# iter_shift_unit

### src/rtl/cpu_shift_pkg.sv
// Shared definitions for the iterative shift unit.
//   - Operation encodings driven on the 'op' port by the decoder.
//   - FSM state encodings of iter_shift_unit. They are 2-bit constants rather
//     than an enum so they can be compared directly against a plain logic
//     state register.
package cpu_shift_pkg;

  localparam logic [1:0] SHIFT_SLL = 2'b00;
  localparam logic [1:0] SHIFT_SRL = 2'b01;
  localparam logic [1:0] SHIFT_SRA = 2'b10;
  localparam logic [1:0] SHIFT_ROR = 2'b11;

  localparam logic [1:0] ST_IDLE  = 2'b00;
  localparam logic [1:0] ST_SHIFT = 2'b01;
  localparam logic [1:0] ST_DONE  = 2'b10;

endpackage

### src/rtl/shift_step.sv
// One-bit shift/rotate step (purely combinational).
// Ports:
//   op      : operation (SHIFT_SLL / SHIFT_SRL / SHIFT_SRA / SHIFT_ROR)
//   value   : current value
//   shifted : value moved by exactly one bit position according to op
module shift_step
  import cpu_shift_pkg::*;
#(
  parameter int WIDTH = 32
) (
  input  logic [1:0]       op,
  input  logic [WIDTH-1:0] value,
  output logic [WIDTH-1:0] shifted
);

  always_comb begin
    shifted = value;
    case (op)
      SHIFT_SLL: shifted = {value[WIDTH-2:0], 1'b0};
      SHIFT_SRL: shifted = {1'b0, value[WIDTH-1:1]};
      // Arithmetic: the sign bit is replicated into the vacated MSB.
      SHIFT_SRA: shifted = {value[WIDTH-1], value[WIDTH-1:1]};
      // Rotate right: the bit leaving at position 0 re-enters at the MSB.
      SHIFT_ROR: shifted = {value[0], value[WIDTH-1:1]};
      default:   shifted = value;
    endcase
  end

endmodule

### src/rtl/iter_shift_unit.sv
// Multi-cycle shift/rotate unit: moves the operand one bit per clock.
// Ports:
//   clk    : clock, all state changes on the rising edge
//   clr_n  : synchronous active-low reset, overrides everything
//   start  : request; accepted only in IDLE or DONE
//   op     : 00 SLL, 01 SRL, 10 SRA, 11 ROR
//   x      : operand
//   shamt  : shift amount 0..WIDTH-1
//   busy   : high while shifting
//   done   : one-cycle pulse, result valid
//   result : shifted value, held until the next accepted start
//
// Handshake: a request is accepted on a rising edge where start=1 and the
// unit is in IDLE or DONE; x/op/shamt are captured at that edge and may
// change freely afterwards. busy is then high for shamt+1 cycles, followed
// by exactly one cycle of done with the final result. start seen while busy
// is ignored. Holding start high through the done cycle launches the next
// operation with no idle gap. busy and done are never high together.
module iter_shift_unit
  import cpu_shift_pkg::*;
#(
  parameter int WIDTH   = 32,
  parameter int SHAMT_W = 5
) (
  input  logic               clk,
  input  logic               clr_n,
  input  logic               start,
  input  logic [1:0]         op,
  input  logic [WIDTH-1:0]   x,
  input  logic [SHAMT_W-1:0] shamt,
  output logic               busy,
  output logic               done,
  output logic [WIDTH-1:0]   result
);

  logic [1:0]         state_q;
  logic [1:0]         op_q;
  logic [SHAMT_W-1:0] count_q;
  logic [WIDTH-1:0]   result_q;
  logic [WIDTH-1:0]   step_value;
  logic               accept;

  shift_step #(.WIDTH(WIDTH)) u_step (
    .op      (op_q),
    .value   (result_q),
    .shifted (step_value)
  );

  assign accept = start && ((state_q == ST_IDLE) || (state_q == ST_DONE));

  always_ff @(posedge clk) begin
    if (!clr_n) begin
      state_q  <= ST_IDLE;
      op_q     <= SHIFT_SLL;
      count_q  <= '0;
      result_q <= '0;
    end else begin
      case (state_q)
        ST_IDLE, ST_DONE: begin
          if (accept) begin
            result_q <= x;
            op_q     <= op;
            count_q  <= shamt;
            state_q  <= ST_SHIFT;
          end else begin
            state_q  <= ST_IDLE;
          end
        end
        ST_SHIFT: begin
          // The count==0 cycle performs no step; it is what makes the
          // latency uniform (shamt+1 busy cycles) including shamt=0.
          if (count_q != '0) begin
            result_q <= step_value;
            count_q  <= count_q - SHAMT_W'(1);
          end else begin
            state_q  <= ST_DONE;
          end
        end
        default: state_q <= ST_IDLE;
      endcase
    end
  end

  // Pure decodes of the state register, so no input reaches an output
  // combinationally.
  assign busy   = (state_q == ST_SHIFT);
  assign done   = (state_q == ST_DONE);
  assign result = result_q;

endmodule

### config.mk
export PLATFORM = sky130hd
export DESIGN_NAME = iter_shift_unit
export DESIGN_NICKNAME = d
export VERILOG_FILES = /design/src/rtl/cpu_shift_pkg.sv /design/src/rtl/shift_step.sv /design/src/rtl/iter_shift_unit.sv
export SDC_FILE = /design/constraint.sdc
export NUM_CORES = 1
export LEC_CHECK = 0
export CORE_MARGIN = 1
export CORE_UTILIZATION = 29
export CTS_CLUSTER_SIZE = 10
export DETAILED_ROUTE_END_ITERATION = 8
export GPL_ROUTABILITY_DRIVEN = 0
export HOLD_SLACK_MARGIN = 0.15
export PLACE_DENSITY_LB_ADDON = 0.08
export SKIP_CTS_REPAIR_TIMING = 1
export SYNTH_ARGS = -nofsm -noshare
export SYNTH_HDL_FRONTEND = slang
export SYNTH_HIERARCHICAL = 1
export SYNTH_SLANG_ARGS = --single-unit
### constraint.sdc
create_clock -name clk -period 2.6 [get_ports clk]
set_clock_uncertainty 0.1 [all_clocks]
set_input_delay 0.26 -clock clk [delete_from_list [all_inputs] [get_ports clk]]
set_output_delay 0.26 -clock clk [all_outputs]
set_load 0.1 [all_outputs]
# ex_mem_alu_dmem

File: src/rtl/ex_mem_alu_dmem.sv
// Execute/memory datapath slice of a 5-stage MIPS pipeline.
//   - ALU control: decodes alu_op (and funct for R-type) into a 4-bit ALU code.
//   - ALU: 32-bit and/or/add/sub/slt/nor; undefined codes give 0.
//   - Data memory: DEPTH x 32 words, combinational read, synchronous write,
//     asynchronously cleared by rst_n.
// Ports:
//   clk, rst_n                   clock, asynchronous active-low reset
//   alu_op, funct                ALUOp from main control, instruction[5:0]
//   alu_a, alu_b                 forwarded / immediate-muxed operands
//   alu_ctrl, alu_zero, alu_result  decoded op, zero flag, result
//   mem_addr, mem_read, mem_write, mem_wdata  byte address and controls
//   mem_rdata                    load data (0 when not reading or in reset)
//   alu_overflow                 signed overflow on add/sub (ALU_OVERFLOW_EN only)
// Optional feature macro: ALU_OVERFLOW_EN.
module ex_mem_alu_dmem #(
  parameter int unsigned DEPTH = 64
) (
  input  logic        clk,
  input  logic        rst_n,
  input  logic [1:0]  alu_op,
  input  logic [5:0]  funct,
  input  logic [31:0] alu_a,
  input  logic [31:0] alu_b,
  output logic [3:0]  alu_ctrl,
  output logic        alu_zero,
  output logic [31:0] alu_result,
  input  logic [31:0] mem_addr,
  input  logic        mem_read,
  input  logic        mem_write,
  input  logic [31:0] mem_wdata,
`ifdef ALU_OVERFLOW_EN
  output logic        alu_overflow,
`endif
  output logic [31:0] mem_rdata
);

  localparam int unsigned AW = $clog2(DEPTH);

  localparam logic [3:0] CtrlAnd = 4'b0000;
  localparam logic [3:0] CtrlOr  = 4'b0001;
  localparam logic [3:0] CtrlAdd = 4'b0010;
  localparam logic [3:0] CtrlSub = 4'b0110;
  localparam logic [3:0] CtrlSlt = 4'b0111;
  localparam logic [3:0] CtrlNor = 4'b1100;
  localparam logic [3:0] CtrlBad = 4'b1111;

  // ALU control decode
  always_comb begin
    alu_ctrl = CtrlBad;
    unique case (alu_op)
      2'b00: alu_ctrl = CtrlAdd;
      2'b01: alu_ctrl = CtrlSub;
      2'b11: alu_ctrl = CtrlOr;
      2'b10: begin
        case (funct)
          6'b100000: alu_ctrl = CtrlAdd;
          6'b100010: alu_ctrl = CtrlSub;
          6'b100100: alu_ctrl = CtrlAnd;
          6'b100101: alu_ctrl = CtrlOr;
          6'b101010: alu_ctrl = CtrlSlt;
          6'b100111: alu_ctrl = CtrlNor;
          default:   alu_ctrl = CtrlBad;
        endcase
      end
      default: alu_ctrl = CtrlBad;
    endcase
  end

  // ALU
  always_comb begin
    alu_result = 32'h0;
    case (alu_ctrl)
      CtrlAnd: alu_result = alu_a & alu_b;
      CtrlOr:  alu_result = alu_a | alu_b;
      CtrlAdd: alu_result = alu_a + alu_b;
      CtrlSub: alu_result = alu_a - alu_b;
      CtrlSlt: alu_result = {31'h0, $signed(alu_a) < $signed(alu_b)};
      CtrlNor: alu_result = ~(alu_a | alu_b);
      default: alu_result = 32'h0;
    endcase
  end

  assign alu_zero = (alu_result == 32'h0);

`ifdef ALU_OVERFLOW_EN
  // Signed overflow: result sign differs from a when operands (b negated for sub)
  // share a's sign.
  always_comb begin
    alu_overflow = 1'b0;
    if (alu_ctrl == CtrlAdd) begin
      alu_overflow = (alu_a[31] == alu_b[31]) && (alu_result[31] != alu_a[31]);
    end else if (alu_ctrl == CtrlSub) begin
      alu_overflow = (alu_a[31] != alu_b[31]) && (alu_result[31] != alu_a[31]);
    end
  end
`endif

  // Data memory
  logic [31:0]   mem_q [DEPTH];
  logic [AW-1:0] mem_idx;
  logic          unused_addr_bits;

  assign mem_idx = mem_addr[AW+1:2];
  // Byte offset and high bits are ignored; addresses wrap modulo DEPTH*4.
  assign unused_addr_bits = ^{mem_addr[31:AW+2], mem_addr[1:0]};

  always_ff @(posedge clk or negedge rst_n) begin
    if (!rst_n) begin
      for (int i = 0; i < int'(DEPTH); i++) begin
        mem_q[i] <= 32'h0;
      end
    end else if (mem_write) begin
      mem_q[mem_idx] <= mem_wdata;
    end
  end

  assign mem_rdata = (mem_read && rst_n) ? mem_q[mem_idx] : 32'h0;

endmodule

File: config.mk
export PLATFORM = sky130hd
export DESIGN_NAME = ex_mem_alu_dmem
export DESIGN_NICKNAME = d
export VERILOG_FILES = /design/src/rtl/ex_mem_alu_dmem.sv
export SDC_FILE = /design/constraint.sdc
export NUM_CORES = 2
export LEC_CHECK = 0
export CORE_MARGIN = 2
export CORE_UTILIZATION = 39
export DETAILED_ROUTE_END_ITERATION = 10
export RECOVER_POWER = 100
export REMOVE_ABC_BUFFERS = 1
export SYNTH_ARGS = -nofsm -noshare
export SYNTH_HDL_FRONTEND = slang
export SYNTH_SLANG_ARGS = --single-unit
File: constraint.sdc
create_clock -name clk -period 8.1 [get_ports clk]
set_input_delay 1.62 -clock clk [delete_from_list [all_inputs] [get_ports clk]]
set_output_delay 1.62 -clock clk [all_outputs]
set_load 0.01 [all_outputs]
# conv3x3_stream

[src/rtl/conv3x3_stream.sv]
`default_nettype none
// ============================================================================
//  Module      : conv3x3_stream
//  Description : Streaming 3x3 convolution over a raster-order pixel stream.
//                Two line buffers feed a 3x3 window. Each fully covered
//                window produces one requantised pixel through a 4-stage
//                pipeline: window, products, sum, saturated output.
//  Revision    : 1.0 - initial release
// ============================================================================
module conv3x3_stream #(
    parameter int IMG_W  = 28,
    parameter int IMG_H  = 28,
    parameter int PIX_W  = 8,
    parameter int COEF_W = 16
) (
    input  logic                  clk_i,
    input  logic                  rst_i,
    input  logic [9*COEF_W-1:0]   kernel_i,
    input  logic [4:0]            shift_i,
    input  logic [1:0]            mode_i,
    input  logic                  s_valid_i,
    output logic                  s_ready_o,
    input  logic [PIX_W-1:0]      s_data_i,
    output logic                  m_valid_o,
    input  logic                  m_ready_i,
    output logic [PIX_W-1:0]      m_data_o,
    output logic                  m_last_o,
    output logic                  frame_done_o,
    output logic                  busy_o
);

    localparam int c_COL_W  = $clog2(IMG_W);
    localparam int c_ROW_W  = $clog2(IMG_H);
    localparam int c_PROD_W = PIX_W + 1 + COEF_W;
    localparam int c_ACC_W  = PIX_W + COEF_W + 5;

    localparam logic [c_COL_W-1:0] c_COL_LAST = c_COL_W'(IMG_W - 1);
    localparam logic [c_ROW_W-1:0] c_ROW_LAST = c_ROW_W'(IMG_H - 1);
    localparam logic [c_COL_W-1:0] c_COL_ONE  = c_COL_W'(1);
    localparam logic [c_ROW_W-1:0] c_ROW_ONE  = c_ROW_W'(1);
    localparam logic [c_COL_W-1:0] c_COL_TWO  = c_COL_W'(2);
    localparam logic [c_ROW_W-1:0] c_ROW_TWO  = c_ROW_W'(2);

    localparam logic signed [c_ACC_W:0] c_PIX_MAX = (c_ACC_W+1)'((1 << PIX_W) - 1);
    localparam logic signed [c_ACC_W:0] c_OFFSET  = (c_ACC_W+1)'(1 << (PIX_W - 1));

    // Handshake and position decode
    logic w_en, w_accept, w_first, w_emit, w_last_pix;

    // Raster position of the next accepted pixel
    logic [c_COL_W-1:0] r_col;
    logic [c_ROW_W-1:0] r_row;

    // Line buffers: lb0 holds row-2, lb1 holds row-1 at the current column
    logic [PIX_W-1:0] r_lb0 [IMG_W];
    logic [PIX_W-1:0] r_lb1 [IMG_W];

    // Stage 1: window, index 3r+c (r=0 oldest line, c=0 oldest column)
    logic [PIX_W-1:0] r_win [9];
    logic             r_v1, r_l1;

    // Per-frame controls latched on pixel (0,0)
    logic [9*COEF_W-1:0] r_kernel;
    logic [4:0]          r_shift;
    logic [1:0]          r_mode;

    // Stage 2: products
    logic signed [c_PROD_W-1:0] r_prod [9];
    logic                       r_v2, r_l2;
    logic [4:0]                 r_shift2;
    logic [1:0]                 r_mode2;

    // Stage 3: sum
    logic signed [c_ACC_W-1:0] w_sum;
    logic signed [c_ACC_W-1:0] r_sum;
    logic                      r_v3, r_l3;
    logic [4:0]                r_shift3;
    logic [1:0]                r_mode3;

    // Stage 4: requantised output
    logic signed [c_ACC_W-1:0] w_y;
    logic signed [c_ACC_W:0]   w_ext, w_t;
    logic [PIX_W-1:0]          w_sat;
    logic                      r_m_valid, r_m_last;
    logic [PIX_W-1:0]          r_m_data;
    logic                      r_busy;

    assign w_en       = !r_m_valid || m_ready_i;
    assign w_accept   = s_valid_i && w_en;
    assign w_first    = (r_row == '0) && (r_col == '0);
    assign w_emit     = (r_row >= c_ROW_TWO) && (r_col >= c_COL_TWO);
    assign w_last_pix = (r_row == c_ROW_LAST) && (r_col == c_COL_LAST);

    assign s_ready_o    = w_en;
    assign m_valid_o    = r_m_valid;
    assign m_data_o     = r_m_data;
    assign m_last_o     = r_m_last;
    assign frame_done_o = r_m_valid && m_ready_i && r_m_last;
    assign busy_o       = r_busy;

    // Line buffers, window shift, products and sum (data path, no reset needed)
    always_ff @(posedge clk_i) begin
        if (w_accept) begin
            for (int r = 0; r < 3; r++) begin
                r_win[3*r]   <= r_win[3*r+1];
                r_win[3*r+1] <= r_win[3*r+2];
            end
            r_win[2]     <= r_lb0[r_col];
            r_win[5]     <= r_lb1[r_col];
            r_win[8]     <= s_data_i;
            r_lb0[r_col] <= r_lb1[r_col];
            r_lb1[r_col] <= s_data_i;
        end
        if (w_en) begin
            for (int i = 0; i < 9; i++) begin
                r_prod[i] <= $signed({{COEF_W{1'b0}}, r_win[i]}) *
                             $signed({{(PIX_W+1){r_kernel[i*COEF_W+COEF_W-1]}},
                                      r_kernel[i*COEF_W +: COEF_W]});
            end
            r_sum <= w_sum;
        end
    end

    // Adder tree over the nine sign-extended products
    always_comb begin
        w_sum = '0;
        for (int i = 0; i < 9; i++) begin
            w_sum = w_sum + $signed({{(c_ACC_W-c_PROD_W){r_prod[i][c_PROD_W-1]}}, r_prod[i]});
        end
    end

    // Floor shift, apply output mode, saturate to the pixel range
    always_comb begin
        w_y   = r_sum >>> r_shift3;
        w_ext = {w_y[c_ACC_W-1], w_y};
        w_t   = w_ext;
        case (r_mode3)
            2'd1:    if (w_y[c_ACC_W-1]) w_t = -w_ext;
            2'd2:    w_t = w_ext + c_OFFSET;
            default: w_t = w_ext;
        endcase
        if (w_t[c_ACC_W])
            w_sat = '0;
        else if (w_t > c_PIX_MAX)
            w_sat = '1;
        else
            w_sat = w_t[PIX_W-1:0];
    end

    // Counters, control latches, stage valid/last bits, output register, busy
    always_ff @(posedge clk_i or posedge rst_i) begin
        if (rst_i) begin
            r_col     <= '0;
            r_row     <= '0;
            r_kernel  <= '0;
            r_shift   <= '0;
            r_mode    <= '0;
            r_v1      <= 1'b0;
            r_l1      <= 1'b0;
            r_v2      <= 1'b0;
            r_l2      <= 1'b0;
            r_shift2  <= '0;
            r_mode2   <= '0;
            r_v3      <= 1'b0;
            r_l3      <= 1'b0;
            r_shift3  <= '0;
            r_mode3   <= '0;
            r_m_valid <= 1'b0;
            r_m_last  <= 1'b0;
            r_m_data  <= '0;
            r_busy    <= 1'b0;
        end else begin
            if (w_accept) begin
                if (w_first) begin
                    r_kernel <= kernel_i;
                    r_shift  <= shift_i;
                    r_mode   <= mode_i;
                end
                if (r_col == c_COL_LAST) begin
                    r_col <= '0;
                    r_row <= (r_row == c_ROW_LAST) ? '0 : r_row + c_ROW_ONE;
                end else begin
                    r_col <= r_col + c_COL_ONE;
                end
            end
            // Shift and mode travel with the data so a new frame's controls
            // never touch results of the previous frame still in flight.
            if (w_en) begin
                r_v1      <= w_accept && w_emit;
                r_l1      <= w_accept && w_last_pix;
                r_v2      <= r_v1;
                r_l2      <= r_l1;
                r_shift2  <= r_shift;
                r_mode2   <= r_mode;
                r_v3      <= r_v2;
                r_l3      <= r_l2;
                r_shift3  <= r_shift2;
                r_mode3   <= r_mode2;
                r_m_valid <= r_v3;
                r_m_last  <= r_l3;
                if (r_v3)
                    r_m_data <= w_sat;
            end
            if (w_accept && w_first)
                r_busy <= 1'b1;
            else if (frame_done_o)
                r_busy <= 1'b0;
        end
    end

endmodule
`default_nettype wire

[config.mk]
export PLATFORM = sky130hd
export DESIGN_NAME = conv3x3_stream
export DESIGN_NICKNAME = d
export VERILOG_FILES = /design/src/rtl/conv3x3_stream.sv
export SDC_FILE = /design/constraint.sdc
export NUM_CORES = 2
export LEC_CHECK = 0
export CAP_MARGIN = 20
export CORE_MARGIN = 3
export CORE_UTILIZATION = 45
export CTS_CLUSTER_DIAMETER = 150
export CTS_CLUSTER_SIZE = 12
export DETAILED_ROUTE_END_ITERATION = 8
export SKIP_LAST_GASP = 1
export SYNTH_ARGS = -nofsm -noshare
export SYNTH_HDL_FRONTEND = slang
export SYNTH_SLANG_ARGS = --single-unit
[constraint.sdc]
create_clock -name clk_i -period 13.5 [get_ports clk_i]
set_input_delay 1.35 -clock clk_i [delete_from_list [all_inputs] [get_ports clk_i]]
set_output_delay 1.35 -clock clk_i [all_outputs]
set_load 0.1 [all_outputs]
# memory_ram

$ cat config.mk
export PLATFORM = sky130hd
export DESIGN_NAME = memory_ram
export DESIGN_NICKNAME = d
export VERILOG_FILES = /design/src/rtl/memory_ram.sv
export SDC_FILE = /design/constraint.sdc
export NUM_CORES = 2
export LEC_CHECK = 0
export ABC_AREA = 0
export CAP_MARGIN = 20
export CORE_ASPECT_RATIO = 1.2
export CORE_MARGIN = 2
export CORE_UTILIZATION = 55
export DETAILED_ROUTE_END_ITERATION = 8
export MAX_ROUTING_LAYER = met4
export PLACE_DENSITY_LB_ADDON = 0.05
export SYNTH_ARGS = -nofsm -noshare
export SYNTH_HDL_FRONTEND = slang
export SYNTH_SLANG_ARGS = --single-unit
$ cat constraint.sdc
create_clock -name clk -period 4.5 [get_ports clk]
set_input_delay 1.125 -clock clk [delete_from_list [all_inputs] [get_ports clk]]
set_output_delay 1.125 -clock clk [all_outputs]
set_load 0.005 [all_outputs]
$ cat src/rtl/memory_ram.sv
// Single-port RAM of D x W words behind valid/ready write-address, write-data,
// read-address and read-data channels; writes commit once both halves are held.
module memory_ram #(
    parameter int W = 16,
    parameter int D = 256,
    localparam int A = (D > 1) ? $clog2(D) : 1
) (
    input  logic         clk,
    input  logic         rst,
    input  logic [A-1:0] aw_data,
    input  logic         aw_valid,
    output logic         aw_ready,
    input  logic [W-1:0] w_data,
    input  logic         w_valid,
    output logic         w_ready,
    input  logic [A-1:0] ar_data,
    input  logic         ar_valid,
    output logic         ar_ready,
    output logic [W-1:0] r_data,
    output logic         r_valid,
    input  logic         r_ready
);

    localparam logic [A:0] DEPTH = (A + 1)'(D);

    logic [W-1:0] mem [D];

    logic         aw_full;
    logic         w_full;
    logic [A-1:0] aw_addr_q;
    logic [W-1:0] w_data_q;

    logic aw_hs;
    logic w_hs;
    logic ar_hs;
    logic r_hs;
    logic commit;
    logic wr_in_range;
    logic rd_in_range;

    // Readies are held low for the whole reset so nothing is accepted mid-reset.
    assign aw_ready = !rst && !aw_full;
    assign w_ready  = !rst && !w_full;
    assign ar_ready = !rst && (!r_valid || r_ready);

    assign aw_hs  = aw_valid && aw_ready;
    assign w_hs   = w_valid && w_ready;
    assign ar_hs  = ar_valid && ar_ready;
    assign r_hs   = r_valid && r_ready;
    assign commit = aw_full && w_full;

    assign wr_in_range = {1'b0, aw_addr_q} < DEPTH;
    assign rd_in_range = {1'b0, ar_data} < DEPTH;

    // NOTE: sequential state uses non-blocking assignments so every register
    // samples the pre-edge values regardless of statement order.
    always_ff @(posedge clk or posedge rst) begin
        if (rst) begin
            aw_full   <= 1'b0;
            w_full    <= 1'b0;
            aw_addr_q <= '0;
            w_data_q  <= '0;
        end else begin
            if (commit) begin
                aw_full <= 1'b0;
                w_full  <= 1'b0;
            end
            if (aw_hs) begin
                aw_full   <= 1'b1;
                aw_addr_q <= aw_data;
            end
            if (w_hs) begin
                w_full   <= 1'b1;
                w_data_q <= w_data;
            end
        end
    end

    // NOTE: the array has no reset so it maps onto block RAM and keeps its
    // contents across rst; only the control registers around it are reset.
    always_ff @(posedge clk) begin
        if (commit && wr_in_range) begin
            mem[aw_addr_q] <= w_data_q;
        end
    end

    // A read on the same edge as a commit sees the pre-commit contents.
    always_ff @(posedge clk or posedge rst) begin
        if (rst) begin
            r_valid <= 1'b0;
            r_data  <= '0;
        end else if (ar_hs) begin
            r_valid <= 1'b1;
            r_data  <= rd_in_range ? mem[ar_data] : '0;
        end else if (r_hs) begin
            r_valid <= 1'b0;
        end
    end

endmodule

# apu_mixer

===== src/rtl/apu_mixer.sv =====
// apu_mixer: serial four-channel audio mixer with master volume and soft-mute gain ramp.
// On each accepted sample_tick the channel levels are snapshotted, summed one channel per
// cycle, scaled by (master_vol+1)/8, then multiplied by a slowly ramping gain (0..8)/8 so
// that mute and enable changes fade in and out instead of clicking.
module apu_mixer #(
   parameter int NUM_CH   = 4,
   parameter int CH_BITS  = 4,
   parameter int OUT_BITS = 6,
   parameter int VOL_BITS = 3
) (
   input  logic                clk,
   input  logic                reset,
   input  logic                sample_tick,
   input  logic [CH_BITS-1:0]  ch1,
   input  logic [CH_BITS-1:0]  ch2,
   input  logic [CH_BITS-1:0]  ch3,
   input  logic [CH_BITS-1:0]  ch4,
   input  logic [NUM_CH-1:0]   ch_en,
   input  logic [VOL_BITS-1:0] master_vol,
   input  logic                mute,
   output logic [OUT_BITS-1:0] audio_out,
   output logic                out_valid,
   output logic                busy,
   output logic                overrun
);

   localparam int IDX_BITS  = (NUM_CH > 1) ? $clog2(NUM_CH) : 1;
   localparam int PROD_BITS = OUT_BITS + VOL_BITS;
   localparam logic [3:0] GAIN_MAX = 4'd8;
   localparam logic [IDX_BITS-1:0] LAST_IDX = IDX_BITS'(NUM_CH - 1);

   typedef enum logic [1:0] {
      IDLE,
      ACC,
      SCALE,
      OUT
   } state_t;

   state_t state;
   state_t next_state;

   logic [CH_BITS-1:0]  snap_ch [4];
   logic [NUM_CH-1:0]   snap_en;
   logic [VOL_BITS-1:0] snap_vol;
   logic                snap_mute;
   logic [OUT_BITS-1:0] acc;
   logic [IDX_BITS-1:0] idx;
   logic [OUT_BITS-1:0] scaled;
   logic [3:0]          gain;

   logic [OUT_BITS-1:0] addend;
   logic [VOL_BITS:0]   vol_plus;
   logic [PROD_BITS-1:0] vol_prod;
   logic [PROD_BITS-1:0] mix_prod;
   logic                unused_lsbs;

   // A disabled channel contributes zero so the accumulate step is always a plain add.
   assign addend = snap_en[idx] ? {{(OUT_BITS-CH_BITS){1'b0}}, snap_ch[idx]} : '0;

   // Both products are sized so that their worst case (60*8 = 480) fits without truncation.
   assign vol_plus = {1'b0, snap_vol} + {{VOL_BITS{1'b0}}, 1'b1};
   assign vol_prod = {{VOL_BITS{1'b0}}, acc} * {{(PROD_BITS-VOL_BITS-1){1'b0}}, vol_plus};
   assign mix_prod = {{VOL_BITS{1'b0}}, scaled} * {{(PROD_BITS-4){1'b0}}, gain};

   // The three bits shifted out by the divide-by-8 are intentionally discarded.
   assign unused_lsbs = ^{vol_prod[VOL_BITS-1:0], mix_prod[2:0]};

   assign busy = (state != IDLE);

   // State register; reset abandons any sample in flight.
   always_ff @(posedge clk or negedge reset) begin
      if (!reset) begin
         state <= IDLE;
      end else begin
         state <= next_state;
      end
   end

   // Next-state logic: one accumulate cycle per channel, then scale, then output.
   always_comb begin
      next_state = state;
      case (state)
         IDLE:    if (sample_tick) next_state = ACC;
         ACC:     if (idx == LAST_IDX) next_state = SCALE;
         SCALE:   next_state = OUT;
         OUT:     next_state = IDLE;
         default: next_state = IDLE;
      endcase
   end

   // Datapath: snapshot, serial accumulate, volume scale, gain-ramped output and overrun flag.
   always_ff @(posedge clk or negedge reset) begin
      if (!reset) begin
         for (int i = 0; i < 4; i++) snap_ch[i] <= '0;
         snap_en   <= '0;
         snap_vol  <= '0;
         snap_mute <= 1'b0;
         acc       <= '0;
         idx       <= '0;
         scaled    <= '0;
         gain      <= '0;
         audio_out <= '0;
         out_valid <= 1'b0;
         overrun   <= 1'b0;
      end else begin
         out_valid <= 1'b0;
         if (busy && sample_tick) overrun <= 1'b1;
         case (state)
            IDLE: begin
               if (sample_tick) begin
                  snap_ch[0] <= ch1;
                  snap_ch[1] <= ch2;
                  snap_ch[2] <= ch3;
                  snap_ch[3] <= ch4;
                  snap_en    <= ch_en;
                  snap_vol   <= master_vol;
                  snap_mute  <= mute;
                  acc        <= '0;
                  idx        <= '0;
               end
            end
            ACC: begin
               acc <= acc + addend;
               idx <= idx + IDX_BITS'(1);
            end
            SCALE: begin
               scaled <= vol_prod[PROD_BITS-1:VOL_BITS];
            end
            OUT: begin
               audio_out <= mix_prod[OUT_BITS+2:3];
               out_valid <= 1'b1;
               if (!snap_mute && gain < GAIN_MAX) begin
                  gain <= gain + 4'd1;
               end else if (snap_mute && gain != 4'd0) begin
                  gain <= gain - 4'd1;
               end
            end
            default: ;
         endcase
      end
   end

endmodule


===== config.mk =====
export PLATFORM = sky130hd
export DESIGN_NAME = apu_mixer
export DESIGN_NICKNAME = d
export VERILOG_FILES = /design/src/rtl/apu_mixer.sv
export SDC_FILE = /design/constraint.sdc
export NUM_CORES = 1
export LEC_CHECK = 0
export CAP_MARGIN = 20
export CORE_ASPECT_RATIO = 1.25
export CORE_MARGIN = 2
export CORE_UTILIZATION = 35
export DETAILED_ROUTE_END_ITERATION = 8
export PLACE_DENSITY = 0.53
export SYNTH_ARGS = -nofsm -noshare
export SYNTH_HDL_FRONTEND = slang
export SYNTH_SLANG_ARGS = --single-unit

===== constraint.sdc =====
create_clock -name clk -period 9.4 [get_ports clk]
set_input_delay 0.94 -clock clk [delete_from_list [all_inputs] [get_ports clk]]
set_output_delay 0.94 -clock clk [all_outputs]
set_load 0.01 [all_outputs]


## Gallery

Track usage over the die.
image #1
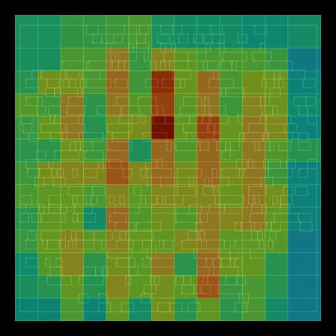
image #2
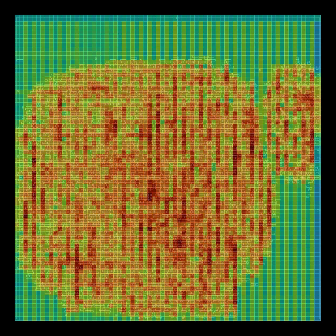
image #3
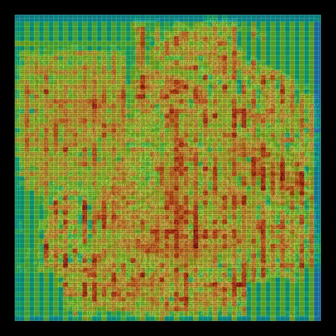
image #4
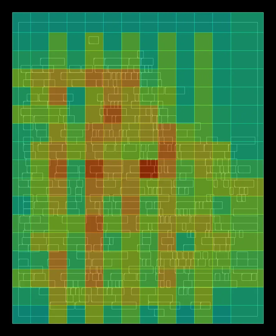
image #5
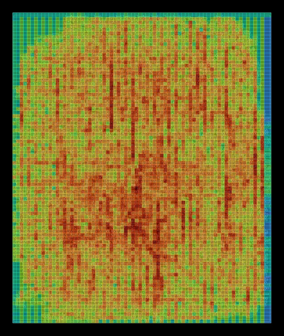
Of these, most wire per cell: image #5
- ex_mem_alu_dmem = image #2
- iter_shift_unit = image #1
- apu_mixer = image #4
- memory_ram = image #5
- conv3x3_stream = image #3

Figure 1. The metal 1 layer (iter_shift_unit).
Scale bar: 20 um. Supply wires on this layer in gray. Cells faint in the background.
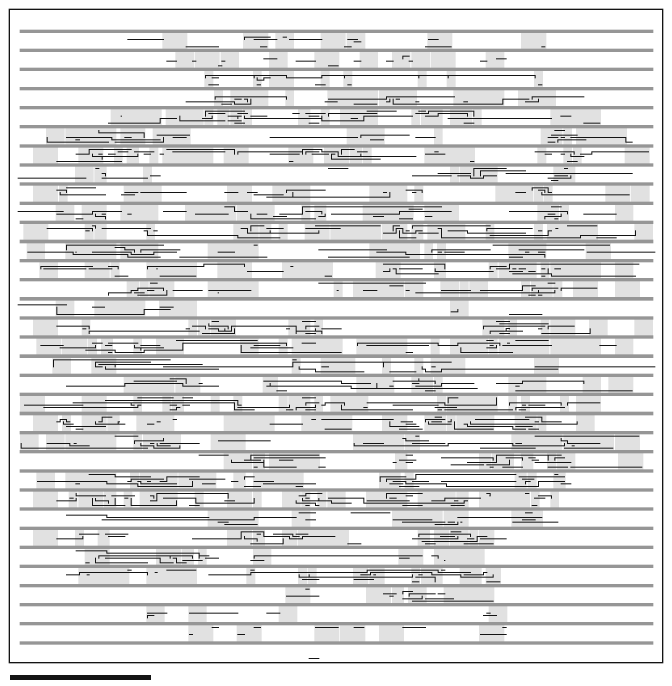
nets with wire on the layer: 311
longest straight run: 30.4 um
share of all routed wire: 51%
main direction: horizontal
via count: 2066
met1 GRT Util: 20.96%

==> out/results.env, iter_shift_unit <==
TRACK_USAGE_PCT=14.86
LARGEST_DELAY_CONTRIBUTOR_FAMILY_ON_THE_CRITICAL_PATH='buffers and inverters'
TIMING.CRITICAL_PATH.BUF_INV=4
YS_SH_ADDER_PCT=0.5236
LAYOUT_TOP_CELL_EXCL_FILL_TAP='sky130_fd_sc_hd__nand2_1'
ENDPOINT_KIND='primary output'
MAXCAPVIOLCOUNT=0
TRITONCTS.NUM_BUFFERS=5
YS_SH_XOR_PCT=0
YOSYSUNIQUECELLTYPES=33
SYNTH_LARGEST_TYPE_AREA_FRACTION_PCT=34.35
MET3_TRACK_USAGE_GR_PCT=3.366
CTS_TREE='done'
FINAL_NETS=379
DIE-AREA_UM2=8608
SHARE_OF_CELLS_ABOVE_DRIVE_STRENGTH_1_PCT=24.04
FINALNONFILLERCELLS=439
RUN_STATUS='finished, final reports clean'
SYNTH.YOSYS.WARNINGS=6
CRIT_REQUIRED_NS=2.24
SEQ_POWER_uW=814
DRT-WIRELENGTH-PER-CELL_UM=14.11
BUSIEST_LAYER='met2'
REPORT.FINAL.SETUP_VIOL=0
DETAILEDROUTE.FIRSTITERATIONVIOLATIONS=42
DRC=0
R2R-START='count_q[1]'
CLOCK_LATENCY_NS=0.29
SW_FRAC_OF_TOTAL_PCT=46.16
CORE_REGION_AREA_UM2=7848
P_CLK_SHARE_PCT=16.8
CRIT_CHAIN='nand2b_2 > buf_4 > clkinv_1 > buf_4 > buf_12'
ANTENNADIODECOUNT=0
-- iter_shift_unit: worst max path at each step --
stage	start	cells past startpoint	to
6_report	state_q[1]	5	busy
3_3_place_gp	clr_n	3	count_q[0]
2_1_floorplan	state_q[0]	1	done
4_1_cts	state_q[1]	5	busy
3_5_place_dp	state_q[1]	5	result[2]
5_1_grt	state_q[1]	5	busy
-- iter_shift_unit: cell type report --
cell class | count | area (um2) | share of cell area [%]
flip-flops and latches | 41 | 820.8 | 25.37
clock buffers | 8 | 80.08 | 2.475
inverters | 4 | 15.01 | 0.4640
repair buffers | 83 | 763.2 | 23.59
well taps | 102 | 127.6 | 3.944
multi-input cells | 201 | 1429 | 44.16
-- iter_shift_unit: layer usage --
layer	wire length, um	vias up
met4	80	0
met3	343	7
met2	2625	56
li1	-	1079
met1	3146	924
met5	0	-
-- iter_shift_unit: cells in the mapped netlist, drive strengths merged, types with 2 or more instances --
cell type	count
nand2b	3
buf	15
mux2	30
a211oi	2
nand3	21
nand2	68
o211a	20
inv	3
nor2b	3
dfxtp	41
clkbuf	7
a21boi	2
a311oi	12
nor2	18
and2	3
nor3	2
a21oi	2
a32o	2
o21ai	6
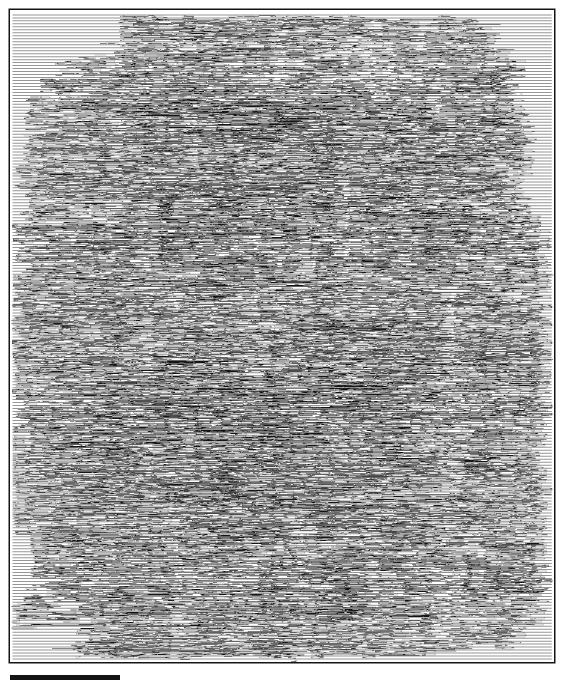
Figure 2: memory_ram, the metal 1 layer.
Scale bar: 100 um. Supply wires on this layer in gray. Cells faint in the background.
nets with wire on the layer: 8122
wire length on this layer: 176 mm
main direction: horizontal
longest straight run: 126 um
via count: 81837
total length of routed wires: 445800 um
met1 GRT Util: 42.89%

Figure 3. Metal layers overlaid (memory_ram).
Two of the layers only.
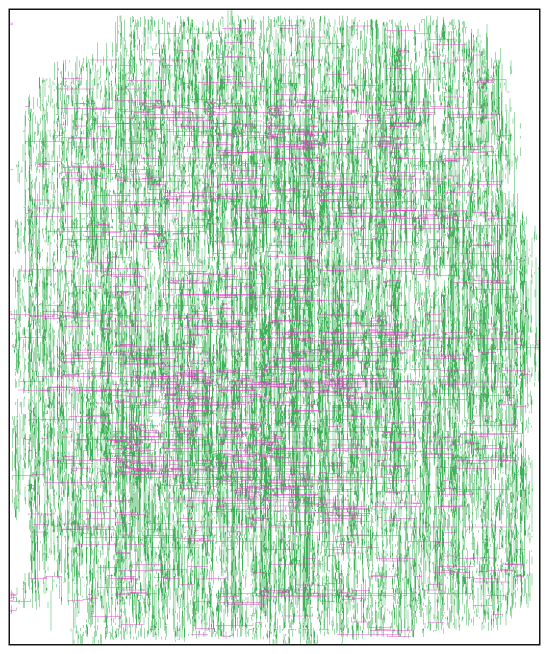
| layer | color | wire length |
|---|---|---|
| M2 | green | 216 mm |
| M3 | magenta | 34.1 mm |
drt wl/cell: 35.72 um
Total GRT Usage: 31.14%

==> out/results.env, memory_ram <==
CRIT_CHAIN='buf_16 > buf_4 > mux4_2 > mux2_2 > a2111oi_0 > buf_4 > a221oi_1 > nand3_1 > buf_12 > o211ai_1'
LAYOUT.AREA.SEQ_UM2=124100
CTS_ROOT_BUF='sky130_fd_sc_hd__clkbuf_16'
YOSYS_CELLS=7597
N_FILL_CELL=19707
TIMING.CRITICAL_PATH.ARRIVAL_NS=4.72
RUN_STATUS='finished, final reports clean'
HTREE_LEVELS=5
WORST_SLACK_NS=0.5690
CORE_REGION_AREA_UM2=288900
CLK_PATH_BUF_DEPTH=4
P_CLK_SHARE_PCT=35.3
TIMING.CRITICAL_PATH.FROM='ar_data[0]'
RSZ0062_AT_GRT='no'
GR-USAGE-MET2_PCT=47.85
DIE-HEIGHT_UM=594.7
AREA_OF_ALL_PLACED_CELLS_WITHOUT_FILLERS_UM2=181900
VDD_DROP_MAX_V=0.001095
CLOCK_LATENCY_NS=0.93
==> memory_ram: placed cells by master, fill, tap and decap left out, drive strengths merged, types with 123 or more instances in the layout <==
cell,count
o22ai,184
nor2,300
edfxtp,4096
clkinv,179
mux4,705
mux2i,662
o21ai,123
buf,743
clkbuf,487
o221ai,123
==> memory_ram: logic make-up (layout without fill, tap and decap cells) <==
family                 Yosys count  after routing
AOI/OAI and AO/OA              904            904
other                            0             13
buffers and inverters          474           1532
muxes                         1437           1437
DFF                           4139           4139
and+or+nand+nor                643            643
==> memory_ram: registers in the layout, summed over array words and instances (netlist names) <==
name	cells
aw_full	1
mem	4096
w_data_q	16
r_data	16
w_full	1
aw_addr_q	8
r_valid	1
==> memory_ram: path summary, 6_finish.rpt <==
check / to / slack, ns / depth (start not counted)
max in group asynchronous: r_data[3] / 3.25 / 3
worst min-delay path: aw_full / 0.50 / 2
worst min register to register: aw_full / 0.50 / 1
worst max register to register: mem[140][8] / 1.13 / 4
min in group clk: aw_full / 0.50 / 1
worst max-delay path: r_data[9] / 0.57 / 10
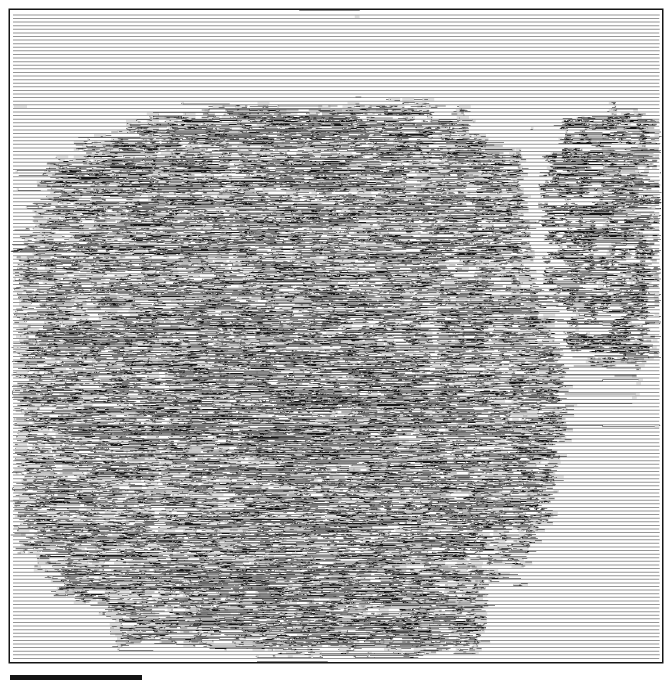
Figure 4: ex_mem_alu_dmem, the metal 1 layer.
Scale bar: 100 um. Supply wires on this layer in gray. Cells faint in the background.
share of all routed wire: 43%
main direction: horizontal
total length of routed wires: 320600 um
via count: 64255
met1 GRT Util: 35.51%

==> out/results.env, ex_mem_alu_dmem <==
RUN_STATUS='finished with violations'
ANTENNA_VIOLATIONS_BEFORE_REPAIR=24
INITIAL_CORE_UTILIZATION_PCT=39.22
MAX_CLOCK_FREQ_MHz=121.8
P_TOTAL_uW=25340
POSTCTSRESIZEDCELLS=1
SHARE_OF_CELLS_ABOVE_DRIVE_STRENGTH_1_PCT=37.38
HIGHEST-SIGNAL-LAYER='met5'
WORST_SLACK_NS=-0.1088
TIMING.CRITICAL_PATH.FROM='mem_addr[3]'
CRIT_REQUIRED_NS=8.80
MAXSLEWVIOLCOUNT=3585
ROUTE.ANTENNA.REMAINING_NETS=0
TIMING.REG2REG.SETUP_SLACK_NS=7.26
DRT-WIRELENGTH-PER-CELL_UM=30.86
SH_COMB_AREA_PCT=36.86
TIMING.CRITICAL_PATH.SLOWEST_CELL_DELAY_NS=2.25
LOGIC_GATES=4213
REPORT.FINAL.SETUP_VIOL=23
WORST_SLEW_MARGIN_REL_PCT=-213.4
MAXCAPVIOLCOUNT=101
TIMING.CRITICAL_PATH.FROM_TYPE='primary input'
VIOLATIONS='capacitance limit, slew limit, setup timing'
## ex_mem_alu_dmem: kinds of logic after synthesis
kind of cell	synth area share, %
adders and majority gates	1.436
and+or+nand+nor	2.331
muxes	24.73
xor gates and xnor gates	0.2532
buffers and inverters	3.482
AOI/OAI and AO/OA	12.89
DFF	54.88
## ex_mem_alu_dmem: worst min path at each step
stage | from | endpoint | slack [ns] | cells after the start
after floorplan | mem_q[1568] | mem_q[1568] | 0.48 | 1
after global placement | mem_q[1984] | mem_q[1984] | 0.49 | 1
after detailed placement | mem_q[1988] | mem_q[1988] | 0.49 | 1
after CTS | mem_q[756] | mem_q[756] | 0.51 | 1
after global routing | mem_q[1214] | mem_q[1214] | 0.51 | 1
final | mem_q[1189] | mem_q[1189] | 0.50 | 1
## ex_mem_alu_dmem: power breakdown
group          switching (uW)  internal (uW)
registers                 673          11600
logic                    1510           1510
clock network            4210           5840
total                    6400          18900
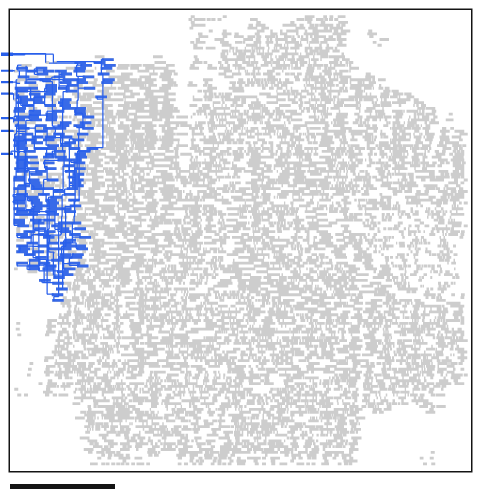
Figure 5: conv3x3_stream, nets reached from selected ports.
Scale bar: 100 um.
| port | color | direction | edge | end cells | buffers | wire |
|---|---|---|---|---|---|---|
| s_data_i | blue | input | left | 232 | 12 | 3190 um |
number of I/O port buffers: 175
num ports: 176

==> out/results.env, conv3x3_stream <==
RUN_STATUS='finished, final reports clean'
YOSYS_CELLS=7267
DRT_WL_TOTAL_UM=200800
VIA_PER_INST=5.254
LAYOUT_TOP_CELL_EXCL_FILL_TAP='sky130_fd_sc_hd__inv_1'
SEQ_AREA_SHARE_PCT=30.71
LAYOUT.CELLS.MOST_COMMON_LIST='sky130_fd_sc_hd__inv_1, sky130_fd_sc_hd__fa_1, sky130_fd_sc_hd__edfxtp_1, sky130_fd_sc_hd__and2_1, sky130_fd_sc_hd__nand2_1'
CLOCK_SINK_COUNT=966
GR-USAGE-MET2_PCT=36.85
SYNTH.MUX.AREA_FRACTION_PCT=7.134
CRIT_CHAIN='nand2_1 > fa_1 > inv_1 > fa_1 > inv_1 > fa_1 > fa_1 > inv_1 > ha_1 > o21ai_0 > a21boi_0 > o21ai_0 > a21boi_0 > o21ai_0 > a21boi_0 > o31ai_1 > a2111oi_0 > nor3_1 > o41ai_1 > a21oi_1 > xnor2_1'
TOP_LOGIC_KIND='adder cells'
HTREE_LEVELS=3
TIMING.CRITICAL_PATH.ARRIVAL_NS=7.03
LARGEST_DELAY_CONTRIBUTOR_FAMILY_ON_THE_CRITICAL_PATH='AND-OR/OR-AND gates'
TIMING.CRITICAL_PATH.FROM='r_win[0][56]'
FINAL_PERIOD_MINUS_WORST_SETUP_SLACK_NS=6.539
FLOW.AREA_GROWTH_FROM_SYNTHESIS_PCT=9.080
POWER_FRAC_COMB_PCT=64.2
MULTI_INPUT_COMB_AREA_UM2=49570
-- conv3x3_stream: worst reg2reg max path, cell delays in order (launching register included) --
cell                        delay (ns)
sky130_fd_sc_hd__edfxtp_1         0.70
sky130_fd_sc_hd__nand2_1          0.17
sky130_fd_sc_hd__fa_1             0.56
sky130_fd_sc_hd__inv_1            0.05
sky130_fd_sc_hd__fa_1             0.49
sky130_fd_sc_hd__inv_1            0.05
sky130_fd_sc_hd__fa_1             0.49
sky130_fd_sc_hd__fa_1             0.49
sky130_fd_sc_hd__inv_1            0.04
sky130_fd_sc_hd__ha_1             0.31
sky130_fd_sc_hd__o21ai_0          0.12
sky130_fd_sc_hd__a21boi_0         0.24
sky130_fd_sc_hd__o21ai_0          0.13
sky130_fd_sc_hd__a21boi_0         0.27
sky130_fd_sc_hd__o21ai_0          0.15
sky130_fd_sc_hd__a21boi_0         0.38
sky130_fd_sc_hd__o31ai_1          0.20
sky130_fd_sc_hd__a2111oi_0        0.63
sky130_fd_sc_hd__nor3_1           0.16
sky130_fd_sc_hd__o41ai_1          0.39
sky130_fd_sc_hd__a21oi_1          0.13
sky130_fd_sc_hd__xnor2_1          0.14
Figure 6. Nets reached from selected ports (apu_mixer).
Scale bar: 20 um.
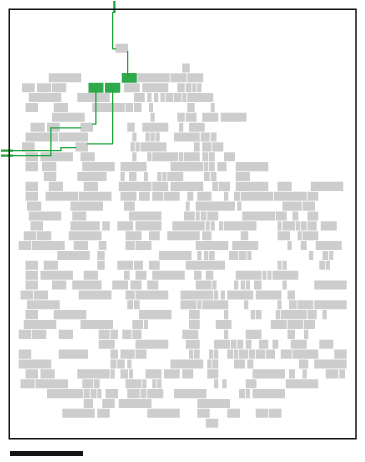
| port | color | direction | edge | end cells | buffers | wire |
|---|---|---|---|---|---|---|
| master_vol | green | input | 2 left, 1 top | 3 | 3 | 96.7 um |
num ports: 36
number of I/O port buffers: 35

==> out/results.env, apu_mixer <==
CTS_TREE='done'
CTS_HOLD_REPAIR.BUFFERS=0
GR_OVFL_TOTAL=0
TIMING.CRITICAL_PATH.FROM_TYPE='flop'
PLACEMENT.SETUP.WORST_SLACK_NS=5.648
TIMING.CRITICAL_PATH.SLOWEST_CELL_DELAY_NS=0.54
DETAILEDROUTE.FIRSTITERATIONVIOLATIONS=77
DIE-HEIGHT_UM=118.0
DRT-WIRELENGTH-PER-CELL_UM=14.13
RUN_STATUS='finished, final reports clean'
ROUTED-VIA-COUNT=2524
REPORT.FINAL.SETUP_VIOL=0
HOLD_SLACK_NS=0.4590
CRIT_REQUIRED_NS=9.59
YOSYSUNIQUECELLTYPES=42
TRITONCTS.NUM_BUFFERS=5
ENDPOINT_KIND='flop'
YS_TOP_CELLS_BY_AREA='sky130_fd_sc_hd__dfrtp_1, sky130_fd_sc_hd__ha_1, sky130_fd_sc_hd__fa_1'
R2R-START='snap_vol[0]'
TOP_LOGIC_KIND='adder cells'
DOMINANTREGCELLSYNTH='sky130_fd_sc_hd__dfrtp_1'
SYNTH-COMPOUND-AREA-SHARE_PCT=11.97
ROUTE.ANTENNA.REMAINING_NETS=0
CLOCK_SINK_COUNT=52
PATH_CLK_SLEW_NS=0.07
SYNTH.YOSYS.WARNINGS=0
TIMING.REG2REG.SETUP_SLACK_NS=5.52
YS_SH_XOR_PCT=3.371
SYNTH_LARGEST_TYPE_AREA_FRACTION_PCT=35.78
SYNTH.AVG_CELL_AREA_UM2=10.83
FLOW.AREA_GROWTH_FROM_SYNTHESIS_PCT=18.47
CRIT_CHAIN='ha_1 > xor2_1 > nand2_1 > fa_1 > fa_1 > inv_1 > fa_1 > a211oi_1 > o21bai_1 > a2111o_1 > o221ai_1'
DETAIL_ROUTE.FIRST_PASS.ITERATIONS=4
WORST_SLACK_NS=5.520
P_LEAK_uW=0.001963
-- apu_mixer: cell type report --
class | count | area share (%)
multi-input combinational | 247 | 50.32
inverter | 30 | 2.613
sequential | 52 | 30.20
clock inverter | 2 | 1.394
timing repair buffer | 37 | 8.827
tap | 129 | 3.746
clock buffer | 5 | 2.904
-- apu_mixer: state kept, by name, summed over array words and instances (netlist names) --
register   flops
snap_vol       3
acc            6
out_valid      1
snap_en        4
idx            2
overrun        1
scaled         6
snap_ch       16
gain           4
audio_out      6
state          2
snap_mute      1
-- apu_mixer: metal layers --
layer  GRT usage [%]  vias up  share of wire (%)
li1                -     1243                  -
met1           17.10     1244                 43
met2           23.11       35                 54
met3           2.369        2                2.8
met4           2.627        0               0.44
met5               0        -                  0
-- apu_mixer: power breakdown --
group / leakage [uW] / switching, uW / total [uW] / internal [uW]
Sequential: 0.000642 / 112 / 436 / 324
Combinational: 0.00123 / 305 / 632 / 327
Clock: 0.0000899 / 81.4 / 233 / 151
Total: 0.00196 / 499 / 1300 / 802

# seq_bam8_ctrl

Figure 7. Sequential cells grouped by signal name (seq_bam8_ctrl).
Scale bar: 20 um.
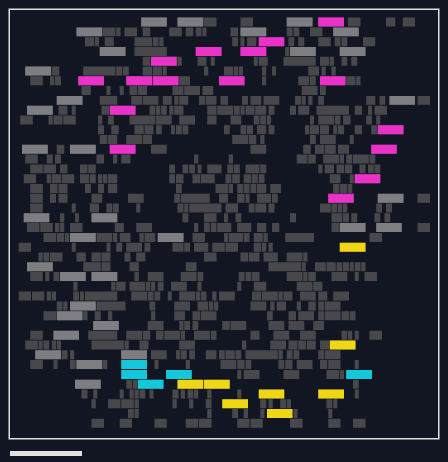

[src/rtl/seq_bam8_ctrl.sv]
// Sequential 8x8 broken-array multiplier, one partial-product row per cycle.
// Ports: clk/rst_n, in_valid/in_ready + a,b,cfg_h,cfg_v, abort, out_valid/out_ready + result, busy.
module seq_bam8_ctrl (
  input  logic        clk,
  input  logic        rst_n,
  input  logic        in_valid,
  output logic        in_ready,
  input  logic [7:0]  a,
  input  logic [7:0]  b,
  input  logic [3:0]  cfg_h,
  input  logic [4:0]  cfg_v,
  input  logic        abort,
  output logic        out_valid,
  input  logic        out_ready,
  output logic [15:0] result,
  output logic        busy
);

  typedef enum logic [1:0] {
    IDLE,
    CALC,
    DONE
  } state_t;

  state_t      state;
  logic [7:0]  a_reg;
  logic [7:0]  b_reg;
  logic [4:0]  v_reg;
  logic [3:0]  row;
  logic [15:0] acc;

  logic [7:0]  mask;
  logic [15:0] term;
  logic [15:0] acc_nxt;
  logic [3:0]  row_first;

  // mask bit i keeps a[i] when its weight i+row reaches the vertical cut
  always_comb begin
    mask = '0;
    for (int i = 0; i < 8; i++) begin
      mask[i] = (5'(i) + {1'b0, row}) >= v_reg;
    end
    term = '0;
    if (b_reg[row[2:0]]) begin
      term = {8'd0, a_reg & mask} << row;
    end
    acc_nxt   = acc + term;
    row_first = cfg_h[3] ? 4'd8 : cfg_h;
  end

  always_ff @(posedge clk) begin
    if (!rst_n) begin
      state     <= IDLE;
      in_ready  <= 1'b1;
      out_valid <= 1'b0;
      busy      <= 1'b0;
      result    <= '0;
      acc       <= '0;
      row       <= '0;
      a_reg     <= '0;
      b_reg     <= '0;
      v_reg     <= '0;
    end else begin
      unique case (state)
        IDLE: begin
          if (in_valid && in_ready) begin
            a_reg    <= a;
            b_reg    <= b;
            v_reg    <= cfg_v;
            acc      <= '0;
            row      <= row_first;
            in_ready <= 1'b0;
            busy     <= 1'b1;
            if (row_first == 4'd8) begin
              state     <= DONE;
              result    <= '0;
              out_valid <= 1'b1;
            end else begin
              state <= CALC;
            end
          end
        end
        CALC: begin
          if (abort) begin
            state     <= IDLE;
            result    <= '0;
            out_valid <= 1'b0;
            in_ready  <= 1'b1;
            busy      <= 1'b0;
          end else begin
            acc <= acc_nxt;
            row <= row + 4'd1;
            if (row == 4'd7) begin
              state     <= DONE;
              result    <= acc_nxt;
              out_valid <= 1'b1;
            end
          end
        end
        DONE: begin
          if (abort) begin
            state     <= IDLE;
            result    <= '0;
            out_valid <= 1'b0;
            in_ready  <= 1'b1;
            busy      <= 1'b0;
          end else if (out_ready) begin
            state     <= IDLE;
            out_valid <= 1'b0;
            in_ready  <= 1'b1;
            busy      <= 1'b0;
          end
        end
        default: begin
          state     <= IDLE;
          out_valid <= 1'b0;
          in_ready  <= 1'b1;
          busy      <= 1'b0;
        end
      endcase
    end
  end

endmodule
[config.mk]
export PLATFORM = sky130hd
export DESIGN_NAME = seq_bam8_ctrl
export DESIGN_NICKNAME = d
export VERILOG_FILES = /design/src/rtl/seq_bam8_ctrl.sv
export SDC_FILE = /design/constraint.sdc
export NUM_CORES = 1
export LEC_CHECK = 0
export ABC_AREA = 0
export CAP_MARGIN = 20
export CORE_MARGIN = 2
export CORE_UTILIZATION = 35
export DETAILED_ROUTE_END_ITERATION = 8
export PLACE_DENSITY_LB_ADDON = 0.1
export RECOVER_POWER = 25
export REMOVE_ABC_BUFFERS = 1
export SLEW_MARGIN = 20
export SYNTH_ARGS = -nofsm -noshare
export SYNTH_HDL_FRONTEND = slang
export SYNTH_SLANG_ARGS = --single-unit
[constraint.sdc]
create_clock -name clk -period 6.3 [get_ports clk]
set_input_delay 1.26 -clock clk [delete_from_list [all_inputs] [get_ports clk]]
set_output_delay 1.26 -clock clk [all_outputs]
set_load 0.02 [all_outputs]
# cereal_tx

===== src/rtl/cereal_tx.sv =====
// rtl/cereal_tx.sv - parametrised UART transmitter with per-frame baud counter
// Serialises one word per valid/ready handshake: start, data LSB first, optional parity, stop.
module cereal_tx #(
  parameter int CLKS_PER_BIT = 5208,
  parameter int DATA_BITS    = 8,
  parameter int PARITY       = 0,
  parameter int STOP_BITS    = 1
) (
  input  logic                 sysclk,
  input  logic                 reset,
  input  logic [DATA_BITS-1:0] data,
  input  logic                 valid,
  output logic                 ready,
  output logic                 cereal,
  output logic                 busy,
  output logic                 done
);

  localparam int CNT_W = $clog2(CLKS_PER_BIT * 2);
  localparam int IDX_W = $clog2(DATA_BITS);
  localparam logic [CNT_W-1:0] BIT_LAST  = CNT_W'(CLKS_PER_BIT - 1);
  localparam logic [CNT_W-1:0] STOP_LAST = CNT_W'(STOP_BITS * CLKS_PER_BIT - 1);
  localparam logic [IDX_W-1:0] IDX_LAST  = IDX_W'(DATA_BITS - 1);

  generate
    if (CLKS_PER_BIT < 2 || DATA_BITS < 5 || DATA_BITS > 9 || PARITY < 0 || PARITY > 2 ||
        (STOP_BITS != 1 && STOP_BITS != 2)) begin : g_bad_params
      $error("cereal_tx: illegal parameter combination");
    end
  endgenerate

  typedef enum logic [2:0] {
    S_IDLE   = 3'd0,
    S_START  = 3'd1,
    S_DATA   = 3'd2,
    S_PARITY = 3'd3,
    S_STOP   = 3'd4
  } state_t;

  state_t               state_q, state_d;
  logic [CNT_W-1:0]     cnt_q, cnt_d;
  logic [IDX_W-1:0]     idx_q, idx_d;
  logic [DATA_BITS-1:0] shift_q, shift_d;
  logic                 par_q, par_d;
  logic                 cereal_d, ready_d, busy_d, done_d;
  logic                 bit_end, stop_end;

  always_ff @(posedge sysclk or posedge reset) begin
    if (reset) begin
      state_q <= S_IDLE;
      cnt_q   <= '0;
      idx_q   <= '0;
      shift_q <= '0;
      par_q   <= 1'b0;
      cereal  <= 1'b1;
      ready   <= 1'b1;
      busy    <= 1'b0;
      done    <= 1'b0;
    end else begin
      state_q <= state_d;
      cnt_q   <= cnt_d;
      idx_q   <= idx_d;
      shift_q <= shift_d;
      par_q   <= par_d;
      cereal  <= cereal_d;
      ready   <= ready_d;
      busy    <= busy_d;
      done    <= done_d;
    end
  end

  always_comb begin
    state_d  = state_q;
    cnt_d    = cnt_q;
    idx_d    = idx_q;
    shift_d  = shift_q;
    par_d    = par_q;
    cereal_d = cereal;
    ready_d  = ready;
    busy_d   = busy;
    done_d   = 1'b0;
    bit_end  = (cnt_q == BIT_LAST);
    stop_end = (cnt_q == STOP_LAST);

    if (state_q != S_IDLE) begin
      cnt_d = cnt_q + 1'b1;
    end

    case (state_q)
      S_IDLE: begin
        cnt_d    = '0;
        idx_d    = '0;
        cereal_d = 1'b1;
        ready_d  = 1'b1;
        busy_d   = 1'b0;
        if (valid && ready) begin
          // Parity is frozen from the accepted word so later bus activity cannot disturb it.
          shift_d  = data;
          par_d    = (PARITY == 1) ? ~^data : ^data;
          state_d  = S_START;
          ready_d  = 1'b0;
          busy_d   = 1'b1;
          cereal_d = 1'b0;
        end
      end
      S_START: begin
        if (bit_end) begin
          cnt_d    = '0;
          idx_d    = '0;
          state_d  = S_DATA;
          cereal_d = shift_q[0];
        end
      end
      S_DATA: begin
        if (bit_end) begin
          cnt_d = '0;
          if (idx_q == IDX_LAST) begin
            if (PARITY != 0) begin
              state_d  = S_PARITY;
              cereal_d = par_q;
            end else begin
              state_d  = S_STOP;
              cereal_d = 1'b1;
            end
          end else begin
            idx_d    = idx_q + 1'b1;
            shift_d  = shift_q >> 1;
            cereal_d = shift_q[1];
          end
        end
      end
      S_PARITY: begin
        if (bit_end) begin
          cnt_d    = '0;
          state_d  = S_STOP;
          cereal_d = 1'b1;
        end
      end
      S_STOP: begin
        // One counter run covers all stop bits, hence the doubled counter width.
        if (stop_end) begin
          cnt_d    = '0;
          state_d  = S_IDLE;
          cereal_d = 1'b1;
          ready_d  = 1'b1;
          busy_d   = 1'b0;
          done_d   = 1'b1;
        end
      end
      default: begin
        state_d  = S_IDLE;
        cnt_d    = '0;
        idx_d    = '0;
        cereal_d = 1'b1;
        ready_d  = 1'b1;
        busy_d   = 1'b0;
      end
    endcase
  end

endmodule


===== config.mk =====
export PLATFORM = sky130hd
export DESIGN_NAME = cereal_tx
export DESIGN_NICKNAME = d
export VERILOG_FILES = /design/src/rtl/cereal_tx.sv
export SDC_FILE = /design/constraint.sdc
export NUM_CORES = 1
export LEC_CHECK = 0
export CAP_MARGIN = 20
export CORE_ASPECT_RATIO = 0.7
export CORE_MARGIN = 4
export CORE_UTILIZATION = 30
export CTS_CLUSTER_SIZE = 10
export DETAILED_ROUTE_END_ITERATION = 10
export GPL_TIMING_DRIVEN = 0
export REMOVE_ABC_BUFFERS = 1
export SLEW_MARGIN = 20
export SYNTH_ARGS = -nofsm -noshare
export SYNTH_HDL_FRONTEND = slang
export SYNTH_SLANG_ARGS = --single-unit
export TNS_END_PERCENT = 10

===== constraint.sdc =====
create_clock -name sysclk -period 2.55 [get_ports sysclk]
set_input_delay 0.51 -clock sysclk [delete_from_list [all_inputs] [get_ports sysclk]]
set_output_delay 0.51 -clock sysclk [all_outputs]
set_load 0.02 [all_outputs]

Figure 8. Track usage over the die (cereal_tx).
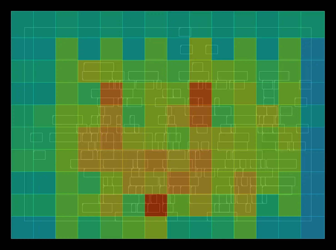
fin util: 37.07%
met1 GRT Util: 16.32%

Figure 9. Metal layers overlaid (cereal_tx).
Two of the layers only.
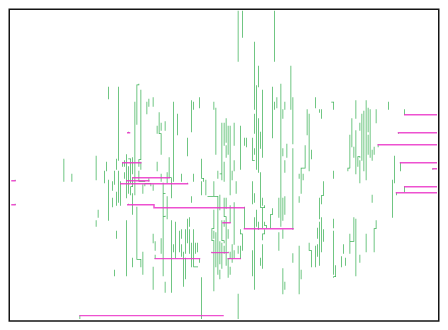
| layer | color | wire length |
|---|---|---|
| M2 | green | 1280 um |
| M3 | magenta | 177 um |
Total GRT Usage: 10.84%
via count: 1191
total length of routed wires: 3344 um
drt wl/cell: 13.54 um

==> out/results.env, cereal_tx <==
RUN_STATUS='finished, final reports clean'
DRC=0
CORE_REGION_AREA_UM2=5313
TIMING.CRITICAL_PATH.ARRIVAL_NS=2.23
YS_SH_XOR_PCT=7.363
REPORT.FINAL.SETUP_VIOL=0
SYNTH_SEQUENTIAL_AREA_RATIO_PCT=48.23
CTS_ROOT_BUF='sky130_fd_sc_hd__clkbuf_8'
INVERTERS_EXCL_CLOCK=5
POWER_DENSITY_OVER_CELL_AREA_nW_PER_UM2=524.2
FINAL.SETUP.TNS_NS=0
PLACED_CELLS=239
MIN_DELAY_PATH_DEPTH=1
HOLD_PATH_CLASS='flop to flop'
LAYOUT.AREA.SEQ_UM2=803.3
YOSYSUNIQUECELLTYPES=39
TRITONCTS.NUM_BUFFERS=5
YOSYS_REGISTER_BITS=32
LARGEST_REG_FLOPS=14
R2R-START='state_q[2]'
==> cereal_tx: critical path: cells and delay by family, from the launching register on <==
kind / cells / cell delay [ns]
flops: 1 / 0.55
simple gates: 2 / 0.88
compound gates: 2 / 0.52
==> cereal_tx: metal layers <==
layer | wire length (um) | global-route usage (%) | vias to the layer above
met3 | 176 | 3.892 | 4
met1 | 1846 | 16.32 | 559
li1 | - | - | 598
met2 | 1283 | 13.69 | 30
met5 | 0 | 0 | -
met4 | 37 | 4.206 | 0
==> cereal_tx: report_power, final <==
group,switching (uW),internal (uW),leakage [uW],total (uW)
logic,16.1,23.1,0.000349,39.2
registers,2.98,513,0.000399,516
clock network,187,290,0.0000552,477
==> cereal_tx: per-stage QoR <==
stage / hold slack [ns] / utilization, % / worst slack, ns / power (uW) / area (um2)
after floorplan: 0.4329 / - / 0.7510 / 544.4 / 1632
after global placement: 0.4507 / 35.04 / 0.4122 / 565.9 / 1862
after detailed placement: 0.4587 / 35.04 / 0.4168 / 566.1 / 1862
after CTS: 0.4683 / 37.07 / 0.4598 / 1045 / 1969
after global routing: 0.4975 / 37.07 / 0.3173 / 1078 / 1969
final: 0.4613 / 37.07 / 0.4865 / 1032 / 1969
Figure 10. Track usage over the die (seq_bam8_ctrl).
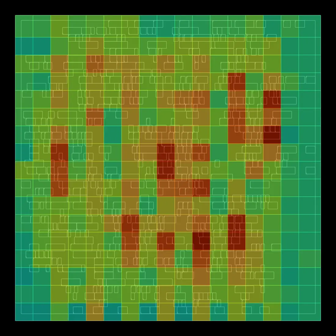
met3 Track Usage GR: 4.502%
Total GRT Usage: 17.75%
fin util: 42.48%

Notes on Figure 7 above:
| netlist name | color | placed flops |
|---|---|---|
| acc | magenta | 16 |
| v_reg | cyan | 5 |
| a_reg | yellow | 8 |
sequential portion of the cell area: 22.33%
power in sequential cells: 498 uW
register area: 1241 um2

==> out/results.env, seq_bam8_ctrl <==
REPORT.FINAL.HOLD_VIOL_COUNT=0
MAX_SLEW.WORST_PIN.SLEW_NS=0.8115
CORE_REGION_AREA_UM2=13090
TIMING_WORST_SETUP_PATH_TYPE='flop to flop'
DETAIL_ROUTE.WIRELENGTH.MET1_UM=5928
P_TOTAL_uW=1875
SH_COMB_AREA_PCT=57.60
TRITONCTS.NUM_BUFFERS=9
RUN_STATUS='finished, final reports clean'
CRIT_REQUIRED_NS=6.52
CTS_ROOT_BUF='sky130_fd_sc_hd__clkbuf_16'
FLOW.AREA_GROWTH_FROM_SYNTHESIS_PCT=20.18
SYNTH_ASYNC_SR_FLOP_SHARE_PCT=0
MET3ROUTEDLENGTH_UM=537
TIMING.CRITICAL_PATH.BUF_INV=2
ROUTED-VIA-COUNT=4278
CTS_SETUP_BUFFERS=0
SYNTH_SEQUENTIAL_AREA_RATIO_PCT=26.83
seq_bam8_ctrl: path summary, 6_finish.rpt:
check,start,endpoint,slack (ns),depth (start not counted)
worst min register to register,b_reg[5],b_reg[5],0.45,2
worst max-delay path,row[1],result[15],1.04,20
worst min-delay path,b_reg[5],b_reg[5],0.45,2
worst max register to register,row[1],result[15],1.04,20
seq_bam8_ctrl: cells by family after synthesis:
kind of cell,count (synthesis)
muxes,21
xor gates and xnor gates,17
DFF,62
and+or+nand+nor,219
AOI/OAI and AO/OA,168
adders and majority gates,57
buffers and inverters,49
seq_bam8_ctrl: power by group:
group / switching, uW / internal (uW) / leakage [uW]
combinational: 555 / 345 / 0.00172
clock: 180 / 297 / 0.000142
sequential: 57.9 / 440 / 0.000504
total: 792 / 1080 / 0.00236
seq_bam8_ctrl: per-stage QoR:
stage          setup slack [ns]  hold WS [ns]
2_1_floorplan             1.711        0.4331
3_3_place_gp              1.228        0.4441
3_5_place_dp              1.093        0.4498
4_1_cts                   1.049        0.4570
5_1_grt                  0.3873        0.4808
6_report                  1.042        0.4539

==> screenshots <==
Nets reached from selected ports.
Scale bar: 20 um.
shot_01.png
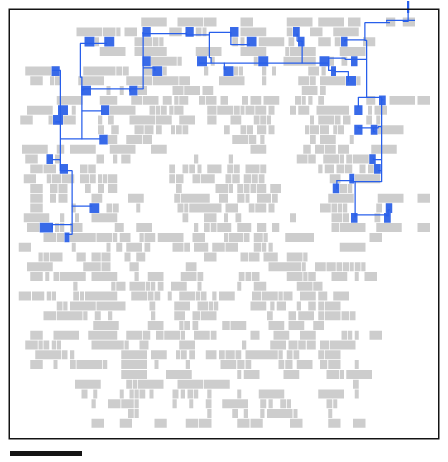
shot_02.png
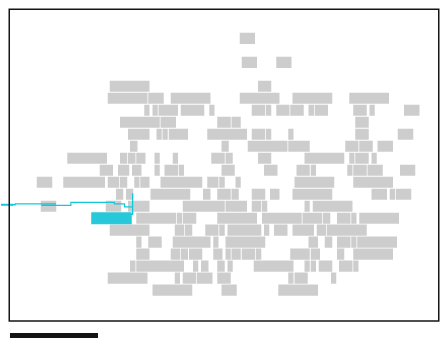
The one with the most cells is shot_01.png.
The one with the largest die is shot_01.png.
| picture | from |
|---|---|
| shot_02.png | cereal_tx |
| shot_01.png | seq_bam8_ctrl |

Key to shot_01.png:
| port | color | direction | edge | end cells | buffers | wire |
|---|---|---|---|---|---|---|
| rst_n | blue | input | top | 41 | 2 | 400 um |


# lcd_timing_engine_flat

Figure 11. Metal layers overlaid (lcd_timing_engine_flat).
Two of the layers only.
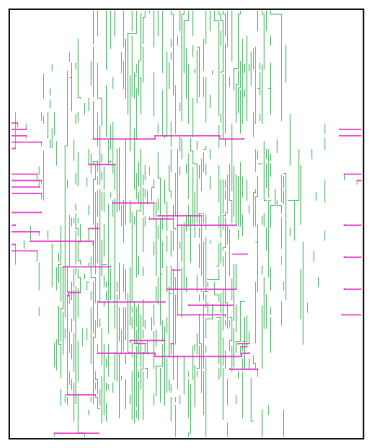

==> src/rtl/lcd_timing_engine_if.sv <==
// lcd_timing_engine_if
//   Pixel-request bus between the LCD timing engine and its pixel source
//   (renderer, frame buffer, ...).
//   master (engine): drives pix_req, pix_x, pix_y, frame_start, line_start;
//                    receives pix_data_in.
//   slave  (source): the mirror image.
interface lcd_timing_engine_if #(
    parameter int HW    = 10,
    parameter int VW    = 9,
    parameter int RGB_W = 16
);
    logic             pix_req;
    logic [HW-1:0]    pix_x;
    logic [VW-1:0]    pix_y;
    logic             frame_start;
    logic             line_start;
    logic [RGB_W-1:0] pix_data_in;

    modport master (
        output pix_req, pix_x, pix_y, frame_start, line_start,
        input  pix_data_in
    );

    modport slave (
        input  pix_req, pix_x, pix_y, frame_start, line_start,
        output pix_data_in
    );
endinterface

==> src/rtl/lcd_timing_engine.sv <==
// lcd_timing_engine
//   DE-mode RGB parallel LCD timing engine. Divides clk into pixel slots,
//   requests each active pixel from a pixel source one slot ahead of the
//   panel, and presents the returned colour on rgb aligned with de.
//
//   Ports:
//     clk, rst_n  system clock, asynchronous active-low reset
//     enable      run timing; low clears and idles the panel
//     pix_if      pixel-request bus (master side): pix_req, pix_x, pix_y,
//                 frame_start, line_start out; pix_data_in in
//     pclk        panel pixel clock (falls on every slot step)
//     de          panel data enable
//     rgb         panel colour bus
//     disp_on     panel display enable
//
//   Build option LCD_SYNC_OUT_EN: adds H_SYNC_W / V_SYNC_W parameters and
//   active-low hsync_n / vsync_n outputs aligned with de.
//
//   State  | meaning
//   -------+-------------------------------------------------------------
//   IDLE   | enable low or just after reset; divider held at 0
//   RUN    | timing running; divider cycles, slots step once per period
module lcd_timing_engine #(
    parameter int H_ACTIVE = 480,
    parameter int H_BLANK  = 256,
    parameter int V_ACTIVE = 272,
    parameter int V_BLANK  = 45,
    parameter int CLK_DIV  = 6,
    parameter int HW       = 10,
    parameter int VW       = 9,
    parameter int RGB_W    = 16
`ifdef LCD_SYNC_OUT_EN
    ,
    parameter int H_SYNC_W = 4,
    parameter int V_SYNC_W = 2
`endif
) (
    input  logic                      clk,
    input  logic                      rst_n,
    input  logic                      enable,
    lcd_timing_engine_if.master       pix_if,
    output logic                      pclk,
    output logic                      de,
    output logic [RGB_W-1:0]          rgb,
    output logic                      disp_on
`ifdef LCD_SYNC_OUT_EN
    ,
    output logic                      hsync_n,
    output logic                      vsync_n
`endif
);

    localparam int H_TOTAL = H_ACTIVE + H_BLANK;
    localparam int V_TOTAL = V_ACTIVE + V_BLANK;
    localparam int HALF    = CLK_DIV / 2;
    localparam int DW      = $clog2(CLK_DIV);

    localparam logic [DW-1:0] DIV_LAST = DW'(CLK_DIV - 1);
    localparam logic [DW-1:0] DIV_STEP = DW'(HALF - 1);
    localparam logic [DW-1:0] DIV_HALF = DW'(HALF);
    localparam logic [HW-1:0] H_LAST   = HW'(H_TOTAL - 1);
    localparam logic [VW-1:0] V_LAST   = VW'(V_TOTAL - 1);
    localparam logic [HW-1:0] H_ACT    = HW'(H_ACTIVE);
    localparam logic [VW-1:0] V_ACT    = VW'(V_ACTIVE);

    typedef enum logic {
        ST_IDLE = 1'b0,
        ST_RUN  = 1'b1
    } state_t;

    state_t state, state_nxt;

    logic [DW-1:0] div_cnt, div_nxt;
    logic [HW-1:0] h_cnt, x_q;
    logic [VW-1:0] v_cnt, y_q;
    logic          run, step, slot_active;
    logic          act_q;
    logic          req_q, fs_q, ls_q;

    // state register
    always_ff @(posedge clk or negedge rst_n) begin
        if (!rst_n) begin
            state <= ST_IDLE;
        end else begin
            state <= state_nxt;
        end
    end

    // next state
    always_comb begin
        state_nxt = ST_IDLE;
        if (enable) begin
            state_nxt = ST_RUN;
        end
    end

    // state outputs: the divider only advances once RUN is entered, so the
    // first enabled clock still sees div_cnt = 0 and pclk gets a full high phase.
    always_comb begin
        run  = (state == ST_RUN);
        step = run && (div_cnt == DIV_STEP);
    end

    always_comb begin
        div_nxt = '0;
        if (run) begin
            div_nxt = (div_cnt == DIV_LAST) ? '0 : div_cnt + DW'(1);
        end
    end

    assign slot_active = (h_cnt < H_ACT) && (v_cnt < V_ACT);

    always_ff @(posedge clk or negedge rst_n) begin
        if (!rst_n) begin
            div_cnt <= '0;
            pclk    <= 1'b0;
            disp_on <= 1'b0;
            h_cnt   <= '0;
            v_cnt   <= '0;
            x_q     <= '0;
            y_q     <= '0;
            req_q   <= 1'b0;
            fs_q    <= 1'b0;
            ls_q    <= 1'b0;
            act_q   <= 1'b0;
            de      <= 1'b0;
            rgb     <= '0;
        end else if (!enable) begin
            div_cnt <= '0;
            pclk    <= 1'b0;
            disp_on <= 1'b0;
            h_cnt   <= '0;
            v_cnt   <= '0;
            x_q     <= '0;
            y_q     <= '0;
            req_q   <= 1'b0;
            fs_q    <= 1'b0;
            ls_q    <= 1'b0;
            act_q   <= 1'b0;
            de      <= 1'b0;
            rgb     <= '0;
        end else begin
            div_cnt <= div_nxt;
            // registered so the panel clock never glitches on counter decode
            pclk    <= (div_nxt < DIV_HALF);
            disp_on <= 1'b1;
            req_q   <= 1'b0;
            fs_q    <= 1'b0;
            ls_q    <= 1'b0;
            if (step) begin
                x_q   <= h_cnt;
                y_q   <= v_cnt;
                req_q <= slot_active;
                fs_q  <= slot_active && (h_cnt == '0) && (v_cnt == '0);
                ls_q  <= slot_active && (h_cnt == '0);
                // display runs one slot behind the request
                act_q <= slot_active;
                de    <= act_q;
                rgb   <= act_q ? pix_if.pix_data_in : '0;
                if (h_cnt == H_LAST) begin
                    h_cnt <= '0;
                    v_cnt <= (v_cnt == V_LAST) ? '0 : v_cnt + VW'(1);
                end else begin
                    h_cnt <= h_cnt + HW'(1);
                end
            end
        end
    end

`ifdef LCD_SYNC_OUT_EN
    // x_q/y_q still hold the previous request slot at the step edge, which
    // is exactly the slot being displayed next.
    always_ff @(posedge clk or negedge rst_n) begin
        if (!rst_n) begin
            hsync_n <= 1'b1;
            vsync_n <= 1'b1;
        end else if (!enable) begin
            hsync_n <= 1'b1;
            vsync_n <= 1'b1;
        end else if (step) begin
            hsync_n <= !((int'(x_q) >= H_ACTIVE) && (int'(x_q) < H_ACTIVE + H_SYNC_W));
            vsync_n <= !((int'(y_q) >= V_ACTIVE) && (int'(y_q) < V_ACTIVE + V_SYNC_W));
        end
    end
`endif

    assign pix_if.pix_req     = req_q;
    assign pix_if.pix_x       = x_q;
    assign pix_if.pix_y       = y_q;
    assign pix_if.frame_start = fs_q;
    assign pix_if.line_start  = ls_q;

endmodule
==> src/flat_wrapper.sv <==
// flat-port wrapper written by rule: the top's interface ports become plain ports
module lcd_timing_engine_flat 
#(
    parameter int H_ACTIVE = 480,
    parameter int H_BLANK  = 256,
    parameter int V_ACTIVE = 272,
    parameter int V_BLANK  = 45,
    parameter int CLK_DIV  = 6,
    parameter int HW       = 10,
    parameter int VW       = 9,
    parameter int RGB_W    = 16

)
  (clk, rst_n, enable, pclk, de, rgb, disp_on, pix_if_pix_req, pix_if_pix_x, pix_if_pix_y, pix_if_frame_start, pix_if_line_start, pix_if_pix_data_in);
  lcd_timing_engine_if #(.HW(HW), .VW(VW), .RGB_W(RGB_W)) pix_if_i ();
  input  logic clk;
  input  logic rst_n;
  input  logic enable;
  output logic pclk;
  output logic de;
  output logic [RGB_W-1:0] rgb;
  output logic disp_on;
  output wire logic [$bits(pix_if_i.pix_req)-1:0] pix_if_pix_req;
  output wire logic [$bits(pix_if_i.pix_x)-1:0] pix_if_pix_x;
  output wire logic [$bits(pix_if_i.pix_y)-1:0] pix_if_pix_y;
  output wire logic [$bits(pix_if_i.frame_start)-1:0] pix_if_frame_start;
  output wire logic [$bits(pix_if_i.line_start)-1:0] pix_if_line_start;
  input wire logic [$bits(pix_if_i.pix_data_in)-1:0] pix_if_pix_data_in;
  assign pix_if_pix_req = pix_if_i.pix_req;
  assign pix_if_pix_x = pix_if_i.pix_x;
  assign pix_if_pix_y = pix_if_i.pix_y;
  assign pix_if_frame_start = pix_if_i.frame_start;
  assign pix_if_line_start = pix_if_i.line_start;
  assign pix_if_i.pix_data_in = pix_if_pix_data_in;
  lcd_timing_engine #(.H_ACTIVE(H_ACTIVE), .H_BLANK(H_BLANK), .V_ACTIVE(V_ACTIVE), .V_BLANK(V_BLANK), .CLK_DIV(CLK_DIV), .HW(HW), .VW(VW), .RGB_W(RGB_W)) u_core (.clk(clk), .rst_n(rst_n), .enable(enable), .pix_if(pix_if_i), .pclk(pclk), .de(de), .rgb(rgb), .disp_on(disp_on));
endmodule
==> config.mk <==
export PLATFORM = sky130hd
export DESIGN_NAME = lcd_timing_engine_flat
export DESIGN_NICKNAME = d
export VERILOG_FILES = /design/src/rtl/lcd_timing_engine_if.sv /design/src/rtl/lcd_timing_engine.sv /design/src/flat_wrapper.sv
export SDC_FILE = /design/constraint.sdc
export NUM_CORES = 1
export LEC_CHECK = 0
export CORE_AREA = 2 2 73 89
export DETAILED_ROUTE_END_ITERATION = 12
export DIE_AREA = 0 0 75 91
export MAX_ROUTING_LAYER = met4
export PLACE_DENSITY = 0.81
export SYNTH_ARGS = -nofsm -noshare
export SYNTH_HDL_FRONTEND = slang
export SYNTH_SLANG_ARGS = --single-unit
export TNS_END_PERCENT = 50
==> constraint.sdc <==
create_clock -name clk -period 2.4 [get_ports clk]
set_clock_uncertainty 0.1 [all_clocks]
set_input_delay 0.72 -clock clk [delete_from_list [all_inputs] [get_ports clk]]
set_output_delay 0.72 -clock clk [all_outputs]
set_load 0.03 [all_outputs]
# inv_mix_col_dec

[src/rtl/inv_mix_col_dec.sv]
// Iterative AES-128 InvMixColumns: one shared column unit, one column per cycle.
// Define INV_MIX_COL_PARALLEL_EN to use four column units and finish in one cycle.
module inv_mix_col_dec #(
    parameter int NUM_COLS = 4
) (
    input  logic         Clk,
    input  logic         RstN,
    input  logic         InValid,
    output logic         InReady,
    input  logic [127:0] DataIn,
    output logic         OutValid,
    input  logic         OutReady,
    output logic [127:0] DataOut,
    output logic [1:0]   DbgState
);
    // Handshake: a transfer happens on a rising edge where valid and ready are
    // both high; valid never depends on ready in the same cycle.

    localparam int CNT_W = $clog2(NUM_COLS);

    typedef enum logic [1:0] {
        IDLE = 2'd0,
        BUSY = 2'd1,
        DONE = 2'd2
    } state_e;

    state_e             state_q, state_d;
    logic [CNT_W-1:0]   cnt_q, cnt_d;
    logic [127:0]       data_q, data_d;
    logic [31:0]        cols [NUM_COLS];

    function automatic logic [7:0] xtime(input logic [7:0] b);
        return {b[6:0], 1'b0} ^ (b[7] ? 8'h1b : 8'h00);
    endfunction

    // 09 = 8+1, 0B = 8+2+1, 0D = 8+4+1, 0E = 8+4+2, all from one xtime chain.
    function automatic logic [31:0] inv_mix_col(input logic [31:0] col);
        logic [7:0] a  [4];
        logic [7:0] x2 [4];
        logic [7:0] x4 [4];
        logic [7:0] x8 [4];
        logic [7:0] m9 [4];
        logic [7:0] mb [4];
        logic [7:0] md [4];
        logic [7:0] me [4];
        for (int i = 0; i < 4; i++) begin
            a[i]  = col[31-8*i -: 8];
            x2[i] = xtime(a[i]);
            x4[i] = xtime(x2[i]);
            x8[i] = xtime(x4[i]);
            m9[i] = x8[i] ^ a[i];
            mb[i] = x8[i] ^ x2[i] ^ a[i];
            md[i] = x8[i] ^ x4[i] ^ a[i];
            me[i] = x8[i] ^ x4[i] ^ x2[i];
        end
        return {me[0] ^ mb[1] ^ md[2] ^ m9[3],
                m9[0] ^ me[1] ^ mb[2] ^ md[3],
                md[0] ^ m9[1] ^ me[2] ^ mb[3],
                mb[0] ^ md[1] ^ m9[2] ^ me[3]};
    endfunction

    always_comb begin
        state_d = state_q;
        cnt_d   = cnt_q;
        data_d  = data_q;
        for (int c = 0; c < NUM_COLS; c++) begin
            cols[c] = data_q[127-32*c -: 32];
        end
        case (state_q)
            IDLE: begin
                if (InValid) begin
                    data_d  = DataIn;
                    cnt_d   = '0;
                    state_d = BUSY;
                end
            end
            BUSY: begin
`ifdef INV_MIX_COL_PARALLEL_EN
                for (int c = 0; c < NUM_COLS; c++) begin
                    data_d[127-32*c -: 32] = inv_mix_col(cols[c]);
                end
                state_d = DONE;
`else
                for (int c = 0; c < NUM_COLS; c++) begin
                    if (cnt_q == CNT_W'(c)) begin
                        data_d[127-32*c -: 32] = inv_mix_col(cols[cnt_q]);
                    end
                end
                cnt_d = cnt_q + 1'b1;
                if (cnt_q == CNT_W'(NUM_COLS - 1)) begin
                    state_d = DONE;
                end
`endif
            end
            DONE: begin
                if (OutReady) begin
                    state_d = IDLE;
                end
            end
            default: state_d = IDLE;
        endcase
    end

    always_ff @(posedge Clk or negedge RstN) begin
        if (!RstN) begin
            state_q <= IDLE;
            cnt_q   <= '0;
            data_q  <= '0;
        end else begin
            state_q <= state_d;
            cnt_q   <= cnt_d;
            data_q  <= data_d;
        end
    end

    // Status outputs decode the state register so reset clears them at once.
    assign InReady  = (state_q == IDLE);
    assign OutValid = (state_q == DONE);
    assign DataOut  = data_q;
    assign DbgState = state_q;

endmodule

[config.mk]
export PLATFORM = sky130hd
export DESIGN_NAME = inv_mix_col_dec
export DESIGN_NICKNAME = d
export VERILOG_FILES = /design/src/rtl/inv_mix_col_dec.sv
export SDC_FILE = /design/constraint.sdc
export NUM_CORES = 1
export LEC_CHECK = 0
export CORE_ASPECT_RATIO = 2
export CORE_MARGIN = 5
export CORE_UTILIZATION = 30
export CTS_CLUSTER_DIAMETER = 100
export DETAILED_ROUTE_END_ITERATION = 6
export GPL_TIMING_DRIVEN = 0
export HOLD_SLACK_MARGIN = 0.08
export PLACE_DENSITY = 0.63
export SETUP_SLACK_MARGIN = 0.1
export SYNTH_ARGS = -nofsm -noshare
export SYNTH_HDL_FRONTEND = slang
export SYNTH_SLANG_ARGS = --single-unit
[constraint.sdc]
create_clock -name Clk -period 2.8 [get_ports Clk]
set_input_delay 0.56 -clock Clk [delete_from_list [all_inputs] [get_ports Clk]]
set_output_delay 0.56 -clock Clk [all_outputs]
set_load 0.02 [all_outputs]
# alu_seq_ctrl

## config.mk

```make
export PLATFORM = sky130hd
export DESIGN_NAME = alu_seq_ctrl
export DESIGN_NICKNAME = d
export VERILOG_FILES = /design/src/rtl/alu_pkg.sv /design/src/rtl/btn_conditioner.sv /design/src/rtl/alu_seq_ctrl.sv
export SDC_FILE = /design/constraint.sdc
export NUM_CORES = 1
export LEC_CHECK = 0
export ABC_AREA = 0
export CAP_MARGIN = 30
export CELL_PAD_IN_SITES_DETAIL_PLACEMENT = 0
export CELL_PAD_IN_SITES_GLOBAL_PLACEMENT = 1
export CORE_ASPECT_RATIO = 1.25
export CORE_MARGIN = 8
export CORE_UTILIZATION = 30
export CTS_CLUSTER_DIAMETER = 30
export DETAILED_ROUTE_END_ITERATION = 6
export PLACE_DENSITY_LB_ADDON = 0.05
export SLEW_MARGIN = 20
export SYNTH_ARGS = -nofsm -noshare
export SYNTH_HDL_FRONTEND = slang
export SYNTH_SLANG_ARGS = --single-unit
```

## constraint.sdc

```tcl
create_clock -name CLK -period 1.14 [get_ports CLK]
set_input_delay 0.285 -clock CLK [delete_from_list [all_inputs] [get_ports CLK]]
set_output_delay 0.285 -clock CLK [all_outputs]
set_load 0.02 [all_outputs]
```

## src/rtl/alu_pkg.sv

```systemverilog
// Shared definitions for the ALU sequencer and the ALU itself.
//   OPW          opcode width
//   OP_*         supported 6-bit opcodes
//   state_e      sequencer state encoding (also driven out on STATE)
//   op_supported 1 when the opcode is one the ALU implements
package alu_pkg;

  localparam int OPW = 6;

  localparam logic [OPW-1:0] OP_ADD = 6'b100000;
  localparam logic [OPW-1:0] OP_SUB = 6'b100010;
  localparam logic [OPW-1:0] OP_AND = 6'b100100;
  localparam logic [OPW-1:0] OP_OR  = 6'b100101;
  localparam logic [OPW-1:0] OP_XOR = 6'b100110;
  localparam logic [OPW-1:0] OP_NOR = 6'b100111;
  localparam logic [OPW-1:0] OP_SRA = 6'b000011;
  localparam logic [OPW-1:0] OP_SRL = 6'b000010;

  typedef enum logic [2:0] {
    ST_WAIT_A  = 3'd0,
    ST_WAIT_B  = 3'd1,
    ST_WAIT_OP = 3'd2,
    ST_EXEC    = 3'd3,
    ST_SHOW    = 3'd4
  } state_e;

  function automatic logic op_supported(input logic [OPW-1:0] op);
    case (op)
      OP_ADD, OP_SUB, OP_AND, OP_OR,
      OP_XOR, OP_NOR, OP_SRA, OP_SRL: op_supported = 1'b1;
      default:                        op_supported = 1'b0;
    endcase
  endfunction

endpackage

```

## src/rtl/btn_conditioner.sv

```systemverilog
// Turns a raw, bouncing, asynchronous button into a single-cycle press pulse.
//   CLK     clock
//   RST_N   synchronous active-low reset
//   BTN     raw button level (asynchronous)
//   press   1-cycle pulse per accepted 0->1 transition of the debounced level
module btn_conditioner #(
  parameter int DEB_CYC = 4
) (
  input  logic CLK,
  input  logic RST_N,
  input  logic BTN,
  output logic press
);

  // Counter only needs to reach DEB_CYC-1.
  localparam int CW = (DEB_CYC < 2) ? 1 : $clog2(DEB_CYC);

  logic [1:0]    r_sync;
  logic          r_lvl;   // debounced level
  logic [CW-1:0] r_cnt;   // consecutive cycles the synced level differs from r_lvl
  logic          r_press;

  logic w_diff;
  logic w_done;

  assign w_diff = r_sync[1] ^ r_lvl;
  assign w_done = w_diff && (r_cnt == CW'(DEB_CYC - 1));
  assign press  = r_press;

  always_ff @(posedge CLK) begin
    if (!RST_N) begin
      r_sync  <= '0;
      r_lvl   <= 1'b0;
      r_cnt   <= '0;
      r_press <= 1'b0;
    end else begin
      r_sync  <= {r_sync[0], BTN};
      // Any return to the current debounced level restarts the count, so a
      // glitch shorter than DEB_CYC cycles never flips r_lvl.
      if (w_done) begin
        r_lvl <= r_sync[1];
        r_cnt <= '0;
      end else if (w_diff) begin
        r_cnt <= r_cnt + 1'b1;
      end else begin
        r_cnt <= '0;
      end
      // Only the debounced rising edge is a press; holding gives one pulse.
      r_press <= w_done & r_sync[1];
    end
  end

endmodule

```

## src/rtl/alu_seq_ctrl.sv

```systemverilog
// Operator sequencer for the 8-bit ALU: loads A, B and OP from a shared
// switch bus on successive button presses, then latches the ALU result.
//   CLK, RST_N   clock, synchronous active-low reset
//   SW           shared operand/opcode switches
//   BTN          raw load/advance button
//   ALU_A/B/OP   registered operands/opcode to the external ALU
//   ALU_Z        combinational ALU result
//   RESULT       registered result, RES_VALID while it is current
//   ERR          last opcode entered was unsupported
//   STATE        current state code
module alu_seq_ctrl #(
  parameter int DW      = 8,
  parameter int OPW     = 6,
  parameter int DEB_CYC = 4
) (
  input  logic           CLK,
  input  logic           RST_N,
  input  logic [DW-1:0]  SW,
  input  logic           BTN,
  output logic [DW-1:0]  ALU_A,
  output logic [DW-1:0]  ALU_B,
  output logic [OPW-1:0] ALU_OP,
  input  logic [DW-1:0]  ALU_Z,
  output logic [DW-1:0]  RESULT,
  output logic           RES_VALID,
  output logic           ERR,
  output logic [2:0]     STATE
);

  import alu_pkg::*;

  state_e         r_state;
  logic [DW-1:0]  r_alu_a;
  logic [DW-1:0]  r_alu_b;
  logic [OPW-1:0] r_alu_op;
  logic [DW-1:0]  r_result;
  logic           r_res_valid;
  logic           r_err;

  logic           w_press;

  btn_conditioner #(.DEB_CYC(DEB_CYC)) u_btn (
    .CLK   (CLK),
    .RST_N (RST_N),
    .BTN   (BTN),
    .press (w_press)
  );

  always_ff @(posedge CLK) begin
    if (!RST_N) begin
      r_state     <= ST_WAIT_A;
      r_alu_a     <= '0;
      r_alu_b     <= '0;
      r_alu_op    <= '0;
      r_result    <= '0;
      r_res_valid <= 1'b0;
      r_err       <= 1'b0;
    end else begin
      case (r_state)
        ST_WAIT_A: if (w_press) begin
          r_alu_a <= SW;
          r_state <= ST_WAIT_B;
        end
        ST_WAIT_B: if (w_press) begin
          r_alu_b <= SW;
          r_state <= ST_WAIT_OP;
        end
        ST_WAIT_OP: if (w_press) begin
          // Bad opcode keeps the previous ALU_OP and waits for another try.
          if (op_supported(SW[OPW-1:0])) begin
            r_alu_op <= SW[OPW-1:0];
            r_err    <= 1'b0;
            r_state  <= ST_EXEC;
          end else begin
            r_err    <= 1'b1;
          end
        end
        // One cycle for the ALU to settle on the new opcode; a press landing
        // here is dropped.
        ST_EXEC: begin
          r_result    <= ALU_Z;
          r_res_valid <= 1'b1;
          r_state     <= ST_SHOW;
        end
        ST_SHOW: if (w_press) begin
          r_res_valid <= 1'b0;
          r_state     <= ST_WAIT_A;
        end
        default: r_state <= ST_WAIT_A;
      endcase
    end
  end

  assign ALU_A     = r_alu_a;
  assign ALU_B     = r_alu_b;
  assign ALU_OP    = r_alu_op;
  assign RESULT    = r_result;
  assign RES_VALID = r_res_valid;
  assign ERR       = r_err;
  assign STATE     = r_state;

endmodule

```

# pe_cfg_loader

## config.mk

```make
export PLATFORM = sky130hd
export DESIGN_NAME = pe_cfg_loader
export DESIGN_NICKNAME = d
export VERILOG_FILES = /design/src/rtl/pe_cfg_loader.sv
export SDC_FILE = /design/constraint.sdc
export NUM_CORES = 1
export LEC_CHECK = 0
export ABC_AREA = 1
export ABC_CLOCK_PERIOD_IN_PS = 3680
export CORE_MARGIN = 5
export CORE_UTILIZATION = 45
export CTS_BUF_LIST = sky130_fd_sc_hd__clkbuf_4 sky130_fd_sc_hd__clkbuf_8 sky130_fd_sc_hd__clkbuf_16
export DETAILED_ROUTE_END_ITERATION = 8
export MAX_ROUTING_LAYER = met4
export PLACE_DENSITY = 0.8
export SLEW_MARGIN = 20
export SYNTH_ARGS = -nofsm -noshare
export SYNTH_HDL_FRONTEND = slang
export SYNTH_SLANG_ARGS = --single-unit
```

## constraint.sdc

```tcl
create_clock -name clk -period 3.68 [get_ports clk]
set_clock_uncertainty 0.05 [all_clocks]
set_input_delay 0.736 -clock clk [delete_from_list [all_inputs] [get_ports clk]]
set_output_delay 0.736 -clock clk [all_outputs]
set_load 0.03 [all_outputs]
```

## src/rtl/pe_cfg_loader.sv

```systemverilog
`default_nettype none
// ============================================================================
// Module  : pe_cfg_loader
// Brief   : Configuration sequencer for the PE array. Parses a packetised
//           32-bit stream (header + payload words) arriving on a valid/ready
//           handshake. Each payload word is replayed onto the addressed PE's
//           {valid,data} configure port for one cycle, in stream order.
// Revision: 1.0 - initial release
// ============================================================================
module pe_cfg_loader #(
    parameter int NUM_PE = 3,
    parameter int CFG_W  = 32
) (
    input  logic                          clk,
    input  logic                          reset,
    input  logic                          start,
    input  logic                          cfg_in_valid,
    output logic                          cfg_in_ready,
    input  logic [31:0]                   cfg_in_data,
    output logic [NUM_PE*(CFG_W+1)-1:0]   cfg_out,
    output logic                          busy,
    output logic                          done,
    output logic                          err
);

    localparam int         c_slice_w = CFG_W + 1;
    localparam logic [8:0] c_num_pe  = 9'(NUM_PE);

    localparam logic [1:0] c_st_idle    = 2'd0;
    localparam logic [1:0] c_st_header  = 2'd1;
    localparam logic [1:0] c_st_payload = 2'd2;
    localparam logic [1:0] c_st_finish  = 2'd3;

    logic [1:0]                        r_state;
    logic [1:0]                        w_state_nxt;
    logic [7:0]                        r_pe_id;
    logic [7:0]                        r_count;
    logic                              r_last;
    logic                              r_done;
    logic                              r_err;
    logic [NUM_PE*(CFG_W+1)-1:0]       r_cfg_out;

    logic                              w_ready;
    logic                              w_accept;
    logic                              w_hdr_acc;
    logic                              w_pay_acc;
    logic                              w_pe_ok;
    logic [7:0]                        w_hdr_pe_id;
    logic [7:0]                        w_hdr_count;
    logic                              w_hdr_last;
    logic [CFG_W-1:0]                  w_word;

    // Header field extraction; bits [14:0] of a header carry nothing.
    assign w_hdr_pe_id = cfg_in_data[31:24];
    assign w_hdr_count = cfg_in_data[23:16];
    assign w_hdr_last  = cfg_in_data[15];

    // Adapt the 32-bit stream word to the configure data width.
    generate
        if (CFG_W <= 32) begin : g_word_narrow
            assign w_word = cfg_in_data[CFG_W-1:0];
        end else begin : g_word_wide
            assign w_word = {{(CFG_W-32){1'b0}}, cfg_in_data};
        end
    endgenerate

    assign w_ready   = (r_state == c_st_header) || (r_state == c_st_payload);
    assign w_accept  = cfg_in_valid && w_ready;
    assign w_hdr_acc = w_accept && (r_state == c_st_header);
    assign w_pay_acc = w_accept && (r_state == c_st_payload);
    // Out-of-range PE ids still consume their payload but never drive a port.
    assign w_pe_ok   = ({1'b0, r_pe_id} < c_num_pe);

    assign cfg_in_ready = w_ready;
    assign busy         = w_ready;
    assign done         = r_done;
    assign err          = r_err;
    assign cfg_out      = r_cfg_out;

    // State register.
    always_ff @(posedge clk) begin
        if (reset) begin
            r_state <= c_st_idle;
        end else begin
            r_state <= w_state_nxt;
        end
    end

    // Next-state decode: packets chain header->payload until a last packet.
    always_comb begin
        w_state_nxt = r_state;
        case (r_state)
            c_st_idle: begin
                if (start) begin
                    w_state_nxt = c_st_header;
                end
            end
            c_st_header: begin
                if (w_hdr_acc) begin
                    if (w_hdr_count != 8'd0) begin
                        w_state_nxt = c_st_payload;
                    end else if (w_hdr_last) begin
                        w_state_nxt = c_st_finish;
                    end else begin
                        w_state_nxt = c_st_header;
                    end
                end
            end
            c_st_payload: begin
                if (w_pay_acc && (r_count == 8'd1)) begin
                    w_state_nxt = r_last ? c_st_finish : c_st_header;
                end
            end
            default: begin
                w_state_nxt = c_st_idle;
            end
        endcase
    end

    // Packet context, session status flags and payload countdown.
    always_ff @(posedge clk) begin
        if (reset) begin
            r_pe_id <= 8'd0;
            r_count <= 8'd0;
            r_last  <= 1'b0;
            r_done  <= 1'b0;
            r_err   <= 1'b0;
        end else begin
            if ((r_state == c_st_idle) && start) begin
                r_done <= 1'b0;
                r_err  <= 1'b0;
            end
            if (w_hdr_acc) begin
                r_pe_id <= w_hdr_pe_id;
                r_count <= w_hdr_count;
                r_last  <= w_hdr_last;
                if ({1'b0, w_hdr_pe_id} >= c_num_pe) begin
                    r_err <= 1'b1;
                end
            end
            // Payload state is only entered with count >= 1, so no wrap.
            if (w_pay_acc) begin
                r_count <= r_count - 8'd1;
            end
            if ((r_state != c_st_finish) && (w_state_nxt == c_st_finish)) begin
                r_done <= 1'b1;
            end
        end
    end

    // One-cycle registered replay of each accepted payload word to its PE.
    always_ff @(posedge clk) begin
        if (reset) begin
            r_cfg_out <= '0;
        end else begin
            r_cfg_out <= '0;
            if (w_pay_acc && w_pe_ok) begin
                for (int i = 0; i < NUM_PE; i++) begin
                    if (r_pe_id == 8'(i)) begin
                        r_cfg_out[i*c_slice_w +: c_slice_w] <= {1'b1, w_word};
                    end
                end
            end
        end
    end

endmodule
`default_nettype wire

```

Figure 12. The metal 1 layer (lcd_timing_engine_flat).
Scale bar: 20 um. Supply wires on this layer in gray. Cells faint in the background.
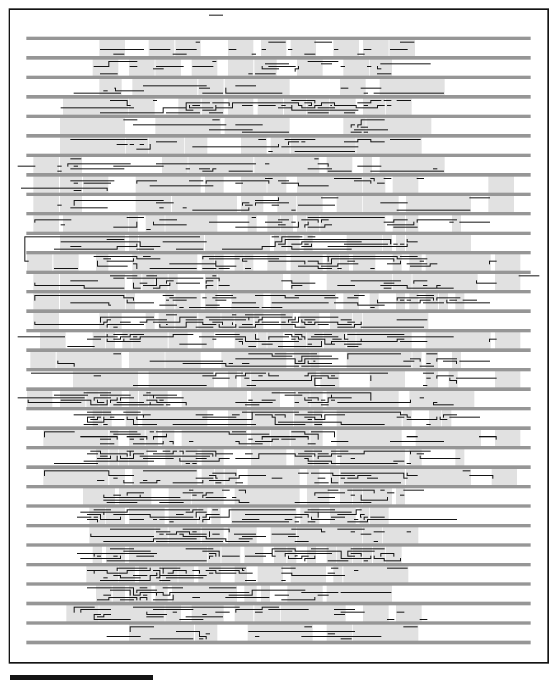
share of all routed wire: 43%
wire length on this layer: 2920 um
via count: 2412
met1 GRT Util: 31.12%
total length of routed wires: 6797 um

Figure 13. Nets reached from selected ports (lcd_timing_engine_flat).
Scale bar: 20 um.
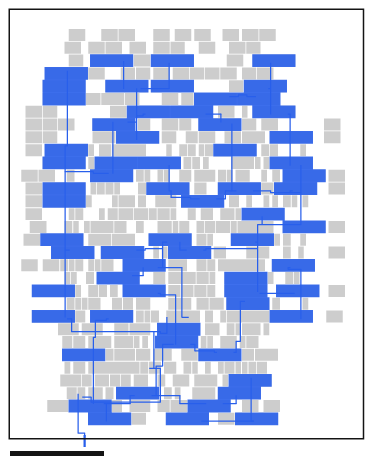
| port | color | direction | edge | end cells | buffers | wire |
|---|---|---|---|---|---|---|
| rst_n | blue | input | bottom | 64 | 3 | 487 um |
num ports: 60
number of I/O port buffers: 59

## Picture notes: Figure 11
| layer | color | wire length |
|---|---|---|
| M3 | magenta | 309 um |
| M2 | green | 3450 um |
drt wl/cell: 15.92 um
Total GRT Usage: 22.64%

==> out/results.env, lcd_timing_engine_flat <==
MAXSLEWVIOLCOUNT=0
LARGEST_AREA_CELL='sky130_fd_sc_hd__dfrtp_1'
R2R-START='u_core.div_cnt[0]'
RUN_STATUS='finished, final reports clean'
LAYOUT_TOP_CELL_EXCL_FILL_TAP='sky130_fd_sc_hd__dfrtp_1'
REPORT.FINAL.SETUP_VIOL=0
INITIAL_CORE_UTILIZATION_PCT=49.00
SIGNAL_BUFFER_AREA_FRACTION_PCT=18.71
YS_SH_XOR_PCT=1.807
SYNTH-COMPOUND-AREA-SHARE_PCT=17.90
TIMING.REG2REG.SETUP_SLACK_NS=0.20
ANTENNADIODECOUNT=0
DIE_X_UM=75
WL_MET2_UM=3452
HIGHEST-SIGNAL-LAYER='met4'
GR_OVFL_TOTAL=0
NETLIST.TOP_CELL.BY_INSTANCES='sky130_fd_sc_hd__dfrtp_1'
FINAL_NETS=363
==> lcd_timing_engine_flat: how the worst max path moves through the flow <==
stage,end,slack (ns)
2_1_floorplan,u_core.v_cnt[3],0.15
3_3_place_gp,u_core.h_cnt[3],0.03
3_5_place_dp,u_core.h_cnt[3],-0.02
4_1_cts,disp_on,0.11
5_1_grt,disp_on,0.07
6_report,disp_on,0.11
==> lcd_timing_engine_flat: metrics by stage <==
| stage | hold slack [ns] | setup WS (ns) |
|---|---|---|
| 6_report | 0.2570 | 0.1112 |
| 5_1_grt | 0.2630 | 0.07233 |
| 3_5_place_dp | 0.3725 | -0.02246 |
| 2_1_floorplan | 0.3244 | 0.1511 |
| 4_1_cts | 0.2530 | 0.1091 |
| 3_3_place_gp | 0.3596 | 0.03400 |
==> lcd_timing_engine_flat: logic make-up (layout without fill, tap and decap cells) <==
family / after synthesis / after routing
mux: 1 / 1
compound gates: 70 / 70
buf+inv: 29 / 96
simple gates: 104 / 104
xor+xnor: 6 / 6
fa+ha+maj: 4 / 4
flops: 64 / 64
Figure 14. The metal 1 layer (pe_cfg_loader).
Scale bar: 20 um. Supply wires on this layer in gray. Cells faint in the background.
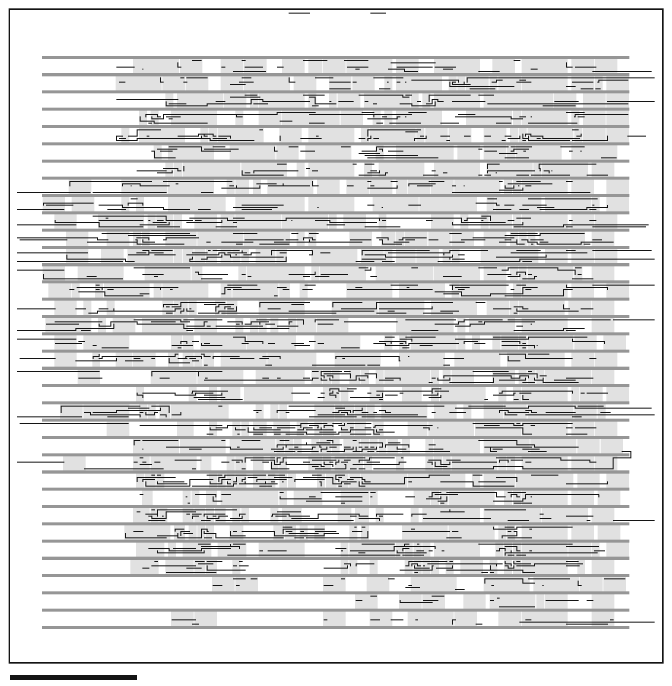
wire length on this layer: 4190 um
longest straight run: 29.4 um
met1 GRT Util: 23.48%
via count: 3225
total length of routed wires: 10280 um

Figure 15. Track usage over the die (pe_cfg_loader).
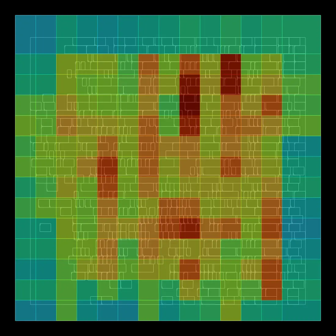
drt wl/cell: 15.13 um
busiest layer in global routing: met2
met3 Track Usage GR: 5.548%
Total GRT Usage: 20.44%
fin util: 70.38%

==> out/results.env, pe_cfg_loader <==
VIA_PER_INST=4.750
WORST_SLEW_MARGIN_REL_PCT=57.12
YOSYS_AREA_UM2=3864
DESIGN.SEQ.COUNT=120
MAX_SLEW.WORST_PIN.SLEW_NS=0.6415
STD_CELL_ROWS=33
MULTI_INPUT_COMB_AREA_UM2=1114
SYNTH-SIMPLE-AREA-SHARE_PCT=20.01
BOUNDARYPINS=139
MAX_CLOCK_FREQ_MHz=353.1
DOMINANTREGCELLSYNTH='sky130_fd_sc_hd__dfxtp_1'
GR_OVFL_TOTAL=0
CTS_TREE='done'
GP_CONGESTION=0.9621
RUN_STATUS='finished, final reports clean'
CLOCK_SINK_COUNT=120
DIE_X_UM=102.7
MAXSLEWVIOLCOUNT=0
POSTCTSRESIZEDCELLS=0
DRC=0
WORSTPATHMAXFANOUT=6
N_FILL_CELL=593
DETAIL_ROUTE.WIRELENGTH.MET1_UM=4193
LAYOUT.AREA.SEQ_UM2=2402
FINAL.SETUP.TNS_NS=0
NETLIST.TOP_CELL.BY_INSTANCES='sky130_fd_sc_hd__dfxtp_1'
DIE-AREA_UM2=10540
==> pe_cfg_loader: stage by stage <==
stage | instance area [um2] | utilization, % | hold slack (ns) | worst slack (ns)
floorplan | 3864 | - | 0.3789 | 1.741
global placement | 5259 | 63.37 | 0.3905 | 0.8342
detailed placement | 5259 | 63.37 | 0.3973 | 0.7464
CTS | 5841 | 70.38 | 0.4060 | 0.8345
global route | 5841 | 70.38 | 0.4311 | 0.7520
finish | 5841 | 70.38 | 0.4068 | 0.8476
==> pe_cfg_loader: worst paths after layout <==
kind / startpoint / slack, ns / end
min reg2reg: r_pe_id[3] / 0.41 / r_pe_id[3]
min: r_pe_id[3] / 0.41 / r_pe_id[3]
max reg2reg: r_state[0] / 1.27 / cfg_out[80]
max: r_state[0] / 0.85 / busy
==> pe_cfg_loader: worst max-delay path: cells and delay by family, from the launching register on <==
family / cells / cell delay (ns)
buffers and inverters: 2 / 0.80
DFF: 1 / 0.42
adders and majority gates: 1 / 0.33
==> pe_cfg_loader: state kept, by name, summed over array words and instances, names as in the netlist <==
name,count
cfg_out,99
r_count,8
r_pe_id,8
r_state,2
done,1
err,1
r_last,1
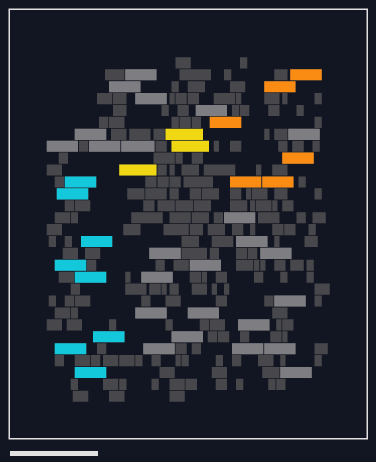
Figure 16: alu_seq_ctrl, sequential cells grouped by signal name.
Scale bar: 20 um.
| netlist name | color | placed flops |
|---|---|---|
| STATE | yellow | 3 |
| ALU_OP | orange | 6 |
| RESULT | cyan | 8 |
not colored: 24
sequential portion of the cell area: 33.91%
register area: 833.3 um2
fin util: 48.03%

==> out/results.env, alu_seq_ctrl <==
WORSTHOLDSTART='u_btn.r_cnt[0]'
N_FILL_CELL=477
NUMBER_OF_NETS_PRODUCED_BY_SYNTHESIS=177
SETUP_CRIT_END='ALU_B[0]'
POSTCTSRESIZEDCELLS=162
REG2REG_TO='ALU_B[0]'
DETAILEDROUTE.FIRSTITERATIONVIOLATIONS=34
TIMING_WORST_SETUP_PATH_TYPE='flop to flop'
TIMING.HOLD.WORST_ENDPOINT='u_btn.r_cnt[0]'
TIMING.REG2REG.SETUP_SLACK_NS=-0.14
LOG.WARNING_COUNT=29
WORST_SLACK_NS=-0.1369
TIMING.CRITICAL_PATH.FROM='STATE[1]'
WORST_SLEW_MARGIN_REL_PCT=84.26
ANTENNA_VIOLATIONS_BEFORE_REPAIR=0
ROUTE.ANTENNA.REMAINING_NETS=0
REPORT.FINAL.SETUP_VIOL=33
EDFF_COUNT_SYNTH=0
RUN_STATUS='finished with violations'
VIOLATIONS='setup timing'
LAYOUT_TOP_CELL_EXCL_FILL_TAP='sky130_fd_sc_hd__dfxtp_1'
TRACK_USAGE_PCT=10.66
## alu_seq_ctrl: cell usage after synthesis (all sizes together) (2+ instances only)
cell type	n	area (um2)
and3b	2	17.52
and2	2	12.51
nand2	26	97.59
nor3	2	15.01
nor2b	18	112.6
buf	5	33.78
o21ai	2	10.01
dfxtp	41	820.8
a21oi	4	20.02
nand2b	4	32.53
a21boi	9	67.56
nand3b	2	15.01
nor2	4	22.52
mux2i	21	210.2
clkbuf	4	15.01
## alu_seq_ctrl: logic make-up (layout without fill, tap and decap cells)
family | after synthesis | count (layout) | share of synthesized area (%)
adder cells (fa/ha/maj) | 1 | 1 | 0.7799
AND-OR/OR-AND | 17 | 17 | 7.098
XOR/XNOR | 1 | 1 | 0.5461
multiplexers | 21 | 21 | 13.10
buffers and inverters | 9 | 90 | 3.042
flip-flops | 41 | 41 | 51.17
AND/OR/NAND/NOR | 67 | 67 | 24.26
Figure 17. Sequential cells grouped by signal name (inv_mix_col_dec).
Scale bar: 50 um.
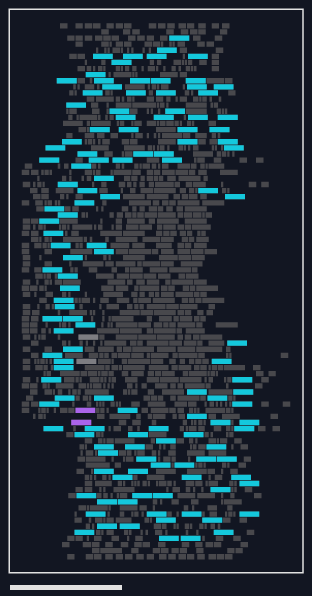
| netlist name | color | placed flops |
|---|---|---|
| DbgState | purple | 2 |
| DataOut | cyan | 128 |
fin util: 49.75%
register area: 3303 um2
sequential portion of the cell area: 23.11%

==> out/results.env, inv_mix_col_dec <==
DIE_X_UM=130.3
AREA_OF_ALL_PLACED_CELLS_WITHOUT_FILLERS_UM2=14300
NUMBER_OF_GLOBAL_ROUTE_VIAS_BEFORE_REPAIR=8900
CTS_ROOT_BUF='sky130_fd_sc_hd__clkbuf_16'
GLOBAL_ROUTE_WIRE_LENGTH_BEFORE_REPAIR_UM=60090
CLK_PATH_BUF_DEPTH=2
GRT_MAX_DEGREE=86
TIMING.CRITICAL_PATH.ARRIVAL_NS=3.53
ANTENNA_VIOLATIONS_BEFORE_REPAIR=4
STD_CELL_ROWS=88
IO_BUFFER_COUNT=263
DIE-AREA_UM2=32630
REG2REG_TO='DataOut[123]'
FLOW.AREA_GROWTH_FROM_SYNTHESIS_PCT=64.78
VIOLATIONS='setup timing'
POSTCTSRESIZEDCELLS=105
TIMING.CRITICAL_PATH.SLOWEST_CELL_DELAY_NS=0.55
REPORT.FINAL.SETUP_VIOL=128
PLACEMENT.SETUP.WORST_SLACK_NS=-0.8907
RUN_STATUS='finished with violations'
WORSTHOLDSTART='DataOut[109]'
WORST_SLACK_NS=-0.3703
SYNTH.CELLS.MOST_FREQUENT='sky130_fd_sc_hd__nand2_1, sky130_fd_sc_hd__dfrtp_1, sky130_fd_sc_hd__nor2_1'
SHARE_OF_CELLS_ABOVE_DRIVE_STRENGTH_1_PCT=23.54
[inv_mix_col_dec: state kept, by name (all words and copies together) (netlist names)]
name,count
DbgState,2
cnt_q,2
DataOut,128
[inv_mix_col_dec: layout make-up]
cell class	instances	area share [%]
multi-input cells	664	42.58
repair buffers	335	23.48
flip-flops and latches	132	23.11
clock buffers	21	3.151
plain buffers	66	3.151
well taps	360	3.151
clock inverters	11	1.234
inverters	3	0.07877
diodes	4	0.07002
[inv_mix_col_dec: cell families (layout without fill, tap and decap cells)]
group,Yosys count,after routing,share of synthesized area (%)
simple gates,297,297,13.09
fa+ha+maj,4,4,0.5769
compound gates,141,141,10.04
mux,32,32,8.696
flops,132,132,38.07
xor+xnor,190,190,25.50
buf+inv,69,436,4.024
other cells,0,4,0
[inv_mix_col_dec: layer usage]
metal,vias to the layer above,GRT usage [%],routed length (um)
li1,3677,-,-
met1,4102,26.19,13210
met2,457,46.91,23230
met3,175,4.097,2229
met4,0,19.47,4158
met5,-,0,0

# vscpu_mem_responder

<file path="src/rtl/vscpu_mem_responder.sv">
`timescale 1ns/1ps
// vscpu_mem_responder
// Responder end of the VSCPU agent memory interface. Arbitrates between the
// host loader port (priority) and the CPU port, runs one fixed-latency SRAM
// access at a time and signals completion with a one-cycle vld/ack pulse.
module vscpu_mem_responder #(
    parameter int ADDR_W   = 14,
    parameter int DATA_W   = 32,
    parameter int DEPTH    = 1024,
    parameter int SRAM_LAT = 1
) (
    input  logic                     clk,
    input  logic                     rst,
    input  logic                     mem_ctrl_req,
    input  logic                     mem_ctrl_we,
    input  logic [ADDR_W-1:0]        mem_ctrl_addr,
    input  logic [DATA_W-1:0]        mem_ctrl_in,
    output logic [DATA_W-1:0]        mem_ctrl_out,
    output logic                     mem_ctrl_vld,
    input  logic                     host_req,
    input  logic                     host_we,
    input  logic [ADDR_W-1:0]        host_addr,
    input  logic [DATA_W-1:0]        host_wdata,
    output logic [DATA_W-1:0]        host_rdata,
    output logic                     host_ack,
    output logic                     sram_csb,
    output logic                     sram_web,
    output logic [$clog2(DEPTH)-1:0] sram_addr,
    output logic [DATA_W-1:0]        sram_din,
    input  logic [DATA_W-1:0]        sram_dout,
    output logic                     busy
);
    localparam int SA_W  = $clog2(DEPTH);
    localparam int CNT_W = 3;
    localparam logic [ADDR_W:0] DEPTH_LIM = (ADDR_W+1)'(DEPTH);

    typedef enum logic [1:0] {S_IDLE, S_ISSUE, S_WAIT, S_RESP} state_t;

    state_t             state, next_state;
    logic [CNT_W-1:0]   cnt;
    logic               lat_host, lat_we, lat_in_range;

    logic               sel_we, sel_in_range;
    logic [ADDR_W-1:0]  sel_addr;
    logic [DATA_W-1:0]  sel_wdata;
    logic [DATA_W-1:0]  rd_val;

    logic               csb_n, web_n, vld_n, ack_n, busy_n;
    logic [SA_W-1:0]    addr_n;
    logic [DATA_W-1:0]  din_n, out_n, rdata_n;

    // Request selection: host wins when both ports request together
    always_comb begin
        sel_we       = host_req ? host_we    : mem_ctrl_we;
        sel_addr     = host_req ? host_addr  : mem_ctrl_addr;
        sel_wdata    = host_req ? host_wdata : mem_ctrl_in;
        sel_in_range = ({1'b0, sel_addr} < DEPTH_LIM);
        rd_val       = lat_in_range ? sram_dout : '0;
    end

    // State register, request latch and WAIT down-counter
    always_ff @(posedge clk) begin
        if (rst) begin
            state        <= S_IDLE;
            cnt          <= '0;
            lat_host     <= 1'b0;
            lat_we       <= 1'b0;
            lat_in_range <= 1'b0;
        end else begin
            state <= next_state;
            if (state == S_IDLE && (host_req || mem_ctrl_req)) begin
                lat_host     <= host_req;
                lat_we       <= sel_we;
                lat_in_range <= sel_in_range;
            end
            if (state == S_ISSUE)
                cnt <= CNT_W'(SRAM_LAT);
            else if (state == S_WAIT)
                cnt <= cnt - 1'b1;
        end
    end

    // Next-state logic
    always_comb begin
        next_state = state;
        case (state)
            S_IDLE:  if (host_req || mem_ctrl_req) next_state = S_ISSUE;
            S_ISSUE: next_state = S_WAIT;
            S_WAIT:  if (cnt == CNT_W'(1)) next_state = S_RESP;
            S_RESP:  next_state = S_IDLE;
            default: next_state = S_IDLE;
        endcase
    end

    // Next values of the registered outputs; the ISSUE-cycle SRAM strobe is
    // computed from the live request so it lands in the same edge as the latch
    always_comb begin
        csb_n   = 1'b1;
        web_n   = 1'b1;
        addr_n  = sram_addr;
        din_n   = sram_din;
        vld_n   = 1'b0;
        ack_n   = 1'b0;
        out_n   = mem_ctrl_out;
        rdata_n = host_rdata;
        busy_n  = (next_state != S_IDLE);
        case (state)
            S_IDLE: begin
                if (next_state == S_ISSUE && sel_in_range) begin
                    csb_n  = 1'b0;
                    web_n  = ~sel_we;
                    addr_n = sel_addr[SA_W-1:0];
                    din_n  = sel_wdata;
                end
            end
            S_WAIT: begin
                if (next_state == S_RESP) begin
                    if (lat_host) ack_n = 1'b1;
                    else          vld_n = 1'b1;
                    if (!lat_we) begin
                        if (lat_host) rdata_n = rd_val;
                        else          out_n   = rd_val;
                    end
                end
            end
            default: ;
        endcase
    end

    // Output registers
    always_ff @(posedge clk) begin
        if (rst) begin
            sram_csb     <= 1'b1;
            sram_web     <= 1'b1;
            sram_addr    <= '0;
            sram_din     <= '0;
            mem_ctrl_vld <= 1'b0;
            host_ack     <= 1'b0;
            mem_ctrl_out <= '0;
            host_rdata   <= '0;
            busy         <= 1'b0;
        end else begin
            sram_csb     <= csb_n;
            sram_web     <= web_n;
            sram_addr    <= addr_n;
            sram_din     <= din_n;
            mem_ctrl_vld <= vld_n;
            host_ack     <= ack_n;
            mem_ctrl_out <= out_n;
            host_rdata   <= rdata_n;
            busy         <= busy_n;
        end
    end
endmodule

</file>
<file path="config.mk">
export PLATFORM = sky130hd
export DESIGN_NAME = vscpu_mem_responder
export DESIGN_NICKNAME = d
export VERILOG_FILES = /design/src/rtl/vscpu_mem_responder.sv
export SDC_FILE = /design/constraint.sdc
export NUM_CORES = 1
export LEC_CHECK = 0
export CORE_MARGIN = 4
export CORE_UTILIZATION = 60
export CTS_CLUSTER_DIAMETER = 40
export CTS_CLUSTER_SIZE = 12
export DETAILED_ROUTE_END_ITERATION = 7
export DONT_BUFFER_PORTS = 1
export GPL_TIMING_DRIVEN = 1
export PLACE_DENSITY_LB_ADDON = 0.08
export SYNTH_ARGS = -nofsm -noshare
export SYNTH_HDL_FRONTEND = slang
export SYNTH_SLANG_ARGS = --single-unit
</file>
<file path="constraint.sdc">
create_clock -name clk -period 2.85 [get_ports clk]
set_input_delay 0.57 -clock clk [delete_from_list [all_inputs] [get_ports clk]]
set_output_delay 0.57 -clock clk [all_outputs]
set_load 0.005 [all_outputs]
</file>
Figure 18. Sequential cells grouped by signal name (vscpu_mem_responder).
Scale bar: 20 um.
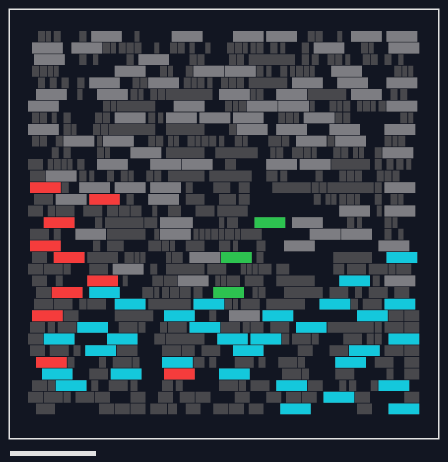
| netlist name | color | placed flops |
|---|---|---|
| sram_addr | red | 10 |
| sram_din | cyan | 32 |
| cnt | green | 3 |
power in sequential cells: 1920 uW
sequential portion of the cell area: 41.47%
register area: 2384 um2

==> out/results.env <==
WORSTPATHMAXFANOUT=32
TOP_LOGIC_KIND='AND-OR/OR-AND gates'
MET3_TRACK_USAGE_GR_PCT=10.91
DRC=0
CLK_PATH_BUF_DEPTH=2
ROUTED-VIA-COUNT=3987
WORSTHOLDSTART='rst'
GLOBAL_ROUTE_WIRE_LENGTH_BEFORE_REPAIR_UM=19910
RUN_STATUS='finished, final reports clean'
FINAL_PERIOD_MINUS_WORST_SETUP_SLACK_NS=2.552
POSTCTSRESIZEDCELLS=0
CRIT_REQUIRED_NS=3.28
LOG.WARNING_COUNT=32
DRT_WL_TOTAL_UM=12820
MAXSLEWVIOLCOUNT=0
VIA_PER_INST=6.210
GRT_MAX_DEGREE=115
NETLIST.TOP_CELL.BY_INSTANCES='sky130_fd_sc_hd__dfxtp_1'
P_CLK_SHARE_PCT=45.4
DETAIL_ROUTE.FIRST_PASS.ITERATIONS=7
DOMINANTREGCELLSYNTH='sky130_fd_sc_hd__dfxtp_1'
WORST_SLEW_MARGIN_REL_PCT=29.09
P_LEAK_uW=0.001929
FLOW.AREA_GROWTH_FROM_SYNTHESIS_PCT=13.21
HTREE_LEVELS=4
MAXCAPVIOLCOUNT=0
CLOCK_LATENCY_NS=0.50
NETLIST_INSTANCES=547
YS_SH_ADDER_PCT=1.479
PLACEMENT.SETUP.WORST_SLACK_NS=0.3196
N_FILL_CELL=648
FINAL.SETUP.TNS_NS=0
ANTENNA_VIOLATIONS_BEFORE_REPAIR=0
GRTUSAGEMET1_PCT=28.36
PATH_CLK_SLEW_NS=0.06
VDD_DROP_MAX_V=0.0005817
SETUP_CRIT_END='host_rdata[31]'
STD_CELL_ROWS=33
COMB_POWER_uW=867
MAXPOWERGROUP='clock'
WORST_SLACK_NS=0.2976
AREA_OF_ALL_PLACED_CELLS_WITHOUT_FILLERS_UM2=5748
-- per-layer routing --
layer | part of all wire [%] | vias to the layer above
li1 | - | 1909
met1 | 37 | 1887
met2 | 50 | 183
met3 | 11 | 8
met4 | 0.80 | 0
met5 | 0 | -
-- final cells by class --
cell class | instances | area [um2] | share of cell area, %
Inverter | 8 | 30.03 | 0.5224
Multi-Input combinational cell | 369 | 2474 | 43.03
Clock buffer | 19 | 431.7 | 7.510
Tap cell | 105 | 131.4 | 2.286
Timing Repair Buffer | 9 | 80.08 | 1.393
Sequential cell | 119 | 2384 | 41.47
Clock inverter | 13 | 217.7 | 3.788
-- cells in the final DEF, fill, tap and decap left out, drive strengths merged, types with 6 or more instances in the layout --
cell type,count
buf,9
inv,11
dfxtp,119
nand2,70
nand3,66
a21oi,106
nor2,8
mux2i,42
a211oi,43
ha,6
clkbuf,19
-- sequential cells by signal (all words and copies together) (netlist names) --
register      flops
sram_addr        10
state             2
mem_ctrl_out     32
sram_din         32
lat_we            1
host_ack          1
cnt               3
busy              1
lat_in_range      1
sram_web          1
lat_host          1
mem_ctrl_vld      1
sram_csb          1
host_rdata       32


==> screenshots <==
Metal layers overlaid.
Two of the layers only.
picture 1
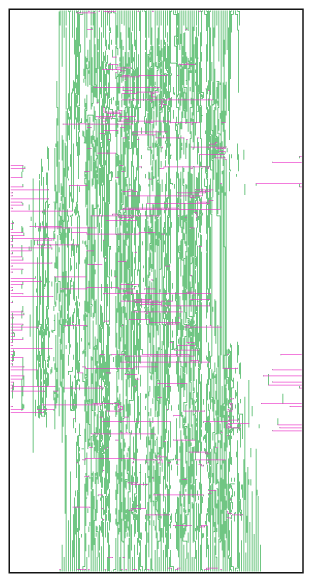
picture 2
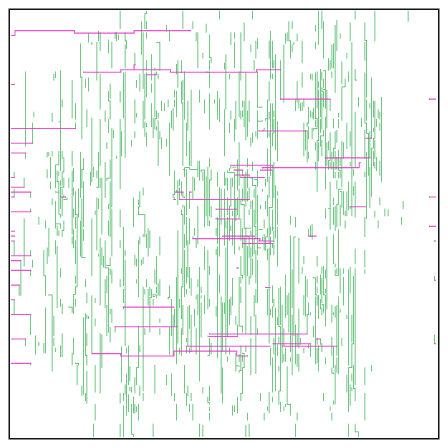
picture 3
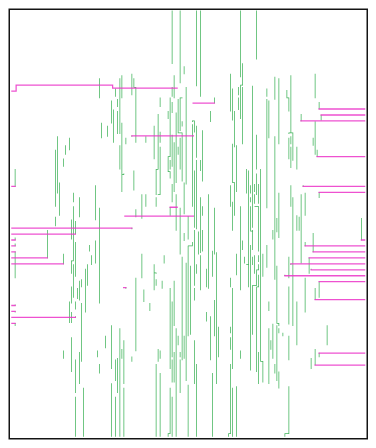
picture 4
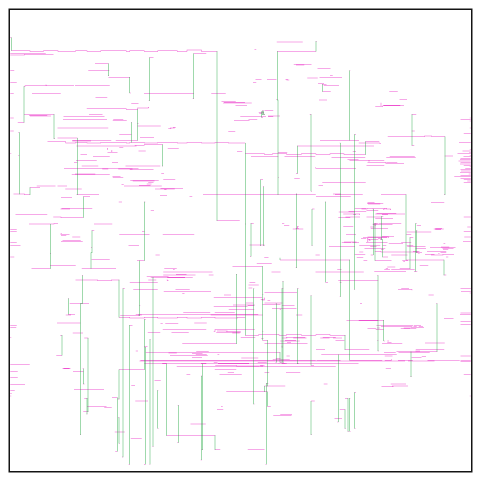
picture 5
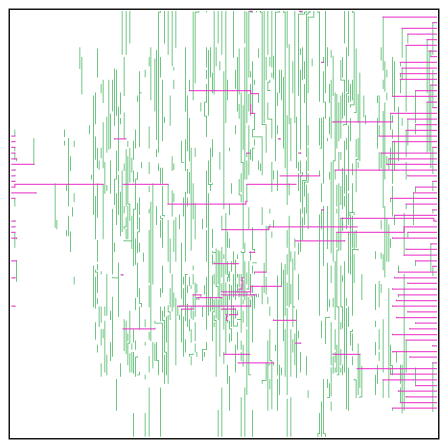
picture 6
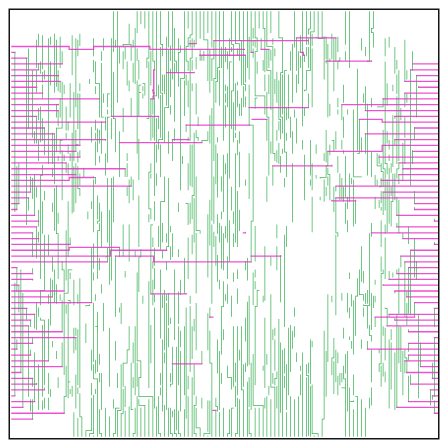
inv_mix_col_dec: picture 1
vscpu_mem_responder: picture 6
alu_seq_ctrl: picture 3
conv3x3_stream: picture 4
pe_cfg_loader: picture 5
seq_bam8_ctrl: picture 2

Key to picture 3:
| layer | color | wire length |
|---|---|---|
| M2 | green | 2100 um |
| M3 | magenta | 357 um |


==> gallery <==
Nets reached from selected ports.
Plate I
Scale bar: 50 um.
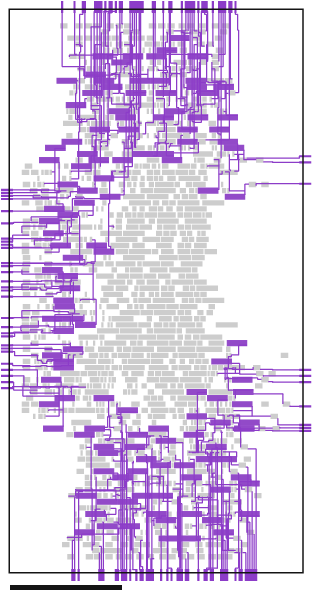
Plate II
Scale bar: 20 um.
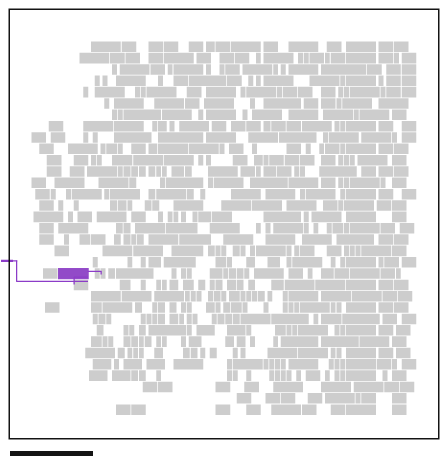
Plate III
Scale bar: 100 um.
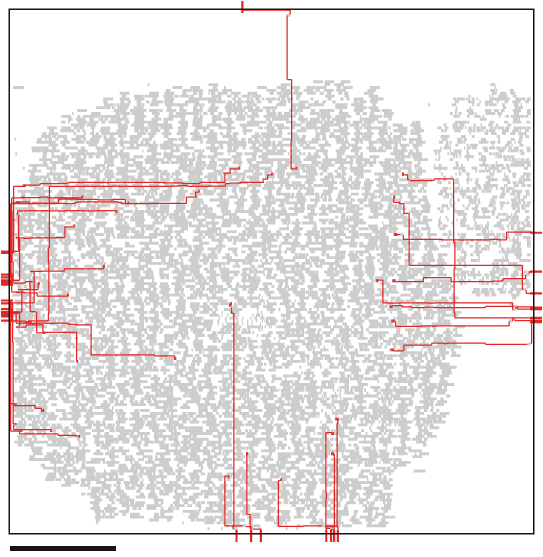
Plate IV
Scale bar: 100 um.
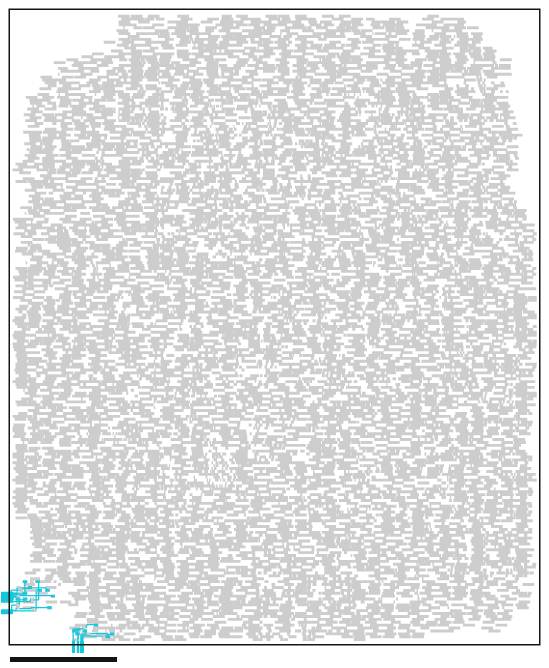
Plate V
Scale bar: 20 um.
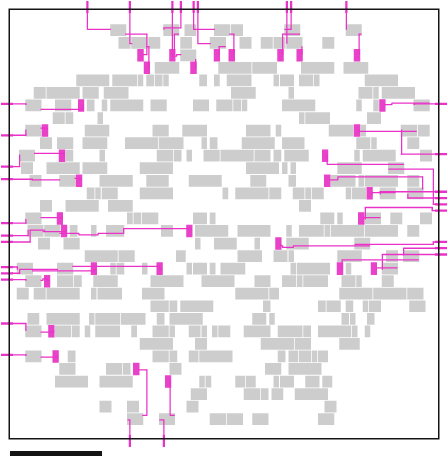
Plate VI
Scale bar: 20 um.
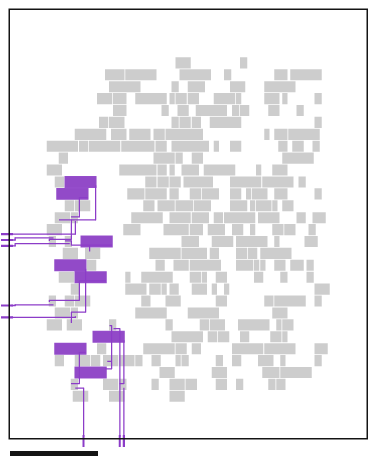
Of these, fewest cells: Plate VI
Of these, largest die: Plate IV
Plate III comes from ex_mem_alu_dmem.
Plate II comes from pe_cfg_loader.
Plate VI comes from alu_seq_ctrl.
Plate I comes from inv_mix_col_dec.
Plate IV comes from memory_ram.
Plate V comes from iter_shift_unit.

No activity file was given, so power comes from the tool's default toggle rates.
